# ---- fsm_bus_arbiter ----
==> fsm_bus_arbiter/floorplan.png <==
Drawn at 10 px/um. Pins as bars on the die edge. Tap cells in grey.
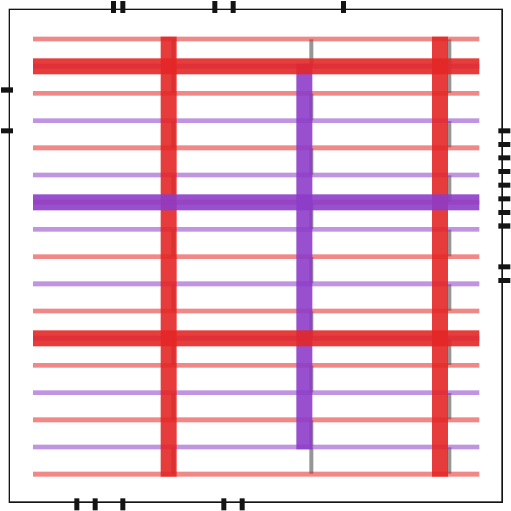

==> config.mk <==
export PLATFORM = sky130hd
export DESIGN_NAME = fsm_bus_arbiter
export DESIGN_NICKNAME = d
export VERILOG_FILES = /design/src/rtl/fsm_bus_arbiter.sv
export SDC_FILE = /design/constraint.sdc
export NUM_CORES = 1
export LEC_CHECK = 0
export ABC_AREA = 1
export ABC_CLOCK_PERIOD_IN_PS = 2100
export CAP_MARGIN = 0
export CORE_MARGIN = 2
export CORE_UTILIZATION = 49
export DETAILED_ROUTE_END_ITERATION = 10
export GPL_TIMING_DRIVEN = 0
export PLACE_DENSITY_LB_ADDON = 0.08
export SLEW_MARGIN = 15
export SYNTH_ARGS = -nofsm -noshare
export SYNTH_HDL_FRONTEND = slang
export SYNTH_SLANG_ARGS = --single-unit
==> constraint.sdc <==
create_clock -name clk -period 2.1 [get_ports clk]
set_input_delay 0.315 -clock clk [delete_from_list [all_inputs] [get_ports clk]]
set_output_delay 0.315 -clock clk [all_outputs]
set_load 0.05 [all_outputs]
==> src/rtl/fsm_bus_arbiter.sv <==
// fsm_bus_arbiter: round-robin one-hot bus arbiter for the req/gnt/done/dly handshake.
// Optional watchdog is built when ARB_TIMEOUT_EN is defined (limit TMO_CYC).
module fsm_bus_arbiter #(
  parameter int N       = 4,
  parameter int IDW     = 2,
  parameter int TMO_CYC = 255
) (
  input  logic           clk,
  input  logic           rst_n,
  input  logic [N-1:0]   req,
  input  logic [N-1:0]   done,
  input  logic [N-1:0]   dly,
  output logic [N-1:0]   gnt,
  output logic [IDW-1:0] owner,
  output logic           busy,
  output logic           tmo
);

  typedef enum logic [3:0] {
    IDLE  = 4'b0001,
    BBUSY = 4'b0010,
    BWAIT = 4'b0100,
    BFREE = 4'b1000
  } state_t;

  state_t         state_r, state_s;
  logic [N-1:0]   gnt_r, gnt_s;
  logic [IDW-1:0] owner_r, owner_s;
  logic [IDW-1:0] ptr_r, ptr_s;
  logic [IDW-1:0] nxt_ptr_s, scan_s;
  logic [IDW:0]   pick_s;
  logic           busy_r, busy_s;
  logic           tmo_r, tmo_s;
  logic           tmo_hit_s;
  logic           own_done_s, own_dly_s;

  // First set bit of r at or above start, wrapping N-1 -> 0; MSB flags a hit.
  function automatic logic [IDW:0] pick(input logic [N-1:0] r, input logic [IDW-1:0] start);
    logic [IDW:0] res;
    int           k;
    res = '0;
    for (int i = N - 1; i >= 0; i--) begin
      k = int'(start) + i;
      if (k >= N) begin
        k = k - N;
      end else begin
        k = k;
      end
      if (r[k]) begin
        res = {1'b1, IDW'(k)};
      end else begin
        res = res;
      end
    end
    return res;
  endfunction

  function automatic logic [N-1:0] onehot(input logic [IDW-1:0] idx);
    logic [N-1:0] r;
    r      = '0;
    r[idx] = 1'b1;
    return r;
  endfunction

  assign own_done_s = done[owner_r];
  assign own_dly_s  = dly[owner_r];
  assign nxt_ptr_s  = (owner_r == IDW'(N - 1)) ? {IDW{1'b0}} : owner_r + IDW'(1);
  // In BFREE the winner is chosen from the freshly advanced pointer.
  assign scan_s     = (state_r == BFREE) ? nxt_ptr_s : ptr_r;
  assign pick_s     = pick(req, scan_s);

`ifdef ARB_TIMEOUT_EN
  logic [15:0] cnt_r;

  // Watchdog counter: cleared on entry to BBUSY, counts while the grant is held.
  always_ff @(posedge clk) begin
    if (!rst_n) begin
      cnt_r <= 16'd0;
    end else if (state_s == BBUSY && state_r != BBUSY) begin
      cnt_r <= 16'd0;
    end else if (state_r == BBUSY || state_r == BWAIT) begin
      cnt_r <= cnt_r + 16'd1;
    end else begin
      cnt_r <= cnt_r;
    end
  end

  assign tmo_hit_s = (state_r == BBUSY || state_r == BWAIT) &&
                     ((cnt_r + 16'd1) == 16'(TMO_CYC));
`else
  assign tmo_hit_s = 1'b0;
`endif

  // Next-state and next-output logic.
  always_comb begin
    state_s = state_r;
    gnt_s   = gnt_r;
    owner_s = owner_r;
    ptr_s   = ptr_r;
    tmo_s   = 1'b0;
    case (state_r)
      IDLE: begin
        if (pick_s[IDW]) begin
          state_s = BBUSY;
          gnt_s   = onehot(pick_s[IDW-1:0]);
          owner_s = pick_s[IDW-1:0];
        end else begin
          state_s = IDLE;
          gnt_s   = '0;
        end
      end
      BBUSY: begin
        if (tmo_hit_s) begin
          state_s = BFREE;
          gnt_s   = '0;
          tmo_s   = 1'b1;
        end else if (own_done_s && own_dly_s) begin
          state_s = BWAIT;
        end else if (own_done_s) begin
          state_s = BFREE;
          gnt_s   = '0;
        end else begin
          state_s = BBUSY;
        end
      end
      BWAIT: begin
        if (tmo_hit_s) begin
          state_s = BFREE;
          gnt_s   = '0;
          tmo_s   = 1'b1;
        end else if (!own_dly_s) begin
          state_s = BFREE;
          gnt_s   = '0;
        end else begin
          state_s = BWAIT;
        end
      end
      BFREE: begin
        ptr_s = nxt_ptr_s;
        if (pick_s[IDW]) begin
          state_s = BBUSY;
          gnt_s   = onehot(pick_s[IDW-1:0]);
          owner_s = pick_s[IDW-1:0];
        end else begin
          state_s = IDLE;
          gnt_s   = '0;
        end
      end
      default: begin
        state_s = IDLE;
        gnt_s   = '0;
      end
    endcase
    busy_s = (state_s == BBUSY) || (state_s == BWAIT);
  end

  // State and registered outputs with synchronous active-low reset.
  always_ff @(posedge clk) begin
    if (!rst_n) begin
      state_r <= IDLE;
      gnt_r   <= '0;
      owner_r <= '0;
      ptr_r   <= '0;
      busy_r  <= 1'b0;
      tmo_r   <= 1'b0;
    end else begin
      state_r <= state_s;
      gnt_r   <= gnt_s;
      owner_r <= owner_s;
      ptr_r   <= ptr_s;
      busy_r  <= busy_s;
      tmo_r   <= tmo_s;
    end
  end

  assign gnt   = gnt_r;
  assign owner = owner_r;
  assign busy  = busy_r;
  assign tmo   = tmo_r;

endmodule

# ---- cprv_wb_stage_flat ----
**src/rtl/cprv_wb_stage_if.sv**
```systemverilog
// Write-back stage bundle: mem-stage offer/handshake, register-file write port and retire count.
interface cprv_wb_stage_if #(
  parameter int DATA_WIDTH = 64
);
  logic                  valid_wb_i;
  logic                  ready_wb_o;
  logic [4:0]            rd_addr_wb_i;
  logic                  rd_en_wb_i;
  logic [6:0]            opcode_wb_i;
  logic [2:0]            funct3_wb_i;
  logic [DATA_WIDTH-1:0] alu_out_wb_i;
  logic [DATA_WIDTH-1:0] rdata_wb_i;
  logic                  rf_ready_i;
  logic                  rd_w_en_o;
  logic [4:0]            rd_addr_o;
  logic [DATA_WIDTH-1:0] rd_data_o;
  logic [63:0]           instret_o;

  modport master (
    output valid_wb_i, rd_addr_wb_i, rd_en_wb_i, opcode_wb_i, funct3_wb_i,
           alu_out_wb_i, rdata_wb_i, rf_ready_i,
    input  ready_wb_o, rd_w_en_o, rd_addr_o, rd_data_o, instret_o
  );

  modport slave (
    input  valid_wb_i, rd_addr_wb_i, rd_en_wb_i, opcode_wb_i, funct3_wb_i,
           alu_out_wb_i, rdata_wb_i, rf_ready_i,
    output ready_wb_o, rd_w_en_o, rd_addr_o, rd_data_o, instret_o
  );
endinterface

```
**src/rtl/cprv_wb_stage.sv**
```systemverilog
// Write-back stage: one-entry EMPTY/FULL buffer that aligns load data at accept,
// writes the register file when it is ready, and counts retired instructions.
module cprv_wb_stage #(
  parameter int DATA_WIDTH = 64,
  parameter int WORD_WIDTH = 32
) (
  input logic           clk,
  input logic           rst,
  cprv_wb_stage_if.slave wb
);
  localparam logic [6:0] OP_LOAD = 7'b0000011;

  if (WORD_WIDTH < 8 || DATA_WIDTH < 32) begin : g_width_check
    $error("cprv_wb_stage: unsupported DATA_WIDTH/WORD_WIDTH");
  end

  typedef enum logic {EMPTY = 1'b0, FULL = 1'b1} state_t;

  state_t                state;
  logic [4:0]            rd_addr_p1;
  logic                  rd_en_p1;
  logic [DATA_WIDTH-1:0] result_p1;
  logic [63:0]           instret_cnt;

  logic                  occupied;
  logic                  ready;
  logic                  accept;
  logic                  commit;
  logic [DATA_WIDTH-1:0] result_p0;

  // Bytes shifted in from above the doubleword are zero, so misaligned loads
  // simply see zero-filled upper bytes.
  function automatic logic [DATA_WIDTH-1:0] load_align(
    input logic [DATA_WIDTH-1:0] rdata,
    input logic [2:0]            offset,
    input logic [2:0]            funct3
  );
    logic [DATA_WIDTH-1:0] s;
    s = rdata >> {offset, 3'b000};
    case (funct3)
      3'b000:  load_align = {{(DATA_WIDTH-8){s[7]}}, s[7:0]};
      3'b001:  load_align = {{(DATA_WIDTH-16){s[15]}}, s[15:0]};
      3'b010:  load_align = {{(DATA_WIDTH-32){s[31]}}, s[31:0]};
      3'b011:  load_align = rdata;
      3'b100:  load_align = {{(DATA_WIDTH-8){1'b0}}, s[7:0]};
      3'b101:  load_align = {{(DATA_WIDTH-16){1'b0}}, s[15:0]};
      3'b110:  load_align = {{(DATA_WIDTH-32){1'b0}}, s[31:0]};
      default: load_align = '0;
    endcase
  endfunction

  assign occupied = (state == FULL);
  assign ready    = !occupied || wb.rf_ready_i;
  assign accept   = wb.valid_wb_i && ready;
  assign commit   = occupied && wb.rf_ready_i;

  // p0: result selection on the incoming instruction
  assign result_p0 = (wb.opcode_wb_i == OP_LOAD)
                   ? load_align(wb.rdata_wb_i, wb.alu_out_wb_i[2:0], wb.funct3_wb_i)
                   : wb.alu_out_wb_i;

  always_ff @(posedge clk) begin
    if (rst) begin
      state       <= EMPTY;
      rd_addr_p1  <= '0;
      rd_en_p1    <= 1'b0;
      result_p1   <= '0;
      instret_cnt <= '0;
    end else begin
      if (commit) begin
        instret_cnt <= instret_cnt + 64'd1;
      end
      if (accept) begin
        state      <= FULL;
        rd_addr_p1 <= wb.rd_addr_wb_i;
        rd_en_p1   <= wb.rd_en_wb_i;
        result_p1  <= result_p0;
      end else if (commit) begin
        state <= EMPTY;
      end
    end
  end

  // p1: register-file write port driven from the stage register
  assign wb.ready_wb_o = ready;
  assign wb.rd_w_en_o  = commit && rd_en_p1 && (rd_addr_p1 != 5'd0);
  assign wb.rd_addr_o  = occupied ? rd_addr_p1 : 5'd0;
  assign wb.rd_data_o  = occupied ? result_p1 : '0;
  assign wb.instret_o  = instret_cnt;
endmodule

```
**src/flat_wrapper.sv**
```systemverilog
// flat-port wrapper written by rule: the top's interface ports become plain ports
module cprv_wb_stage_flat 
#(
  parameter int DATA_WIDTH = 64,
  parameter int WORD_WIDTH = 32
)
  (clk, rst, wb_valid_wb_i, wb_rd_addr_wb_i, wb_rd_en_wb_i, wb_opcode_wb_i, wb_funct3_wb_i, wb_alu_out_wb_i, wb_rdata_wb_i, wb_rf_ready_i, wb_ready_wb_o, wb_rd_w_en_o, wb_rd_addr_o, wb_rd_data_o, wb_instret_o);
  cprv_wb_stage_if #(.DATA_WIDTH(DATA_WIDTH)) wb_i ();
  input logic clk;
  input logic rst;
  input wire logic [$bits(wb_i.valid_wb_i)-1:0] wb_valid_wb_i;
  input wire logic [$bits(wb_i.rd_addr_wb_i)-1:0] wb_rd_addr_wb_i;
  input wire logic [$bits(wb_i.rd_en_wb_i)-1:0] wb_rd_en_wb_i;
  input wire logic [$bits(wb_i.opcode_wb_i)-1:0] wb_opcode_wb_i;
  input wire logic [$bits(wb_i.funct3_wb_i)-1:0] wb_funct3_wb_i;
  input wire logic [$bits(wb_i.alu_out_wb_i)-1:0] wb_alu_out_wb_i;
  input wire logic [$bits(wb_i.rdata_wb_i)-1:0] wb_rdata_wb_i;
  input wire logic [$bits(wb_i.rf_ready_i)-1:0] wb_rf_ready_i;
  output wire logic [$bits(wb_i.ready_wb_o)-1:0] wb_ready_wb_o;
  output wire logic [$bits(wb_i.rd_w_en_o)-1:0] wb_rd_w_en_o;
  output wire logic [$bits(wb_i.rd_addr_o)-1:0] wb_rd_addr_o;
  output wire logic [$bits(wb_i.rd_data_o)-1:0] wb_rd_data_o;
  output wire logic [$bits(wb_i.instret_o)-1:0] wb_instret_o;
  assign wb_i.valid_wb_i = wb_valid_wb_i;
  assign wb_i.rd_addr_wb_i = wb_rd_addr_wb_i;
  assign wb_i.rd_en_wb_i = wb_rd_en_wb_i;
  assign wb_i.opcode_wb_i = wb_opcode_wb_i;
  assign wb_i.funct3_wb_i = wb_funct3_wb_i;
  assign wb_i.alu_out_wb_i = wb_alu_out_wb_i;
  assign wb_i.rdata_wb_i = wb_rdata_wb_i;
  assign wb_i.rf_ready_i = wb_rf_ready_i;
  assign wb_ready_wb_o = wb_i.ready_wb_o;
  assign wb_rd_w_en_o = wb_i.rd_w_en_o;
  assign wb_rd_addr_o = wb_i.rd_addr_o;
  assign wb_rd_data_o = wb_i.rd_data_o;
  assign wb_instret_o = wb_i.instret_o;
  cprv_wb_stage #(.DATA_WIDTH(DATA_WIDTH), .WORD_WIDTH(WORD_WIDTH)) u_core (.clk(clk), .rst(rst), .wb(wb_i));
endmodule
```
**config.mk**
```make
export PLATFORM = sky130hd
export DESIGN_NAME = cprv_wb_stage_flat
export DESIGN_NICKNAME = d
export VERILOG_FILES = /design/src/rtl/cprv_wb_stage_if.sv /design/src/rtl/cprv_wb_stage.sv /design/src/flat_wrapper.sv
export SDC_FILE = /design/constraint.sdc
export NUM_CORES = 1
export LEC_CHECK = 0
export ABC_AREA = 1
export CAP_MARGIN = 15
export CORE_ASPECT_RATIO = 0.75
export CORE_UTILIZATION = 53
export DETAILED_ROUTE_END_ITERATION = 8
export PLACE_DENSITY = 0.95
export SETUP_SLACK_MARGIN = 0.1
export SLEW_MARGIN = 40
export SYNTH_ARGS = -nofsm -noshare
export SYNTH_HDL_FRONTEND = slang
export SYNTH_SLANG_ARGS = --single-unit
export TNS_END_PERCENT = 100
```
**constraint.sdc**
```tcl
create_clock -name clk -period 3.9 [get_ports clk]
set_clock_uncertainty 0.15 [all_clocks]
set_input_delay 0.78 -clock clk [delete_from_list [all_inputs] [get_ports clk]]
set_output_delay 0.78 -clock clk [all_outputs]
set_load 0.02 [all_outputs]
```
# ---- ssd_scan_encoder ----
File: config.mk
export PLATFORM = sky130hd
export DESIGN_NAME = ssd_scan_encoder
export DESIGN_NICKNAME = d
export VERILOG_FILES = /design/src/rtl/ssd_scan_encoder_pkg.sv /design/src/rtl/ssd_driver.sv /design/src/rtl/ssd_scan_encoder.sv
export SDC_FILE = /design/constraint.sdc
export NUM_CORES = 1
export LEC_CHECK = 0
export CAP_MARGIN = 5
export CORE_MARGIN = 3
export CORE_UTILIZATION = 58
export DETAILED_ROUTE_END_ITERATION = 6
export GPL_TIMING_DRIVEN = 0
export HOLD_SLACK_MARGIN = 0.1
export PLACE_DENSITY = 0.87
export SKIP_CTS_REPAIR_TIMING = 1
export SLEW_MARGIN = 20
export SYNTH_ARGS = -nofsm -noshare
export SYNTH_HDL_FRONTEND = slang
export SYNTH_SLANG_ARGS = --single-unit
File: constraint.sdc
create_clock -name clk -period 2.9 [get_ports clk]
set_input_delay 0.725 -clock clk [delete_from_list [all_inputs] [get_ports clk]]
set_output_delay 0.725 -clock clk [all_outputs]
set_load 0.01 [all_outputs]
File: src/rtl/ssd_scan_encoder_pkg.sv
// Shared glyph constants and sizing helpers for the scanned seven-segment encoder.
// Segment order everywhere is {g,f,e,d,c,b,a}, active low.
package ssd_scan_encoder_pkg;
  localparam logic [6:0] SSD_BLANK = 7'b1111111;
  localparam logic [6:0] SSD_MINUS = 7'b0111111;

  function automatic int ceil_div4(input int w);
    return (w + 3) / 4;
  endfunction
endpackage

File: src/rtl/ssd_driver.sv
// Combinational hex-to-glyph decoder, active-low {g,f,e,d,c,b,a}.
module ssd_driver (
  input  logic [3:0] hex,
  output logic [6:0] seg
);
  always_comb begin
    unique case (hex)
      4'h0: seg = 7'b1000000;
      4'h1: seg = 7'b1111001;
      4'h2: seg = 7'b0100100;
      4'h3: seg = 7'b0110000;
      4'h4: seg = 7'b0011001;
      4'h5: seg = 7'b0010010;
      4'h6: seg = 7'b0000010;
      4'h7: seg = 7'b1111000;
      4'h8: seg = 7'b0000000;
      4'h9: seg = 7'b0010000;
      4'hA: seg = 7'b0001000;
      4'hB: seg = 7'b0000011;
      4'hC: seg = 7'b1000110;
      4'hD: seg = 7'b0100001;
      4'hE: seg = 7'b0000110;
      default: seg = 7'b0001110;
    endcase
  end
endmodule

File: src/rtl/ssd_scan_encoder.sv
// Time-multiplexed seven-segment controller: roller nibbles or signed result,
// frame-latched for tear-free scanning, plus a sticky blinking overflow LED.
module ssd_scan_encoder
  import ssd_scan_encoder_pkg::*;
#(
  parameter int N_DIGITS    = 4,
  parameter int SUM_W       = 4,
  parameter int REFRESH_DIV = 50000,
  parameter int BLINK_DIV   = 12500000
) (
  input  logic                  clk,
  input  logic                  reset,
  input  logic [4*N_DIGITS-1:0] rollers,
  input  logic [SUM_W-1:0]      sum,
  input  logic                  overflow,
  input  logic                  M,
  output logic [6:0]            seg,
  output logic [N_DIGITS-1:0]   an,
  output logic                  overflow_led
);
  localparam int D     = ceil_div4(SUM_W);
  localparam int MAG_W = 4 * D;
  localparam int IDX_W = $clog2(N_DIGITS);
  localparam int RC_W  = $clog2(REFRESH_DIV);
  localparam int BC_W  = $clog2(BLINK_DIV);

  logic [RC_W-1:0]       ref_cnt;
  logic [IDX_W-1:0]      idx;
  logic                  first_q;
  logic [4*N_DIGITS-1:0] sh_rollers;
  logic [SUM_W-1:0]      sh_sum;
  logic                  sh_m;
  logic                  ovf_q, phase;
  logic [BC_W-1:0]       blink_cnt;

  logic tick, last, latch;
  assign tick  = (ref_cnt == RC_W'(REFRESH_DIV - 1));
  assign last  = (idx == IDX_W'(N_DIGITS - 1));
  assign latch = tick & (last | first_q);

  // The first slot after reset latches and displays in the same edge, so it
  // reads the live inputs; every later slot reads the shadow frame.
  logic [N_DIGITS-1:0][3:0] src_r;
  logic [SUM_W-1:0]         src_sum, mag;
  logic                     src_m, neg;
  logic [D-1:0][3:0]        mag_v;
  logic [3:0]               roll_nib, mag_nib, nib;
  logic [6:0]               drv_seg, glyph;

  always_comb begin
    src_r    = first_q ? rollers : sh_rollers;
    src_sum  = first_q ? sum : sh_sum;
    src_m    = first_q ? M : sh_m;
    neg      = src_sum[SUM_W-1];
    mag      = neg ? (~src_sum + SUM_W'(1)) : src_sum;
    mag_v    = MAG_W'(mag);
    roll_nib = '0;
    mag_nib  = '0;
    for (int k = 0; k < N_DIGITS; k++)
      if (idx == IDX_W'(k)) roll_nib = src_r[k];
    for (int k = 0; k < D; k++)
      if (idx == IDX_W'(k)) mag_nib = mag_v[k];
    nib = src_m ? mag_nib : roll_nib;
  end

  ssd_driver u_drv (.hex(nib), .seg(drv_seg));

  always_comb begin
    glyph = SSD_BLANK;
    if (!src_m || idx < IDX_W'(D)) glyph = drv_seg;
    else if (idx == IDX_W'(D))     glyph = neg ? SSD_MINUS : SSD_BLANK;
  end

  always_ff @(posedge clk) begin
    if (reset) begin
      ref_cnt    <= '0;
      idx        <= '0;
      first_q    <= 1'b1;
      sh_rollers <= '0;
      sh_sum     <= '0;
      sh_m       <= 1'b0;
      seg        <= SSD_BLANK;
      an         <= '1;
    end else begin
      ref_cnt <= tick ? '0 : ref_cnt + RC_W'(1);
      if (tick) begin
        idx     <= last ? '0 : idx + IDX_W'(1);
        first_q <= 1'b0;
        seg     <= glyph;
        an      <= ~(N_DIGITS'(1) << idx);
      end
      if (latch) begin
        sh_rollers <= rollers;
        sh_sum     <= sum;
        sh_m       <= M;
      end
    end
  end

  // Overflow tracks live mode, not the frame: leaving mode 1 clears at once.
  always_ff @(posedge clk) begin
    if (reset || !M)   ovf_q <= 1'b0;
    else if (overflow) ovf_q <= 1'b1;
  end

  always_ff @(posedge clk) begin
    if (reset || !ovf_q) begin
      blink_cnt <= '0;
      phase     <= 1'b0;
    end else if (blink_cnt == BC_W'(BLINK_DIV - 1)) begin
      blink_cnt <= '0;
      phase     <= ~phase;
    end else begin
      blink_cnt <= blink_cnt + BC_W'(1);
    end
  end

  assign overflow_led = ovf_q & ~phase;
endmodule


==> gallery <==
Routing congestion map.
image #1
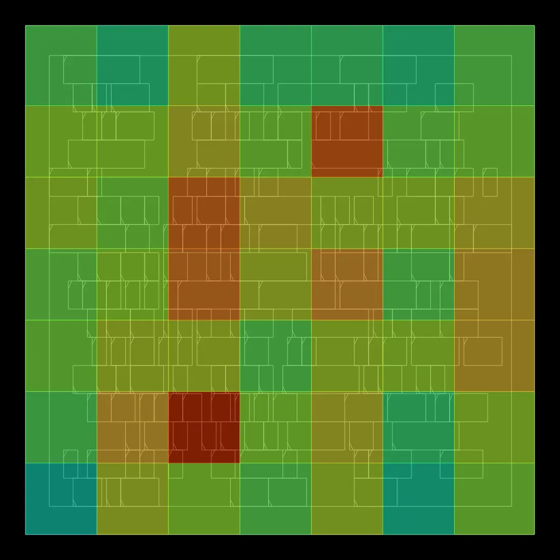
image #2
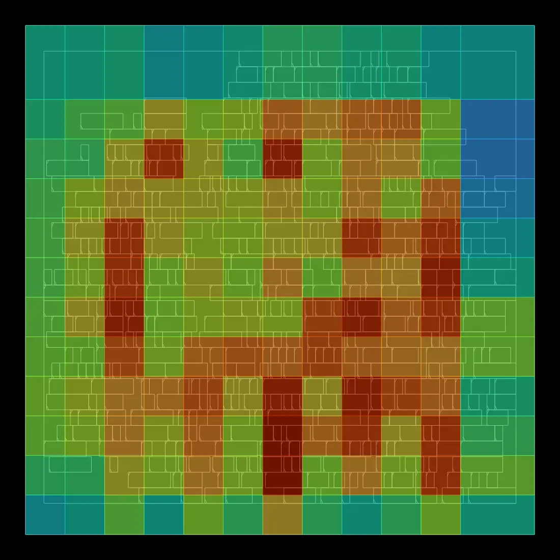
image #3
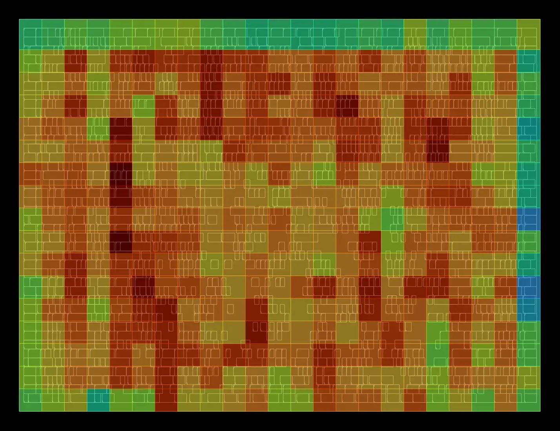
image #3 -> cprv_wb_stage_flat
image #2 -> ssd_scan_encoder
image #1 -> fsm_bus_arbiter
Of these, most wire per cell: image #3
Of these, lowest track usage: image #1

==> fsm_bus_arbiter/class_map.png <==
Drawn at 10 px/um. Fill, decap, tap and diode cells in grey.
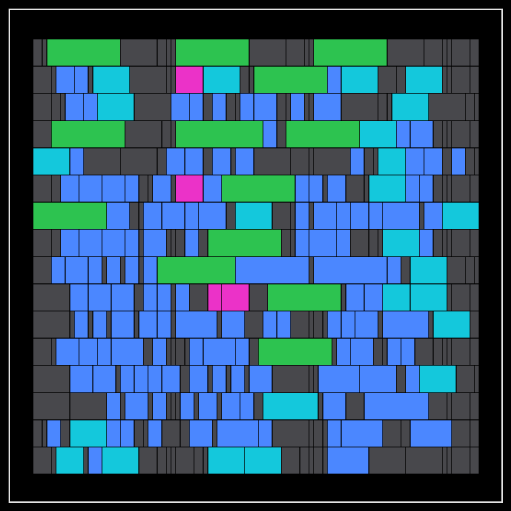
blue -> remaining logic cells  # cells 133
cyan -> remaining buffers and delay cells  # cells 24
magenta -> clock drivers and dummy loads  # cells 4
green -> registers  # cells 13

Notes on fsm_bus_arbiter/floorplan.png above:
red -> VSS
purple -> VDD
tap cells = 27
signal pins = 22
VDD IR max: 0.480 mV
die height: 49.1 um
width of the chip: 49.1 um
placeable core area: 1940 um2

==> results.env, fsm_bus_arbiter <==
FINAL_LAYOUT_TOP_LOGIC_CELLS='37 x nand2_1, 20 x clkdlybuf4s50_1, 17 x nand2_2'
HOLD_END='gnt[3]$_SDFFE_PN0P_'
WL_PER_CELL_UM=10.8
TIMING.SETUP.CRITICAL_PATH_CLASS='register to register'
SYNTH_SIMPLE_GATE_AREA_SHARE_PCT=49.6
POST-DP-HPWL_UM=1760
CP.ARRIVAL_NS=2.13
OUTCOME='completed'
SYN2LAYOUT_AREA_GROWTH_PCT=29.1
YOSYSTOPAREACELLSHARE_PCT=26.1
GRT_ANTENNA_BEFORE_REPAIR=0
TRITONCTS='yes'
POWER_PER_CELL_AREA_nW_PER_UM2=665
NUMPLACEDINSTANCES=195
P_LEAK_nW=0.604
YOSYS.AREA_SHARE.XOR_XNOR_PCT=0
AVGSYNTHCELLAREA_UM2=6.75
PERIOD_USED_PCT=91.9
==> fsm_bus_arbiter: metal layers <==
| metal | part of all wire, % | vias to the layer above | track usage [%] |
|---|---|---|---|
| met5 | 0 | - | 0 |
| met4 | 1.3 | 0 | 7.62 |
| met3 | 4.5 | 5 | 4.91 |
| met2 | 48 | 23 | 34.5 |
| met1 | 46 | 448 | 26.4 |
| li1 | - | 523 | - |
==> fsm_bus_arbiter: registers in the layout, indices dropped and copies added (netlist names) <==
signal,cells
owner,2
busy,1
ptr_r,2
state_r,4
gnt,4
==> fsm_bus_arbiter: critical path, stage by stage (launching register included) <==
cell	delay [ns]
dfxtp_4	0.37
ha_1	0.31
inv_1	0.06
nand3_1	0.08
nand2_2	0.14
nand2_1	0.06
nand2_1	0.13
nand2_2	0.09
nand2_2	0.08
inv_2	0.04
nand3_1	0.06
nand2_1	0.10
inv_2	0.14
nand3_1	0.08
a21oi_1	0.12
==> fsm_bus_arbiter: where the power goes <==
group	total [W]	internal, W	switching, W
clock network	0.000152	0.0000736	0.0000784
registers	0.000318	0.000281	0.0000368
logic	0.000387	0.000147	0.000240
total	0.000857	0.000502	0.000355
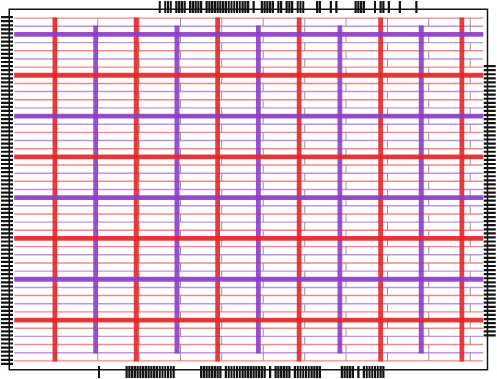
(cprv_wb_stage_flat/floorplan.png)
Drawn at 3 px/um. Pins as bars on the die edge. Tap cells in grey.
purple -> VDD
red -> VSS
met4 straps = 11
met5 straps = 8
rows = 42
signal pins = 283
VDD IR max: 0.176 mV
placeable core area: 17900 um2

==> results.env, cprv_wb_stage_flat <==
WORST_PATH_LARGEST_CELL_DELAY_NS=0.62
YS_ASYNC_SR_FRACTION_PCT=0
SYNTH_SIMPLE_GATE_AREA_SHARE_PCT=38.9
DRIVE_ABOVE_1_SHARE_PCT=7.60
CTS-BUFFERS-INSERTED=17
CP.ARRIVAL_NS=2.43
LATENCY_AT_LATER_PIN_NS=0.44
BOUNDARYPINS=283
LAYOUT.CELLS.MOST_COMMON='nand2_1'
ANT_NETS=0
CLOCK_TREE.HTREE_LEVEL_COUNT=4
CRIT-REG2REG-CAPTURE='u_core.wb.instret_o[60]$_SDFFE_PP0P_'
TRITONCTS='yes'
SEQUENTIAL_CELL_TOTAL=135
SYNTHMOSTINSTANTIATEDCELL='nand2_1'
SEQ_POWER_SHARE_PCT=38.3
HOLD_PATH.CLASS='register to register'
FINAL_LAYOUT_TOP_LOGIC_CELLS='551 x nand2_1, 281 x clkdlybuf4s50_1, 182 x nor2_1'
SEQUENTIAL_CELL_AREA_UM2=2700
TOTALNEGATIVESETUPSLACK_NS=0
WORSTPATHBUFFERINVERTERCOUNT=4
OUTCOME='completed'
TIMING.SETUP.CRITICAL_PATH_CLASS='primary input to primary output'
YOSYS-STAT-AREA_UM2=9790
[cprv_wb_stage_flat: worst max-delay path by stage]
stage	startpoint	to	slack [ns]	depth (start not counted)
after floorplan	wb_rf_ready_i	wb_rd_w_en_o	1.41	5
after global placement	wb_rf_ready_i	wb_rd_w_en_o	0.58	6
after detailed placement	wb_rf_ready_i	wb_rd_w_en_o	0.56	6
after CTS	wb_rf_ready_i	wb_rd_w_en_o	0.56	6
after global routing	wb_rf_ready_i	wb_rd_w_en_o	0.48	6
final	wb_rf_ready_i	wb_rd_w_en_o	0.54	6
[cprv_wb_stage_flat: per-stage QoR]
| step | total power [W] | worst slack [ns] | cells | util [%] |
|---|---|---|---|---|
| final | 0.00385 | 0.535 | 2176 | 74.6 |
| after global routing | 0.00396 | 0.482 | 2176 | 74.6 |
| after CTS | 0.00382 | 0.558 | 2176 | 74.6 |
| after detailed placement | 0.00227 | 0.560 | 2144 | 71.5 |
| after global placement | 0.00226 | 0.576 | 2144 | 71.5 |
| after floorplan | 0.00190 | 1.41 | 1684 | - |
[cprv_wb_stage_flat: routing by layer]
metal,vias to the layer above,GRT usage [%]
met5,-,0
met4,0,12.6
met3,106,9.82
met2,902,61.2
met1,5751,58.5
li1,5862,-
==> ssd_scan_encoder/clock_wires.png <==
Drawn at 4 px/um.
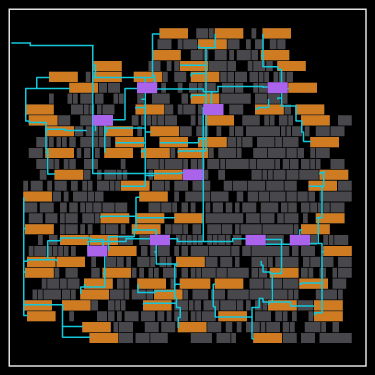
orange -> flip-flops  # count 77
cyan -> clock wires  # length 868 um
purple -> clock-net drivers  # count 9
flops lie = all over the die
routed clock nets = 10

==> ssd_scan_encoder/floorplan.png <==
Drawn at 6 px/um. Pins as bars on the die edge. Tap cells in grey.
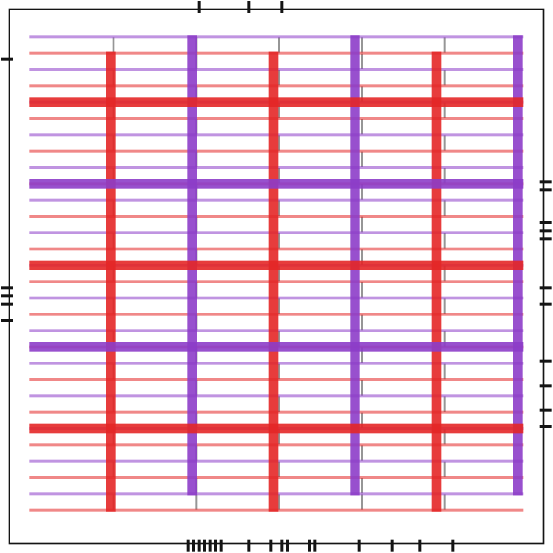
purple -> VDD
red -> VSS
signal pins = 36
met5 straps = 5

==> results.env, ssd_scan_encoder <==
SETUP_SLACK_NS=0.0844
SIGNAL_BUFFER_AREA_FRACTION_PCT=10.1
FINAL-INSTANCE-COUNT-EXCL-FILL=592
GLOBAL_ROUTING_MET3_RESOURCE_UTILIZATION_PCT=6.42
MAX-CLOCK-PATH-BUFFERS=2
CRIT-REG2REG-CAPTURE='seg[3]$_SDFFE_PP1P_'
WL_MET3_UM=477
LARGESTPOWERGROUP='registers'
DRC=0
INTERNAL_POWER_W=0.00147
HOLD_PATH.CLASS='register to register'
OUTCOME='completed'
DIE.SIZE.X_UM=88.8
ENDPOINT='seg[3]$_SDFFE_PP1P_'
GRT_ANTENNA_BEFORE_REPAIR=0
[ssd_scan_encoder: Yosys cell counts, types with 9 or more instances]
| cell type | number | area [um2] |
|---|---|---|
| xor2_1 | 17 | 149 |
| ha_1 | 13 | 163 |
| nor3_1 | 11 | 55.1 |
| nand4_1 | 9 | 56.3 |
| nand3_1 | 15 | 75.1 |
| a21oi_1 | 29 | 145 |
| nand2_1 | 65 | 244 |
| xnor2_1 | 17 | 149 |
| mux2i_1 | 11 | 110 |
| clkbuf_1 | 16 | 60.1 |
| nor2_1 | 68 | 255 |
| inv_1 | 13 | 48.8 |
| dfxtp_1 | 77 | 1540 |
[ssd_scan_encoder: logic make-up (layout without fill, tap and decap cells)]
family	count (synthesis)	after routing	synth area share [%]
buffers and inverters	34	87	3.93
AOI/OAI and AO/OA	72	72	13.5
xor gates and xnor gates	34	34	7.49
DFF	77	77	38.8
and+or+nand+nor	211	211	26.4
muxes	21	21	5.79
adders and majority gates	13	13	4.09
[ssd_scan_encoder: registers in the layout, indices dropped and copies added, names as in the netlist]
register and flops:
first_q 1, sh_m 1, seg 7, sh_sum 4, phase 1, an 4
blink_cnt 24, ovf_q 1, ref_cnt 16, idx 2, sh_rollers 16

# ---- uart_tx_drain ----
==> uart_tx_drain/clock_wires.png <==
Drawn at 6 px/um.
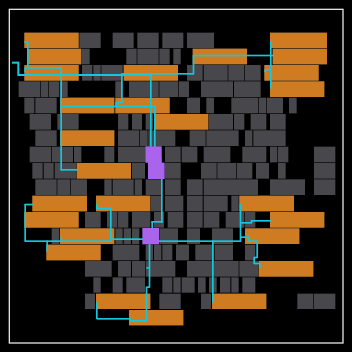

<file path="config.mk">
export PLATFORM = sky130hd
export DESIGN_NAME = uart_tx_drain
export DESIGN_NICKNAME = d
export VERILOG_FILES = /design/src/rtl/uart_pkg.sv /design/src/rtl/uart_baud_counter.sv /design/src/rtl/uart_tx_drain.sv
export SDC_FILE = /design/constraint.sdc
export NUM_CORES = 1
export LEC_CHECK = 0
export CORE_UTILIZATION = 50
export DETAILED_ROUTE_END_ITERATION = 6
export PLACE_DENSITY = 0.8
export SLEW_MARGIN = 30
export SYNTH_ARGS = -nofsm -noshare
export SYNTH_HDL_FRONTEND = slang
export SYNTH_SLANG_ARGS = --single-unit
</file>
<file path="constraint.sdc">
create_clock -name CLK_50 -period 2.1 [get_ports CLK_50]
set_clock_uncertainty 0.2 [all_clocks]
set_input_delay 0.42 -clock CLK_50 [delete_from_list [all_inputs] [get_ports CLK_50]]
set_output_delay 0.42 -clock CLK_50 [all_outputs]
set_load 0.02 [all_outputs]
</file>
<file path="src/rtl/uart_pkg.sv">
// rtl/uart_pkg.sv - shared state encoding and frame timing constants for the UART transmitter
package uart_pkg;

  typedef enum logic [1:0] {
    IDLE  = 2'd0,
    START = 2'd1,
    DATA  = 2'd2,
    STOP  = 2'd3
  } tx_state_t;

  // start bit + 8 data bits + stop bit
  localparam int FRAME_BITS = 10;

  function automatic int clks_per_bit(input int clk_freq, input int baud);
    return clk_freq / baud;
  endfunction

endpackage

</file>
<file path="src/rtl/uart_baud_counter.sv">
// rtl/uart_baud_counter.sv - bit-cycle counter, pulses bit_end on the last cycle of each serial bit
module uart_baud_counter #(
  parameter int CLKS_PER_BIT = 434
) (
  input  logic CLK_50,
  input  logic RESET_N,
  input  logic clear,
  input  logic enable,
  output logic bit_end
);

  localparam int W = (CLKS_PER_BIT > 1) ? $clog2(CLKS_PER_BIT) : 1;
  localparam logic [W-1:0] LAST = W'(CLKS_PER_BIT - 1);

  logic [W-1:0] count;

  assign bit_end = enable && (count == LAST);

  always_ff @(posedge CLK_50 or negedge RESET_N) begin
    if (!RESET_N) begin
      count <= '0;
    end else if (clear || bit_end) begin
      count <= '0;
    end else if (enable) begin
      count <= count + 1'b1;
    end
  end

endmodule

</file>
<file path="src/rtl/uart_tx_drain.sv">
// rtl/uart_tx_drain.sv - drains a show-ahead FIFO onto an 8N1 UART line, one pop per frame
module uart_tx_drain
  import uart_pkg::*;
#(
  parameter int CLK_FREQ     = 50000000,
  parameter int BAUD         = 115200,
  parameter int CLKS_PER_BIT = clks_per_bit(CLK_FREQ, BAUD)
) (
  input  logic       CLK_50,
  input  logic       RESET_N,
  input  logic [7:0] FIFO_RD_DATA,
  input  logic       FIFO_EMPTY,
  output logic       FIFO_RD_EN,
  output logic       TX,
  output logic       TX_BUSY,
  output logic       TX_DONE
);

  localparam logic [2:0] LAST_BIT = 3'(FRAME_BITS - 3);

  tx_state_t  state;
  logic [7:0] shift_reg;
  logic [2:0] bit_idx;
  logic       bit_end;
  logic       start_frame;
  logic       counting;

  // EMPTY only matters while idle; the byte is latched and popped on this one edge
  assign start_frame = (state == IDLE) && !FIFO_EMPTY;
  assign counting    = (state != IDLE);

  uart_baud_counter #(
    .CLKS_PER_BIT(CLKS_PER_BIT)
  ) u_baud (
    .CLK_50 (CLK_50),
    .RESET_N(RESET_N),
    .clear  (start_frame),
    .enable (counting),
    .bit_end(bit_end)
  );

  always_ff @(posedge CLK_50 or negedge RESET_N) begin
    if (!RESET_N) begin
      state      <= IDLE;
      shift_reg  <= '0;
      bit_idx    <= '0;
      FIFO_RD_EN <= 1'b0;
      TX         <= 1'b1;
      TX_BUSY    <= 1'b0;
      TX_DONE    <= 1'b0;
    end else begin
      FIFO_RD_EN <= 1'b0;
      TX_DONE    <= 1'b0;
      case (state)
        IDLE: begin
          if (start_frame) begin
            state      <= START;
            shift_reg  <= FIFO_RD_DATA;
            bit_idx    <= '0;
            FIFO_RD_EN <= 1'b1;
            TX         <= 1'b0;
            TX_BUSY    <= 1'b1;
          end
        end
        START: begin
          if (bit_end) begin
            state <= DATA;
            TX    <= shift_reg[0];
          end
        end
        DATA: begin
          if (bit_end) begin
            shift_reg <= {1'b0, shift_reg[7:1]};
            bit_idx   <= bit_idx + 3'd1;
            if (bit_idx == LAST_BIT) begin
              state <= STOP;
              TX    <= 1'b1;
            end else begin
              // next bit is the one that lands in bit 0 after this shift
              TX <= shift_reg[1];
            end
          end
        end
        STOP: begin
          if (bit_end) begin
            state   <= IDLE;
            TX_BUSY <= 1'b0;
            TX_DONE <= 1'b1;
          end
        end
        default: state <= IDLE;
      endcase
    end
  end

endmodule

</file>
# ---- uart_program_loader ----
[config.mk]
export PLATFORM = sky130hd
export DESIGN_NAME = uart_program_loader
export DESIGN_NICKNAME = d
export VERILOG_FILES = /design/src/rtl/uart_program_loader_pkg.sv /design/src/rtl/uart_program_loader_uart_rx.sv /design/src/rtl/uart_program_loader.sv
export SDC_FILE = /design/constraint.sdc
export NUM_CORES = 1
export LEC_CHECK = 0
export ABC_AREA = 0
export CELL_PAD_IN_SITES_DETAIL_PLACEMENT = 2
export CELL_PAD_IN_SITES_GLOBAL_PLACEMENT = 2
export CORE_ASPECT_RATIO = 1.1
export CORE_MARGIN = 5
export CORE_UTILIZATION = 28
export DETAILED_ROUTE_END_ITERATION = 10
export PLACE_DENSITY = 0.6
export SYNTH_ARGS = -nofsm -noshare
export SYNTH_HDL_FRONTEND = slang
export SYNTH_SLANG_ARGS = --single-unit
[constraint.sdc]
create_clock -name clk -period 2.5 [get_ports clk]
set_input_delay 0.25 -clock clk [delete_from_list [all_inputs] [get_ports clk]]
set_output_delay 0.25 -clock clk [all_outputs]
set_load 0.01 [all_outputs]
[src/rtl/uart_program_loader_pkg.sv]
// Shared types and constants for the UART program loader.
// Optional feature macro: LOADER_CHECKSUM_EN adds the CSUM frame state.
package loader_pkg;

  localparam logic [7:0] LOADER_HEADER = 8'hA5;

  typedef enum logic [2:0] {
    IDLE,
    LEN0,
    LEN1,
    DATA,
`ifdef LOADER_CHECKSUM_EN
    CSUM,
`endif
    DONE,
    ERROR
  } loader_state_e;

  typedef enum logic [1:0] {
    RX_IDLE,
    RX_START,
    RX_BITS,
    RX_STOP
  } rx_state_e;

  // Bit period in clocks, rounded to nearest, never below 4 so mid-bit sampling stays meaningful.
  function automatic int clks_per_bit(input int clkHz, input int baud);
    int r;
    r = (clkHz + baud / 2) / baud;
    return (r < 4) ? 4 : r;
  endfunction

endpackage

[src/rtl/uart_program_loader_uart_rx.sv]
// 8N1 UART receiver: 2-flop synchroniser, mid-bit sampling, framing check and a per-bit-time tick.
module uart_rx
  import loader_pkg::*;
#(
  parameter int CLKS_PER_BIT = 10
) (
  input  logic       clk,
  input  logic       rst,
  input  logic       rx_i,
  output logic       byte_valid_o,
  output logic [7:0] byte_data_o,
  output logic       frame_err_o,
  output logic       bit_tick_o
);

  localparam int CW = $clog2(CLKS_PER_BIT) + 1;
  localparam logic [CW-1:0] LAST_CNT = CW'(CLKS_PER_BIT - 1);
  localparam logic [CW-1:0] HALF_CNT = CW'(CLKS_PER_BIT / 2 - 1);

  rx_state_e state_q, state_d;
  logic          sync1_q, sync2_q, prev_q;
  logic [CW-1:0] cnt_q, cnt_d;
  logic [CW-1:0] tickCnt_q;
  logic [2:0]    bitIdx_q, bitIdx_d;
  logic [7:0]    shift_q, shift_d;
  logic [7:0]    data_q, data_d;
  logic          valid_q, valid_d;
  logic          ferr_q, ferr_d;

  always_ff @(posedge clk or negedge rst) begin
    if (!rst) begin
      sync1_q   <= 1'b1;
      sync2_q   <= 1'b1;
      prev_q    <= 1'b1;
      state_q   <= RX_IDLE;
      cnt_q     <= '0;
      tickCnt_q <= '0;
      bitIdx_q  <= '0;
      shift_q   <= '0;
      data_q    <= '0;
      valid_q   <= 1'b0;
      ferr_q    <= 1'b0;
    end else begin
      sync1_q   <= rx_i;
      sync2_q   <= sync1_q;
      prev_q    <= sync2_q;
      state_q   <= state_d;
      cnt_q     <= cnt_d;
      tickCnt_q <= (tickCnt_q == LAST_CNT) ? '0 : tickCnt_q + 1'b1;
      bitIdx_q  <= bitIdx_d;
      shift_q   <= shift_d;
      data_q    <= data_d;
      valid_q   <= valid_d;
      ferr_q    <= ferr_d;
    end
  end

  // A start bit that reads high at its mid-point was a glitch and is dropped.
  always_comb begin
    state_d  = state_q;
    cnt_d    = cnt_q + 1'b1;
    bitIdx_d = bitIdx_q;
    shift_d  = shift_q;
    data_d   = data_q;
    valid_d  = 1'b0;
    ferr_d   = 1'b0;
    case (state_q)
      RX_IDLE: begin
        cnt_d = '0;
        if (prev_q && !sync2_q) state_d = RX_START;
      end
      RX_START: begin
        if (cnt_q == HALF_CNT) begin
          cnt_d    = '0;
          bitIdx_d = '0;
          state_d  = sync2_q ? RX_IDLE : RX_BITS;
        end
      end
      RX_BITS: begin
        if (cnt_q == LAST_CNT) begin
          cnt_d    = '0;
          shift_d  = {sync2_q, shift_q[7:1]};
          bitIdx_d = bitIdx_q + 1'b1;
          if (bitIdx_q == 3'd7) state_d = RX_STOP;
        end
      end
      RX_STOP: begin
        if (cnt_q == LAST_CNT) begin
          cnt_d   = '0;
          state_d = RX_IDLE;
          if (sync2_q) begin
            valid_d = 1'b1;
            data_d  = shift_q;
          end else begin
            ferr_d = 1'b1;
          end
        end
      end
      default: state_d = RX_IDLE;
    endcase
  end

  assign byte_valid_o = valid_q;
  assign byte_data_o  = data_q;
  assign frame_err_o  = ferr_q;
  assign bit_tick_o   = (tickCnt_q == LAST_CNT);

endmodule

[src/rtl/uart_program_loader.sv]
// Loads a program image from UART into instruction memory while holding the core in reset.
// Optional feature macro: LOADER_CHECKSUM_EN appends and verifies an XOR checksum byte.
module uart_program_loader
  import loader_pkg::*;
#(
  parameter int CLK_HZ   = 12000000,
  parameter int BAUD     = 115200,
  parameter int ADDR_W   = 10,
  parameter int GAP_BITS = 256
) (
  input  logic              clk,
  input  logic              rst,
  input  logic              uart_rx,
  output logic              mem_we,
  output logic [ADDR_W-1:0] mem_addr,
  output logic [31:0]       mem_wdata,
  output logic              core_hold,
  output logic              load_done,
  output logic              load_error
);

  localparam int CLKS_PER_BIT = clks_per_bit(CLK_HZ, BAUD);
  localparam int GW = $clog2(GAP_BITS + 2) + 1;
  localparam logic [GW-1:0] GAP_LIMIT = GW'(GAP_BITS);
  localparam logic [16:0]   MAX_WORDS = 17'(2 ** ADDR_W);

  logic       byteValid, frameErr, bitTick;
  logic [7:0] byteData;

  uart_rx #(.CLKS_PER_BIT(CLKS_PER_BIT)) uRx (
    .clk          (clk),
    .rst          (rst),
    .rx_i         (uart_rx),
    .byte_valid_o (byteValid),
    .byte_data_o  (byteData),
    .frame_err_o  (frameErr),
    .bit_tick_o   (bitTick)
  );

  loader_state_e state_q, state_d;
  logic              memWe_q, memWe_d;
  logic [ADDR_W-1:0] memAddr_q, memAddr_d;
  logic [31:0]       memWdata_q, memWdata_d;
  logic              coreHold_q, coreHold_d;
  logic              loadDone_q, loadDone_d;
  logic              loadError_q, loadError_d;
  logic [ADDR_W-1:0] addr_q, addr_d;
  logic [ADDR_W:0]   wordCnt_q, wordCnt_d;
  logic [1:0]        byteIdx_q, byteIdx_d;
  logic [23:0]       asm_q, asm_d;
  logic [7:0]        countLo_q, countLo_d;
  logic [15:0]       count_q, count_d;
  logic [GW-1:0]     gap_q, gap_d;
`ifdef LOADER_CHECKSUM_EN
  logic [7:0]        csum_q, csum_d;
`endif

  logic        active, lastWord;
  logic [15:0] nextCount;

  assign active    = !(state_q inside {IDLE, DONE, ERROR});
  assign nextCount = {byteData, countLo_q};
  assign lastWord  = ({{(15 - ADDR_W){1'b0}}, wordCnt_q} + 16'd1) == count_q;

  always_ff @(posedge clk or negedge rst) begin
    if (!rst) begin
      state_q     <= IDLE;
      memWe_q     <= 1'b0;
      memAddr_q   <= '0;
      memWdata_q  <= '0;
      coreHold_q  <= 1'b1;
      loadDone_q  <= 1'b0;
      loadError_q <= 1'b0;
      addr_q      <= '0;
      wordCnt_q   <= '0;
      byteIdx_q   <= '0;
      asm_q       <= '0;
      countLo_q   <= '0;
      count_q     <= '0;
      gap_q       <= '0;
`ifdef LOADER_CHECKSUM_EN
      csum_q      <= '0;
`endif
    end else begin
      state_q     <= state_d;
      memWe_q     <= memWe_d;
      memAddr_q   <= memAddr_d;
      memWdata_q  <= memWdata_d;
      coreHold_q  <= coreHold_d;
      loadDone_q  <= loadDone_d;
      loadError_q <= loadError_d;
      addr_q      <= addr_d;
      wordCnt_q   <= wordCnt_d;
      byteIdx_q   <= byteIdx_d;
      asm_q       <= asm_d;
      countLo_q   <= countLo_d;
      count_q     <= count_d;
      gap_q       <= gap_d;
`ifdef LOADER_CHECKSUM_EN
      csum_q      <= csum_d;
`endif
    end
  end

  // Sitting in DONE releases the core one cycle after entry; a checksum match releases it directly.
  always_comb begin
    state_d     = state_q;
    memWe_d     = 1'b0;
    memAddr_d   = memAddr_q;
    memWdata_d  = memWdata_q;
    coreHold_d  = coreHold_q;
    loadDone_d  = loadDone_q;
    loadError_d = loadError_q;
    addr_d      = addr_q;
    wordCnt_d   = wordCnt_q;
    byteIdx_d   = byteIdx_q;
    asm_d       = asm_q;
    countLo_d   = countLo_q;
    count_d     = count_q;
    gap_d       = gap_q;
`ifdef LOADER_CHECKSUM_EN
    csum_d      = csum_q;
`endif

    if (state_q == DONE) begin
      coreHold_d = 1'b0;
      loadDone_d = 1'b1;
    end

    if (!active || byteValid || frameErr) gap_d = '0;
    else if (bitTick) gap_d = gap_q + 1'b1;

    case (state_q)
      IDLE, DONE, ERROR: begin
        if (byteValid && byteData == LOADER_HEADER) begin
          state_d     = LEN0;
          coreHold_d  = 1'b1;
          loadDone_d  = 1'b0;
          loadError_d = 1'b0;
          addr_d      = '0;
          wordCnt_d   = '0;
          byteIdx_d   = '0;
`ifdef LOADER_CHECKSUM_EN
          csum_d      = '0;
`endif
        end
      end
      LEN0: begin
        if (byteValid) begin
          countLo_d = byteData;
          state_d   = LEN1;
`ifdef LOADER_CHECKSUM_EN
          csum_d    = csum_q ^ byteData;
`endif
        end
      end
      LEN1: begin
        if (byteValid) begin
          count_d = nextCount;
`ifdef LOADER_CHECKSUM_EN
          csum_d  = csum_q ^ byteData;
`endif
          if ({1'b0, nextCount} > MAX_WORDS) begin
            state_d     = ERROR;
            loadError_d = 1'b1;
          end else if (nextCount == 16'd0) begin
`ifdef LOADER_CHECKSUM_EN
            state_d = CSUM;
`else
            state_d = DONE;
`endif
          end else begin
            state_d = DATA;
          end
        end
      end
      DATA: begin
        if (byteValid) begin
          byteIdx_d = byteIdx_q + 1'b1;
`ifdef LOADER_CHECKSUM_EN
          csum_d    = csum_q ^ byteData;
`endif
          case (byteIdx_q)
            2'd0: asm_d[7:0]   = byteData;
            2'd1: asm_d[15:8]  = byteData;
            2'd2: asm_d[23:16] = byteData;
            default: begin
              memWe_d    = 1'b1;
              memAddr_d  = addr_q;
              memWdata_d = {byteData, asm_q};
              addr_d     = addr_q + 1'b1;
              wordCnt_d  = wordCnt_q + 1'b1;
              if (lastWord) begin
`ifdef LOADER_CHECKSUM_EN
                state_d = CSUM;
`else
                state_d = DONE;
`endif
              end
            end
          endcase
        end
      end
`ifdef LOADER_CHECKSUM_EN
      CSUM: begin
        if (byteValid) begin
          if (byteData == csum_q) begin
            state_d    = DONE;
            coreHold_d = 1'b0;
            loadDone_d = 1'b1;
          end else begin
            state_d     = ERROR;
            loadError_d = 1'b1;
          end
        end
      end
`endif
      default: state_d = IDLE;
    endcase

    if (active && (frameErr || gap_q > GAP_LIMIT)) begin
      state_d     = ERROR;
      loadError_d = 1'b1;
    end
  end

  assign mem_we     = memWe_q;
  assign mem_addr   = memAddr_q;
  assign mem_wdata  = memWdata_q;
  assign core_hold  = coreHold_q;
  assign load_done  = loadDone_q;
  assign load_error = loadError_q;

endmodule

==> uart_program_loader/clock_wires.png <==
Drawn at 2 px/um.
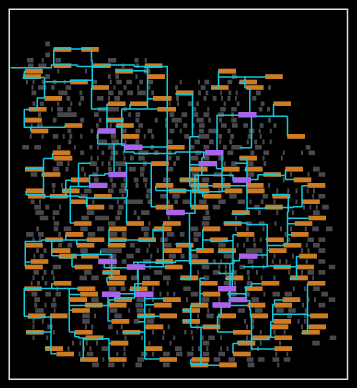
purple -> clock-net drivers  # count 17
cyan -> clock wires  # length 2570 um
orange -> flip-flops  # count 172
flops lie = all over the die
routed clock nets = 18
worst clock skew on the final layout: 0.0115 ns
clock network power share: 48.1%
Latency at later pin: 0.44 ns
Clock Power: 0.00286 W

==> results.env, uart_program_loader <==
SYNTH_FLOPS=172
POWER_PER_CELL_AREA_nW_PER_UM2=628
FINAL-MAX-SLEW-VIOLATION-COUNT=0
ROUTED-VIA-COUNT=5579
WL_MET3_UM=492
TIMING.SETUP.CRITICAL_PATH_CLASS='register to register'
VIA_COUNT_OF_THE_FIRST_GLOBAL_ROUTING_PASS=6545
YOSYS-STAT-AREA_UM2=7730
MAX-CAP-VIOLATIONS=0
LARGESTPOWERGROUP='registers'
P_LEAK_nW=4.48
GRT-OVFL-TOTAL=0
TRITONCTS='yes'
ROUTABILITYCONGESTION=0.754
DRT_FIRST_PASS_ITERS=4
SYN2LAYOUT_AREA_GROWTH_PCT=22.6
NWELLTAPS=357
CRITICAL_PATH.MAX_FANOUT=6
OUTCOME='completed'
MAXSLEWHEADROOM_PCT=47.5
CTS_HOLD_REPAIR.BUFFERS=1
## uart_program_loader: layout by cell type (no fill, tap or decap), types with 4 or more instances in the layout
| master | count |
|---|---|
| xnor2_1 | 20 |
| o21ai_0 | 29 |
| buf_4 | 37 |
| inv_8 | 4 |
| o31ai_1 | 5 |
| clkdlybuf4s50_1 | 47 |
| nor3_1 | 6 |
| or3_1 | 5 |
| nor4_1 | 4 |
| a21oi_1 | 17 |
| nand2b_1 | 4 |
| nor2b_1 | 4 |
| nand4_1 | 12 |
| ha_1 | 11 |
| xor2_1 | 21 |
| mux2_2 | 65 |
| dfrtp_1 | 166 |
| and3_1 | 6 |
| nand2_1 | 164 |
| nor2_1 | 52 |
| nand3_1 | 22 |
| mux2i_1 | 6 |
| nand4b_1 | 4 |
| inv_1 | 12 |
| dfstp_2 | 4 |
| clkbuf_16 | 17 |
## uart_program_loader: through the flow
stage	cells	hold WS [ns]
after floorplan	721	-0.0456
after global placement	1123	0.273
after detailed placement	1123	0.285
after CTS	1157	0.203
after global routing	1165	0.213
final	1165	0.222
==> uart_tx_drain/class_map.png <==
Drawn at 8 px/um. Fill, decap, tap and diode cells in grey.
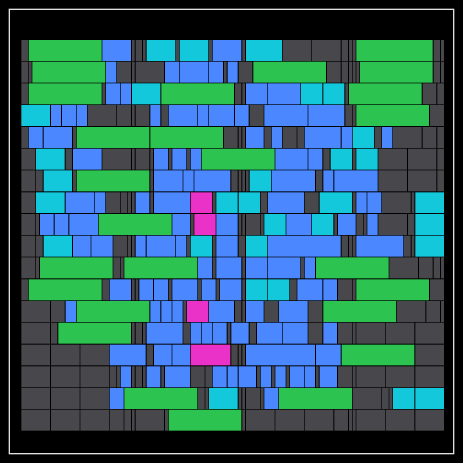
magenta -> clock drivers and dummy loads  # cells 4
cyan -> remaining buffers and delay cells  # cells 30
blue -> remaining logic cells  # cells 109
green -> registers  # cells 26

## Picture notes: uart_tx_drain/clock_wires.png
orange -> flip-flops  # count 26
cyan -> clock wires  # length 268 um
purple -> clock-net drivers  # count 3
routed clock nets = 4
flops lie = all over the die

==> results.env, uart_tx_drain <==
ANT_NETS=0
SYNTH.DISTINCT_CELLS=41
COMB.MULTI_INPUT.COUNT=101
COMB_POWER_SHARE_PCT=4.6
SLOWEST_STAGE='or4_4'
SYNTH-SEQ-AREA-SHARE_PCT=45.8
VIOLATIONS='setup timing'
LARGESTPOWERGROUP='registers'
TOP_CELLS_BY_COUNT='25 x dfrtp_1, 15 x nand2_1, 11 x o21ai_0'
SETUP_SLACK_NS=-0.0153
USE_MET1_PCT=26.5
NON_CLOCK_INVERTER_COUNT=8
INTERNAL_POWER_W=0.000627
SEQ_CELL_POWER_W=0.000501
SETUP_VIOL=1
OUTCOME='finished with violations'
COMBINED_AREA_OF_THE_MULTI_INPUT_LOGIC_CELLS_UM2=752
## uart_tx_drain: per-stage QoR
step	hold WS [ns]	total power, W
after detailed placement	0.283	0.000547
final	0.248	0.000783
after global routing	0.304	0.000811
after floorplan	-0.0756	0.000514
after global placement	0.268	0.000546
after CTS	0.268	0.000795
## uart_tx_drain: how the worst max path moves through the flow
| stage | from | to | cells after the start | slack, ns |
|---|---|---|---|---|
| floorplan | state[0]$_DFFE_PN0P_ | state[1]$_DFFE_PN0P_ | 6 | 0.009 |
| global placement | FIFO_EMPTY | state[1]$_DFFE_PN0P_ | 5 | -0.15 |
| detailed placement | FIFO_EMPTY | state[1]$_DFFE_PN0P_ | 5 | -0.21 |
| CTS | state[0]$_DFFE_PN0P_ | state[1]$_DFFE_PN0P_ | 6 | -0.01 |
| global route | state[0]$_DFFE_PN0P_ | state[1]$_DFFE_PN0P_ | 6 | -0.05 |
| finish | state[1]$_DFFE_PN0P_ | state[1]$_DFFE_PN0P_ | 6 | -0.02 |

==> screenshots <==
Routing congestion map.
Plate I
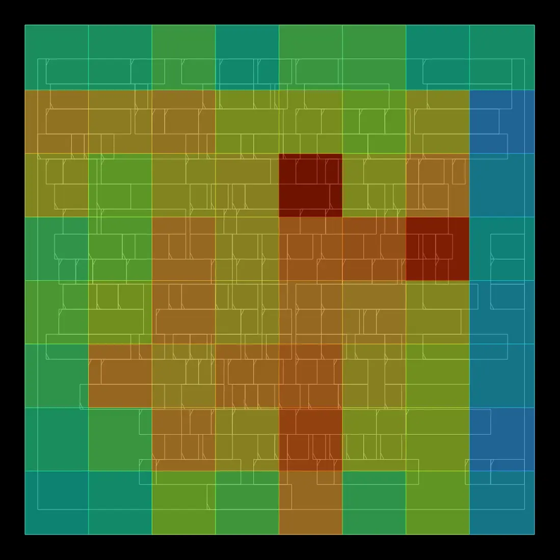
Plate II
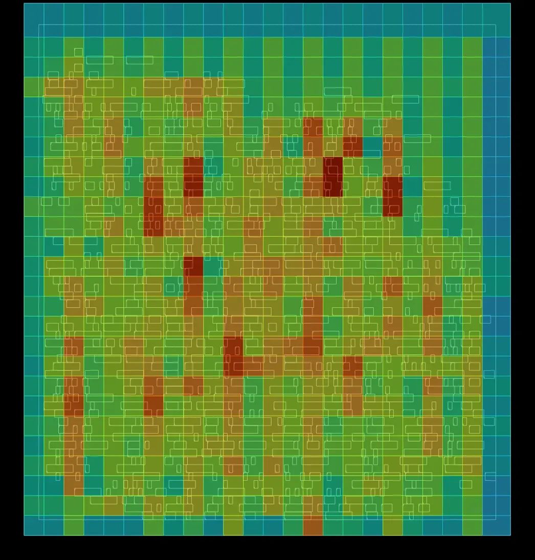
Plate I comes from uart_tx_drain.
Plate II comes from uart_program_loader.
- most wire per cell: Plate II
- highest utilization: Plate I


# ---- gf_inv_sbox_seq ----
$ cat src/rtl/gf_pkg.sv
// Shared definitions for the GF(2^8) inverse / InvSubBytes engine.
// Holds the AES field constants, the FSM state type, the step counter type
// and the combinational inverse affine helper.
// Configuration macro used by the top: GF_INV_SBOX_AFFINE_EN.
package gf_pkg;

    localparam logic [7:0]  GF_POLY_AES  = 8'h1B;
    localparam logic [7:0]  INV_AFFINE_C = 8'h05;
    localparam int unsigned CALC_STEPS   = 13;
    localparam int unsigned STEP_W       = 4;

    typedef logic [STEP_W-1:0] step_t;

    localparam step_t LAST_STEP = step_t'(CALC_STEPS - 1);

    typedef enum logic [1:0] {
        IDLE = 2'd0,
        CALC = 2'd1,
        DONE = 2'd2
    } state_t;

    // AES inverse affine transform: r_i = b_(i+2) ^ b_(i+5) ^ b_(i+7) ^ c_i.
    function automatic logic [7:0] inv_affine(input logic [7:0] b);
        logic [7:0] r;
        r = 8'h00;
        for (int i = 0; i < 8; i++) begin
            r[i] = b[3'(i + 2)] ^ b[3'(i + 5)] ^ b[3'(i + 7)] ^ INV_AFFINE_C[i];
        end
        return r;
    endfunction

endpackage

$ cat src/rtl/gf_mul8.sv
// Combinational 8x8 multiplier over GF(2^8) with a configurable reduction
// polynomial (bit 8 implicit).
// Ports:
//   i_a, i_b : operands
//   o_p      : product i_a * i_b mod (x^8 + POLY)
module gf_mul8 #(
    parameter logic [7:0] POLY = 8'h1B
) (
    input  logic [7:0] i_a,
    input  logic [7:0] i_b,
    output logic [7:0] o_p
);

    // Shift-and-add: add the running multiple of i_a for every set bit of i_b,
    // reducing the multiple after each left shift.
    always_comb begin
        logic [7:0] w_acc;
        logic [7:0] w_sh;
        w_acc = 8'h00;
        w_sh  = i_a;
        for (int i = 0; i < 8; i++) begin
            if (i_b[i]) begin
                w_acc = w_acc ^ w_sh;
            end
            w_sh = {w_sh[6:0], 1'b0} ^ (w_sh[7] ? POLY : 8'h00);
        end
        o_p = w_acc;
    end

endmodule

$ cat src/rtl/gf_inv_sbox_seq.sv
// Multi-cycle GF(2^8) inverter (a^254) built around one shared multiplier.
// With GF_INV_SBOX_AFFINE_EN defined, the captured byte first passes through
// the AES inverse affine transform, so the result is InvSubBytes.
// Ports:
//   clk, rst   : clock, synchronous active-high reset
//   in_valid   : input byte valid       in_ready  : block can accept a byte
//   in_data    : input byte
//   out_valid  : result valid           out_ready : consumer accepts result
//   out_data   : result byte (held while out_valid)
module gf_inv_sbox_seq
    import gf_pkg::*;
#(
    parameter logic [7:0] POLY = GF_POLY_AES
) (
    input  logic       clk,
    input  logic       rst,
    input  logic       in_valid,
    output logic       in_ready,
    input  logic [7:0] in_data,
    output logic       out_valid,
    input  logic       out_ready,
    output logic [7:0] out_data
);

    state_t     r_state;
    state_t     w_state_next;
    logic [7:0] r_x;
    logic [7:0] r_acc;
    step_t      r_step;
    logic [7:0] r_out_data;

    logic [7:0] w_pre;
    logic [7:0] w_mul_b;
    logic [7:0] w_prod;
    logic       w_in_ready;
    logic       w_out_valid;

    // Optional pre-transform on the capture path.
`ifdef GF_INV_SBOX_AFFINE_EN
    assign w_pre = inv_affine(in_data);
`else
    assign w_pre = in_data;
`endif

    // Even steps square the accumulator, odd steps multiply by the input.
    assign w_mul_b = r_step[0] ? r_x : r_acc;

    gf_mul8 #(
        .POLY (POLY)
    ) u_mul (
        .i_a (r_acc),
        .i_b (w_mul_b),
        .o_p (w_prod)
    );

    // State register.
    always_ff @(posedge clk) begin
        if (rst) begin
            r_state <= IDLE;
        end else begin
            r_state <= w_state_next;
        end
    end

    // Next-state logic.
    always_comb begin
        w_state_next = r_state;
        case (r_state)
            IDLE: if (in_valid)              w_state_next = CALC;
            CALC: if (r_step == LAST_STEP)   w_state_next = DONE;
            DONE: if (out_ready)             w_state_next = IDLE;
            default:                         w_state_next = IDLE;
        endcase
    end

    // Handshake outputs decode the state register only.
    always_comb begin
        w_in_ready  = 1'b0;
        w_out_valid = 1'b0;
        case (r_state)
            IDLE:    w_in_ready  = 1'b1;
            DONE:    w_out_valid = 1'b1;
            default: ;
        endcase
    end

    // Datapath: capture, exponentiation chain, result hold.
    always_ff @(posedge clk) begin
        if (rst) begin
            r_x        <= 8'h00;
            r_acc      <= 8'h00;
            r_step     <= '0;
            r_out_data <= 8'h00;
        end else begin
            case (r_state)
                IDLE: begin
                    if (in_valid) begin
                        r_x    <= w_pre;
                        r_acc  <= w_pre;
                        r_step <= '0;
                    end
                end
                CALC: begin
                    r_acc  <= w_prod;
                    r_step <= r_step + step_t'(1);
                    if (r_step == LAST_STEP) begin
                        r_out_data <= w_prod;
                    end
                end
                default: ;
            endcase
        end
    end

    assign in_ready  = w_in_ready;
    assign out_valid = w_out_valid;
    assign out_data  = r_out_data;

endmodule

$ cat config.mk
export PLATFORM = sky130hd
export DESIGN_NAME = gf_inv_sbox_seq
export DESIGN_NICKNAME = d
export VERILOG_FILES = /design/src/rtl/gf_pkg.sv /design/src/rtl/gf_mul8.sv /design/src/rtl/gf_inv_sbox_seq.sv
export SDC_FILE = /design/constraint.sdc
export NUM_CORES = 1
export LEC_CHECK = 0
export CAP_MARGIN = 10
export CORE_UTILIZATION = 50
export CTS_CLUSTER_DIAMETER = 200
export DETAILED_ROUTE_END_ITERATION = 10
export GPL_TIMING_DRIVEN = 0
export PLACE_DENSITY = 0.7
export SYNTH_ARGS = -nofsm -noshare
export SYNTH_HDL_FRONTEND = slang
export SYNTH_HIERARCHICAL = 1
export SYNTH_SLANG_ARGS = --single-unit
$ cat constraint.sdc
create_clock -name clk -period 3.7 [get_ports clk]
set_clock_uncertainty 0.2 [all_clocks]
set_input_delay 0.74 -clock clk [delete_from_list [all_inputs] [get_ports clk]]
set_output_delay 0.74 -clock clk [all_outputs]
set_load 0.01 [all_outputs]
# ---- debounce_multi ----
`src/rtl/debounce_chan.sv`:
```
// One debounce channel: accepts a new level only after STABLE consecutive
// sample ticks disagree with the current output, and pulses rise/fall on change.
module debounce_chan #(
  parameter int unsigned STABLE = 3
) (
  input  logic clk,
  input  logic rst,
  input  logic tick,
  input  logic din,
  output logic dout,
  output logic rise,
  output logic fall
);

  localparam int unsigned CW = ($clog2(STABLE + 1) > 1) ? $clog2(STABLE + 1) : 1;

  logic [CW-1:0] cnt;

  // A tick that agrees with the current level restarts qualification.
  always_ff @(posedge clk) begin
    if (rst) begin
      cnt  <= '0;
      dout <= 1'b0;
      rise <= 1'b0;
      fall <= 1'b0;
    end else begin
      rise <= 1'b0;
      fall <= 1'b0;
      if (tick) begin
        if (din != dout) begin
          if (cnt == CW'(STABLE - 1)) begin
            dout <= din;
            cnt  <= '0;
            rise <= din;
            fall <= ~din;
          end else begin
            cnt <= cnt + CW'(1);
          end
        end else begin
          cnt <= '0;
        end
      end
    end
  end

endmodule

```
`src/rtl/debounce_multi.sv`:
```
// Multi-channel button debouncer: per-bit two-flop synchroniser, shared
// sample-tick prescaler and one debounce_chan per input.
module debounce_multi #(
  parameter int unsigned N_BTN  = 5,
  parameter int unsigned DIV    = 100000,
  parameter int unsigned STABLE = 3
) (
  input  logic             clk,
  input  logic             rst,
  input  logic [N_BTN-1:0] btnin,
  output logic [N_BTN-1:0] btnout,
  output logic [N_BTN-1:0] rise,
  output logic [N_BTN-1:0] fall
);

  localparam int unsigned PW = ($clog2(DIV) > 1) ? $clog2(DIV) : 1;

  logic [N_BTN-1:0] s1;
  logic [N_BTN-1:0] s2;
  logic [PW-1:0]    pcnt;
  logic             tick;

  always_ff @(posedge clk) begin
    if (rst) begin
      s1 <= '0;
      s2 <= '0;
    end else begin
      s1 <= btnin;
      s2 <= s1;
    end
  end

  // With DIV=1 the counter sits at 0 and tick stays high.
  assign tick = (pcnt == PW'(DIV - 1));

  always_ff @(posedge clk) begin
    if (rst) begin
      pcnt <= '0;
    end else if (tick) begin
      pcnt <= '0;
    end else begin
      pcnt <= pcnt + PW'(1);
    end
  end

  for (genvar i = 0; i < N_BTN; i++) begin : g_chan
    debounce_chan #(
      .STABLE(STABLE)
    ) u_chan (
      .clk (clk),
      .rst (rst),
      .tick(tick),
      .din (s2[i]),
      .dout(btnout[i]),
      .rise(rise[i]),
      .fall(fall[i])
    );
  end

endmodule

```
`config.mk`:
```
export PLATFORM = sky130hd
export DESIGN_NAME = debounce_multi
export DESIGN_NICKNAME = d
export VERILOG_FILES = /design/src/rtl/debounce_chan.sv /design/src/rtl/debounce_multi.sv
export SDC_FILE = /design/constraint.sdc
export NUM_CORES = 1
export LEC_CHECK = 0
export CORE_ASPECT_RATIO = 0.6
export CORE_UTILIZATION = 40
export DETAILED_ROUTE_END_ITERATION = 10
export GPL_TIMING_DRIVEN = 0
export PLACE_DENSITY = 0.63
export RECOVER_POWER = 50
export SETUP_SLACK_MARGIN = 0.15
export SLEW_MARGIN = 20
export SYNTH_ARGS = -nofsm -noshare
export SYNTH_HDL_FRONTEND = slang
export SYNTH_SLANG_ARGS = --single-unit
```
`constraint.sdc`:
```
create_clock -name clk -period 2.1 [get_ports clk]
set_input_delay 0.315 -clock clk [delete_from_list [all_inputs] [get_ports clk]]
set_output_delay 0.315 -clock clk [all_outputs]
set_load 0.02 [all_outputs]
```
# ---- xy_led_guide_flat ----
--- src/rtl/xy_led_guide_if.sv ---
// Coordinate sample bus from the blob tracker plus the guidance LED outputs.
// The tracker side drives x/y/valid; the LED guide drives the lamps.
interface xy_led_guide_if #(
   parameter int XW = 10,
   parameter int YW = 10
);
   logic [XW-1:0] x;
   logic [YW-1:0] y;
   logic          valid;
   logic          LED1;
   logic          LED2;
   logic          LED3;
   logic          LED4;
   logic          LED5;
   logic          tracking;

   modport master (
      output x, y, valid,
      input  LED1, LED2, LED3, LED4, LED5, tracking
   );

   modport slave (
      input  x, y, valid,
      output LED1, LED2, LED3, LED4, LED5, tracking
   );
endinterface

--- src/rtl/xy_led_guide.sv ---
// Guidance LED driver: per-axis zone classification with centre deadband,
// debounce over consecutive present samples, and a lost-blob timeout with blinking centre LED.
module xy_led_guide #(
   parameter int XW           = 10,
   parameter int YW           = 10,
   parameter int RES_X        = 1024,
   parameter int RES_Y        = 768,
   parameter int DEADBAND     = 16,
   parameter int HOLD         = 3,
   parameter int LOST_CYCLES  = 1200000,
   parameter int BLINK_CYCLES = 3000000
) (
   input logic           clk,
   input logic           reset,
   xy_led_guide_if.slave bus
);
   typedef enum logic [1:0] {Z_CENTRE = 2'd0, Z_LOW = 2'd1, Z_HIGH = 2'd2} zone_t;
   typedef enum logic [1:0] {S_IDLE = 2'd0, S_TRACK = 2'd1, S_LOST = 2'd2} state_t;

   localparam int MID_X = RES_X / 2;
   localparam int MID_Y = RES_Y / 2;
   localparam int CW    = $clog2(HOLD + 1);
   localparam int TW    = $clog2(LOST_CYCLES + 1);
   localparam int BW    = $clog2(BLINK_CYCLES + 1);

   // Index 0 is the x axis, index 1 the y axis.
   logic [31:0] coord [2];
   zone_t       zone  [2];
   logic        present;

   assign coord[0] = {{(32 - XW){1'b0}}, bus.x};
   assign coord[1] = {{(32 - YW){1'b0}}, bus.y};
   assign present  = bus.valid && (bus.y != '1);

   generate
      for (genvar gi = 0; gi < 2; gi++) begin : g_zone
         localparam int          MID  = (gi == 0) ? MID_X : MID_Y;
         localparam int          RES  = (gi == 0) ? RES_X : RES_Y;
         localparam logic [31:0] LO_T = 32'(MID - DEADBAND);
         localparam logic [31:0] HI_T = 32'(MID + DEADBAND);
         localparam logic [31:0] RS_T = 32'(RES);
         assign zone[gi] = (coord[gi] >= RS_T) ? Z_HIGH :
                           (coord[gi] <  LO_T) ? Z_LOW  :
                           (coord[gi] >  HI_T) ? Z_HIGH : Z_CENTRE;
      end
   endgenerate

   state_t          state_reg, state_next;
   zone_t           cur_reg  [2];
   zone_t           cur_next [2];
   zone_t           cand_reg [2];
   zone_t           cand_next[2];
   logic [CW-1:0]   cnt_reg  [2];
   logic [CW-1:0]   cnt_next [2];
   logic [TW-1:0]   timer_reg, timer_next;
   logic [BW-1:0]   blink_cnt_reg, blink_cnt_next;
   logic            blink_reg, blink_next;

   logic            led1_reg, led2_reg, led3_reg, led4_reg, led5_reg, tracking_reg;

   always_ff @(posedge clk) begin
      if (reset) begin
         state_reg     <= S_IDLE;
         timer_reg     <= '0;
         blink_cnt_reg <= '0;
         blink_reg     <= 1'b0;
         for (int i = 0; i < 2; i++) begin
            cur_reg[i]  <= Z_CENTRE;
            cand_reg[i] <= Z_CENTRE;
            cnt_reg[i]  <= '0;
         end
      end else begin
         state_reg     <= state_next;
         timer_reg     <= timer_next;
         blink_cnt_reg <= blink_cnt_next;
         blink_reg     <= blink_next;
         for (int i = 0; i < 2; i++) begin
            cur_reg[i]  <= cur_next[i];
            cand_reg[i] <= cand_next[i];
            cnt_reg[i]  <= cnt_next[i];
         end
      end
   end

   always_comb begin
      state_next     = state_reg;
      timer_next     = timer_reg;
      blink_cnt_next = blink_cnt_reg;
      blink_next     = blink_reg;
      for (int i = 0; i < 2; i++) begin
         cur_next[i]  = cur_reg[i];
         cand_next[i] = cand_reg[i];
         cnt_next[i]  = cnt_reg[i];
      end

      case (state_reg)
         S_TRACK: begin
            if (present) begin
               timer_next = '0;
               for (int i = 0; i < 2; i++) begin
                  if (zone[i] == cur_reg[i]) begin
                     cnt_next[i] = '0;
                  end else if (zone[i] == cand_reg[i]) begin
                     if (32'(cnt_reg[i]) + 32'd1 == 32'(HOLD)) begin
                        cur_next[i] = zone[i];
                        cnt_next[i] = '0;
                     end else begin
                        cnt_next[i] = cnt_reg[i] + 1'b1;
                     end
                  end else begin
                     cand_next[i] = zone[i];
                     cnt_next[i]  = CW'(1);
                     if (HOLD == 1) cur_next[i] = zone[i];
                  end
               end
            end else if (timer_reg == TW'(LOST_CYCLES - 1)) begin
               state_next     = S_LOST;
               blink_next     = 1'b1;
               blink_cnt_next = '0;
            end else begin
               timer_next = timer_reg + 1'b1;
            end
         end
         S_IDLE, S_LOST: begin
            // Reacquisition skips debounce: commit the sample zones directly.
            if (present) begin
               state_next = S_TRACK;
               timer_next = '0;
               for (int i = 0; i < 2; i++) begin
                  cur_next[i]  = zone[i];
                  cand_next[i] = zone[i];
                  cnt_next[i]  = '0;
               end
            end else if (state_reg == S_LOST) begin
               if (blink_cnt_reg == BW'(BLINK_CYCLES - 1)) begin
                  blink_cnt_next = '0;
                  blink_next     = ~blink_reg;
               end else begin
                  blink_cnt_next = blink_cnt_reg + 1'b1;
               end
            end
         end
         default: state_next = S_IDLE;
      endcase
   end

   // Output stage registers the LED decode of the committed state.
   always_ff @(posedge clk) begin
      if (reset) begin
         led1_reg     <= 1'b0;
         led2_reg     <= 1'b0;
         led3_reg     <= 1'b0;
         led4_reg     <= 1'b0;
         led5_reg     <= 1'b0;
         tracking_reg <= 1'b0;
      end else begin
         tracking_reg <= (state_reg == S_TRACK);
         led1_reg     <= (state_reg == S_TRACK) && (cur_reg[0] == Z_LOW);
         led3_reg     <= (state_reg == S_TRACK) && (cur_reg[0] == Z_HIGH);
         led2_reg     <= (state_reg == S_TRACK) && (cur_reg[1] == Z_LOW);
         led4_reg     <= (state_reg == S_TRACK) && (cur_reg[1] == Z_HIGH);
         led5_reg     <= ((state_reg == S_TRACK) && (cur_reg[0] == Z_CENTRE) &&
                          (cur_reg[1] == Z_CENTRE)) ||
                         ((state_reg == S_LOST) && blink_reg);
      end
   end

   assign bus.LED1     = led1_reg;
   assign bus.LED2     = led2_reg;
   assign bus.LED3     = led3_reg;
   assign bus.LED4     = led4_reg;
   assign bus.LED5     = led5_reg;
   assign bus.tracking = tracking_reg;
endmodule

--- src/flat_wrapper.sv ---
// flat-port wrapper written by rule: the top's interface ports become plain ports
module xy_led_guide_flat 
#(
   parameter int XW           = 10,
   parameter int YW           = 10,
   parameter int RES_X        = 1024,
   parameter int RES_Y        = 768,
   parameter int DEADBAND     = 16,
   parameter int HOLD         = 3,
   parameter int LOST_CYCLES  = 1200000,
   parameter int BLINK_CYCLES = 3000000
)
  (clk, reset, bus_x, bus_y, bus_valid, bus_LED1, bus_LED2, bus_LED3, bus_LED4, bus_LED5, bus_tracking);
  xy_led_guide_if #(.XW(XW), .YW(YW)) bus_i ();
  input logic clk;
  input logic reset;
  input wire logic [$bits(bus_i.x)-1:0] bus_x;
  input wire logic [$bits(bus_i.y)-1:0] bus_y;
  input wire logic [$bits(bus_i.valid)-1:0] bus_valid;
  output wire logic [$bits(bus_i.LED1)-1:0] bus_LED1;
  output wire logic [$bits(bus_i.LED2)-1:0] bus_LED2;
  output wire logic [$bits(bus_i.LED3)-1:0] bus_LED3;
  output wire logic [$bits(bus_i.LED4)-1:0] bus_LED4;
  output wire logic [$bits(bus_i.LED5)-1:0] bus_LED5;
  output wire logic [$bits(bus_i.tracking)-1:0] bus_tracking;
  assign bus_i.x = bus_x;
  assign bus_i.y = bus_y;
  assign bus_i.valid = bus_valid;
  assign bus_LED1 = bus_i.LED1;
  assign bus_LED2 = bus_i.LED2;
  assign bus_LED3 = bus_i.LED3;
  assign bus_LED4 = bus_i.LED4;
  assign bus_LED5 = bus_i.LED5;
  assign bus_tracking = bus_i.tracking;
  xy_led_guide #(.XW(XW), .YW(YW), .RES_X(RES_X), .RES_Y(RES_Y), .DEADBAND(DEADBAND), .HOLD(HOLD), .LOST_CYCLES(LOST_CYCLES), .BLINK_CYCLES(BLINK_CYCLES)) u_core (.clk(clk), .reset(reset), .bus(bus_i));
endmodule
--- config.mk ---
export PLATFORM = sky130hd
export DESIGN_NAME = xy_led_guide_flat
export DESIGN_NICKNAME = d
export VERILOG_FILES = /design/src/rtl/xy_led_guide_if.sv /design/src/rtl/xy_led_guide.sv /design/src/flat_wrapper.sv
export SDC_FILE = /design/constraint.sdc
export NUM_CORES = 1
export LEC_CHECK = 0
export ABC_AREA = 1
export CORE_MARGIN = 2
export CORE_UTILIZATION = 64
export DETAILED_ROUTE_END_ITERATION = 10
export PLACE_DENSITY = 0.86
export SYNTH_ARGS = -nofsm -noshare
export SYNTH_HDL_FRONTEND = slang
export SYNTH_SLANG_ARGS = --single-unit
--- constraint.sdc ---
create_clock -name clk -period 2.8 [get_ports clk]
set_input_delay 0.42 -clock clk [delete_from_list [all_inputs] [get_ports clk]]
set_output_delay 0.42 -clock clk [all_outputs]
set_load 0.01 [all_outputs]

==> notes/layouts.md <==
Pictures saved along the way, in no particular order.

Cells coloured by class.
Drawn at 6 px/um. Fill, decap, tap and diode cells in grey.
shot_01.png
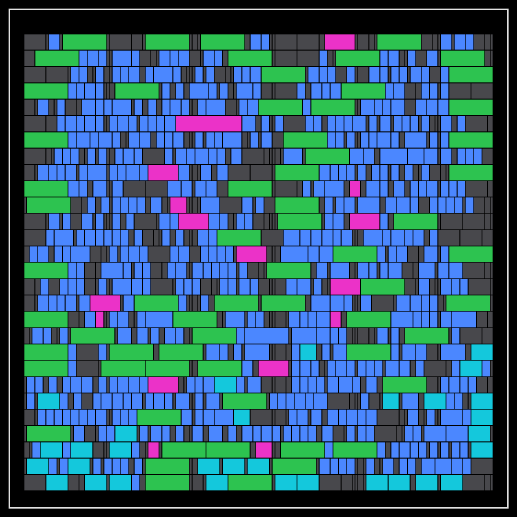
shot_02.png
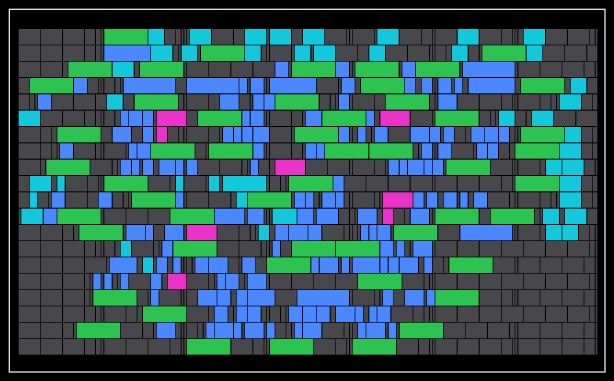
shot_03.png
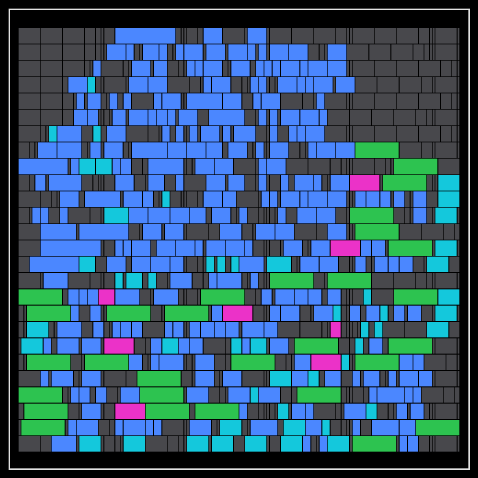
- fewest cells: shot_02.png
- fewest sequential cells: shot_03.png
gf_inv_sbox_seq: shot_03.png
xy_led_guide_flat: shot_01.png
debounce_multi: shot_02.png

Key to shot_03.png:
magenta -> clock drivers and dummy loads  # cells 8
blue -> remaining logic cells  # cells 279
cyan -> remaining buffers and delay cells  # cells 50
green -> registers  # cells 30

==> gf_inv_sbox_seq/floorplan.png <==
Drawn at 6 px/um. Pins as bars on the die edge. Tap cells in grey.
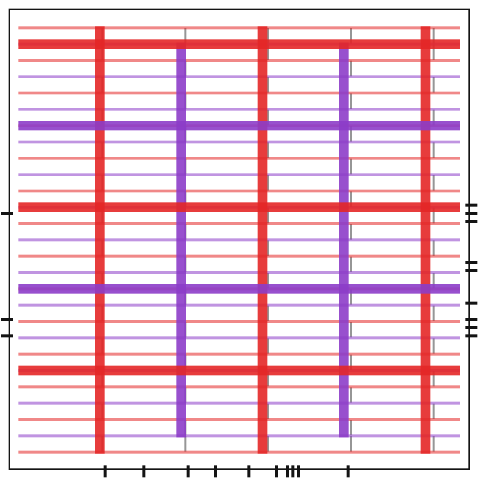
red -> VSS
purple -> VDD
met1 rails = 27
signal pins = 22
tap cells = 70
met4 straps = 5
rows = 26

==> results.env, gf_inv_sbox_seq <==
CRITICAL_PATH.ENDPOINT_TYPE='register'
REPORT.FINAL.HOLD_VIOL_COUNT=0
CELL_COUNT_LISTED_IN_SYNTH_STAT_TXT=339
DRIVE_ABOVE_1_SHARE_PCT=12.3
WORST_HOLD_MARGIN_NS=0.270
RSZ0062_AT_GRT='false'
AOI_SHARE_PCT=9.40
CRITICAL_PATH.TOP_DELAY_FAMILY='buffers and inverters'
FLOP_CELL='dfxtp_1'
POWER_COMBINATIONAL_W=0.00207
WL_PER_CELL_UM=14.5
CLKTRANSATPATHREGS_NS=0.07
POSTSYNTHNETCOUNT=353
MAX_SLEW.WORST_PIN.SLEW_NS=0.521
FINAL_LAYOUT_TOP_LOGIC_CELLS='50 x xnor2_1, 49 x nand2_1, 30 x dfxtp_1'
CRITICAL_PATH.MAX_FANOUT=10
INTERNAL_POWER_W=0.00148
FINAL_TOTAL_PWR_W=0.00277
MAX-CLOCK-PATH-BUFFERS=2
NON_CLOCK_INVERTER_COUNT=6
TOP_LOGIC_KIND='XOR/XNOR gates'
DRC=0
WL_MET3_UM=278
MAPPEDNETLISTAREA_UM2=2770
USE_MET1_PCT=30.3
OUTCOME='completed'
SETUP_VIOL=0
CP.ARRIVAL_NS=3.24
COMB.MULTI_INPUT.COUNT=273
SEQ_POWER_SHARE_PCT=15.3
GLOBAL_ROUTING_MET3_RESOURCE_UTILIZATION_PCT=4.79
POWER_PER_CELL_AREA_nW_PER_UM2=878
POST_DRT_VIA_CELL_RATIO=5.27
-- gf_inv_sbox_seq: flip-flops by register name (all words and copies together), names as in the netlist --
| signal | count |
|---|---|
| r_state | 2 |
| out_data | 8 |
| r_acc | 8 |
| r_x | 8 |
| r_step | 4 |
-- gf_inv_sbox_seq: synthesized netlist by cell type (8+ instances only) --
master / n / area, um2
nor3_1: 9 / 45.0
nor2_1: 27 / 101
nand2b_1: 18 / 113
xor2_1: 17 / 149
a21oi_1: 11 / 55.1
clkbuf_1: 18 / 67.6
dfxtp_1: 30 / 601
mux2_2: 8 / 90.1
o21ai_0: 8 / 40.0
nand2_1: 49 / 184
nand4b_1: 8 / 70.1
mux2i_1: 13 / 130
xnor2_1: 50 / 438
-- gf_inv_sbox_seq: worst paths after layout --
path,start,to,slack [ns]
setup / recovery,r_step[0]$_SDFFE_PP0P_,r_acc[3]$_SDFFE_PP0P_,0.47
hold / removal,out_data[6]$_SDFFE_PP0P_,out_data[6]$_SDFFE_PP0P_,0.27
setup reg to reg,r_step[0]$_SDFFE_PP0P_,r_acc[3]$_SDFFE_PP0P_,0.47
hold reg to reg,out_data[6]$_SDFFE_PP0P_,out_data[6]$_SDFFE_PP0P_,0.27
==> debounce_multi/congestion_map.png <==
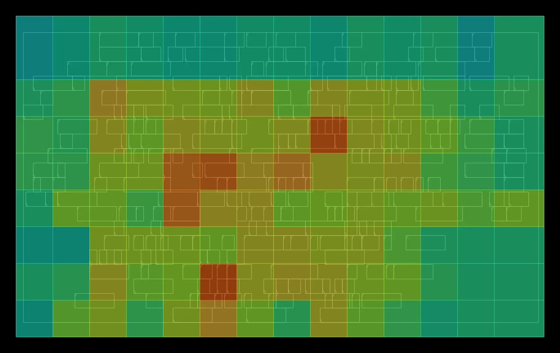
met2 track demand over resource in global routing: 20.0%
overall track demand over capacity in global routing: 14.4%
WL per Instance: 11.7 um

==> results.env, debounce_multi <==
WL_MET3_UM=139
SYNTH-SEQ-AREA-SHARE_PCT=46.1
REPORT.FINAL.HOLD_VIOL_COUNT=0
LAYOUT.CLOCK_BUFFERS=5
CLOCK_TREE.HTREE_LEVEL_COUNT=2
MAXSLEWHEADROOM_PCT=67.2
YS_ASYNC_SR_FRACTION_PCT=0
CRITICAL_PATH.ENDPOINT_TYPE='register'
CLKTRANSATPATHREGS_NS=0.09
NETLIST_INSTANCES=230
SYNTH.DISTINCT_CELLS=33
YOSYSTOPAREACELLSHARE_PCT=46.1
CORE_AREA_UM2=5260
INSERTEDDIODECOUNT=0
CRITPATHREQUIREDTIME_NS=2.29
FINAL_TOTAL_PWR_W=0.00161
GRT-OVFL-TOTAL=0
CELL_COUNT_LISTED_IN_SYNTH_STAT_TXT=230
GR-MAX-USAGE-LAYER='met1'
COMBINED_AREA_OF_THE_MULTI_INPUT_LOGIC_CELLS_UM2=1010
YOSYS.AREA_SHARE.XOR_XNOR_PCT=7.36
TOTALNEGATIVESETUPSLACK_NS=0
POST_CTS.RESIZED_INSTANCES=0
TIMING.CLOCK.SKEW_NS=0.00656
CRITICAL_PATH.MAX_FANOUT=10
POST-DP-HPWL_UM=2750
DETAIL_ROUTE.WIRELENGTH.MET1_UM=2180
POSTSYNTHNETCOUNT=238
GRT_PASS1_WL_UM=6490
TOP_LOGIC_KIND='simple AND/OR/NAND/NOR gates'
OUTCOME='completed'
SETUP_VIOL=0
debounce_multi: per-stage QoR:
| stage | instances | util [%] | area, um2 | setup WS [ns] |
|---|---|---|---|---|
| after floorplan | 230 | - | 2260 | 0.461 |
| after global placement | 316 | 48.4 | 2540 | 0.317 |
| after detailed placement | 316 | 48.4 | 2540 | 0.310 |
| after CTS | 324 | 50.0 | 2630 | 0.239 |
| after global routing | 324 | 50.0 | 2630 | 0.119 |
| final | 324 | 50.0 | 2630 | 0.265 |
debounce_multi: path summary, 6_finish.rpt:
kind	cells after the start	start	to	slack (ns)
worst max-delay path	7	pcnt[0]$_SDFF_PP0_	pcnt[13]$_SDFF_PP0_	0.26
worst min-delay path	2	rst	s1[3]$_SDFF_PP0_	0.41
worst max register to register	7	pcnt[0]$_SDFF_PP0_	pcnt[13]$_SDFF_PP0_	0.26
worst min register to register	1	s1[1]$_SDFF_PP0_	s2[1]$_SDFF_PP0_	0.44
debounce_multi: power breakdown:
group | switching, W | internal, W | total (W)
clock | 0.000320 | 0.000233 | 0.000553
sequential | 0.00000970 | 0.000999 | 0.00101
combinational | 0.0000288 | 0.0000235 | 0.0000523
==> xy_led_guide_flat/clock_wires.png <==
Drawn at 4 px/um.
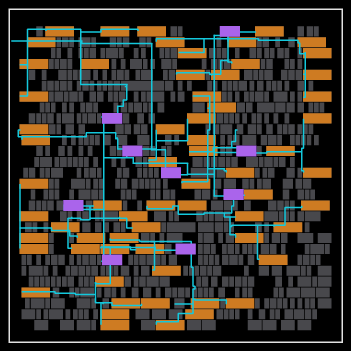
purple -> clock-net drivers  # count 9
cyan -> clock wires  # length 852 um
orange -> flip-flops  # count 64
routed clock nets = 10
flops lie = all over the die

==> results.env, xy_led_guide_flat <==
REG2REG_SLACK_NS=0.67
LARGESTPOWERGROUP='registers'
BOUNDARYPINS=29
WORST_HOLD_PATH_STARTPOINT='u_core.timer_reg[10]$_SDFFE_PP0P_'
LAYOUT.CLOCK.CELL_AREA_SHARE_PCT=4.21
ANT_NETS=0
CORE_AREA_UM2=5960
SETUP_VIOL=0
LAYOUT.CELLS.MOST_COMMON='nand2_1'
COMBINED_AREA_OF_THE_MULTI_INPUT_LOGIC_CELLS_UM2=2290
CTS.SINKS=64
FMAX_MHz=469
ROUTABILITYCONGESTION=0.948
NWELLTAPS=75
CLOCKPOWERSHARE_PCT=40.1
MIN_PATH_CELLS=1
SYNTH_FLOPS=64
TIMING.CLOCK.SKEW_NS=0.00651
SETUP_SLACK_NS=0.668
FINAL-MAX-SLEW-VIOLATION-COUNT=0
GRT-OVFL-TOTAL=0
OUTCOME='completed'
ENDPOINT='u_core.blink_cnt_reg[16]$_SDFFE_PP0P_'
COMB_POWER_SHARE_PCT=11.5
CLOCKNETWORKPOWER_W=0.000780
POSTCTSSETUPBUFFERS=0
INTERNAL_POWER_W=0.00142
NET_SWITCHING_POWER_W=0.000526
YS_ASYNC_SR_FRACTION_PCT=0
CLKTRANSATPATHREGS_NS=0.08
VIA_COUNT_OF_THE_FIRST_GLOBAL_ROUTING_PASS=3858
-- xy_led_guide_flat: kinds of logic after synthesis --
group	after synthesis	synth area share (%)
buffers and inverters	98	10.3
AND/OR/NAND/NOR	404	45.8
adder cells (fa/ha/maj)	2	0.629
flip-flops	64	32.2
AND-OR/OR-AND	61	8.39
XOR/XNOR	12	2.64
-- xy_led_guide_flat: metrics by stage --
| step | util, % | hold WS, ns | power [W] | area, um2 | std cells |
|---|---|---|---|---|---|
| after detailed placement | 71.8 | 0.462 | 0.00118 | 4270 | 730 |
| after global routing | 74.9 | 0.502 | 0.00202 | 4460 | 746 |
| after global placement | 71.8 | 0.459 | 0.00117 | 4270 | 730 |
| final | 74.9 | 0.485 | 0.00194 | 4460 | 746 |
| after floorplan | - | 0.443 | 0.00111 | 3980 | 641 |
| after CTS | 74.9 | 0.478 | 0.00194 | 4460 | 746 |
-- xy_led_guide_flat: layer usage --
layer | track usage, % | part of all wire, % | up-vias
li1 | - | - | 2112
met1 | 35.3 | 45 | 1825
met2 | 47.9 | 47 | 149
met3 | 5.27 | 5.1 | 37
met4 | 15.4 | 3.2 | 0
met5 | 0 | 0 | -


==> layout pictures side by side <==
Supply network.
(a)
Drawn at 2 px/um. Pins as bars on the die edge. Tap cells in grey.
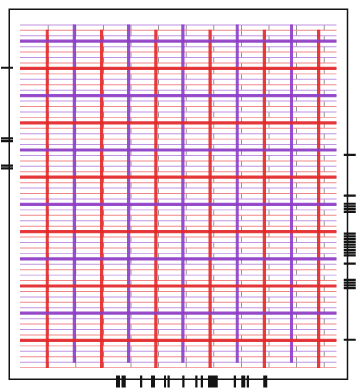
(b)
Drawn at 6 px/um. Pins as bars on the die edge. Tap cells in grey.
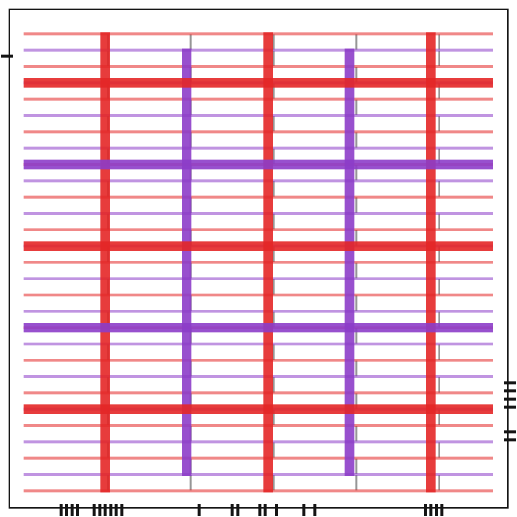
(c)
Drawn at 8 px/um. Pins as bars on the die edge. Tap cells in grey.
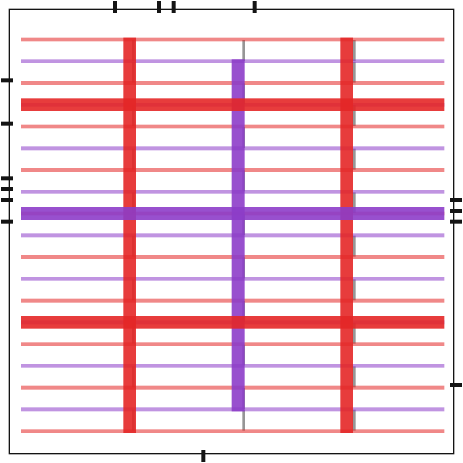
(d)
Drawn at 6 px/um. Pins as bars on the die edge. Tap cells in grey.
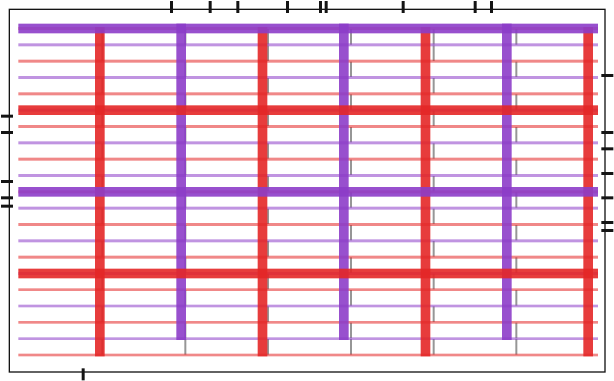
(b) -> xy_led_guide_flat
(d) -> debounce_multi
(a) -> uart_program_loader
(c) -> uart_tx_drain
Of these, most pins: (a)
Of these, largest die: (a)

Key to (a):
purple -> VDD
red -> VSS
met5 straps = 12
signal pins = 49


==> notes/layouts.md <==
Pictures saved along the way, in no particular order.

Cells coloured by class.
picture 1
Drawn at 6 px/um. Fill, decap, tap and diode cells in grey.
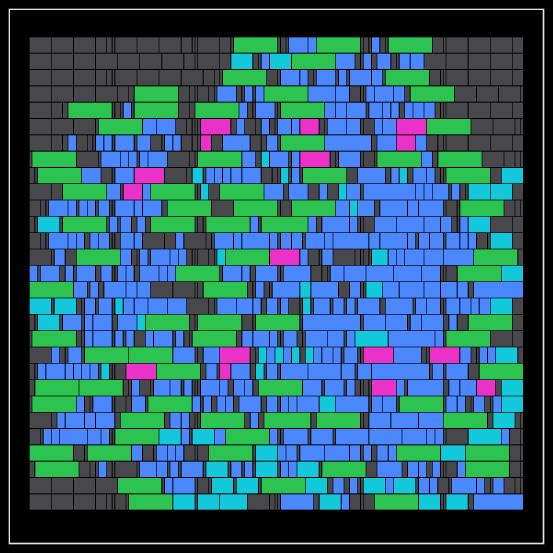
picture 2
Drawn at 3 px/um. Fill, decap, tap and diode cells in grey.
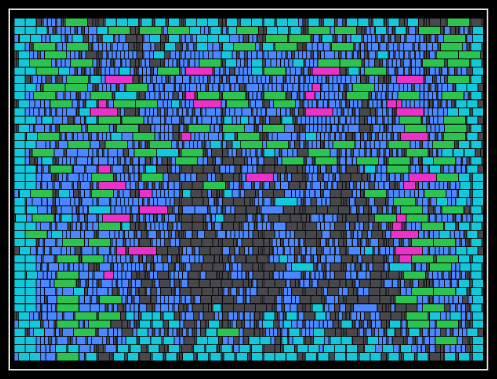
picture 3
Drawn at 2 px/um. Fill, decap, tap and diode cells in grey.
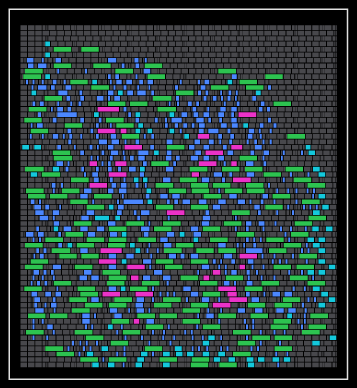
- fewest cells: picture 1
Picture 1 is ssd_scan_encoder.
Picture 2 is cprv_wb_stage_flat.
Picture 3 is uart_program_loader.

Power and IR drop assume default switching activity.
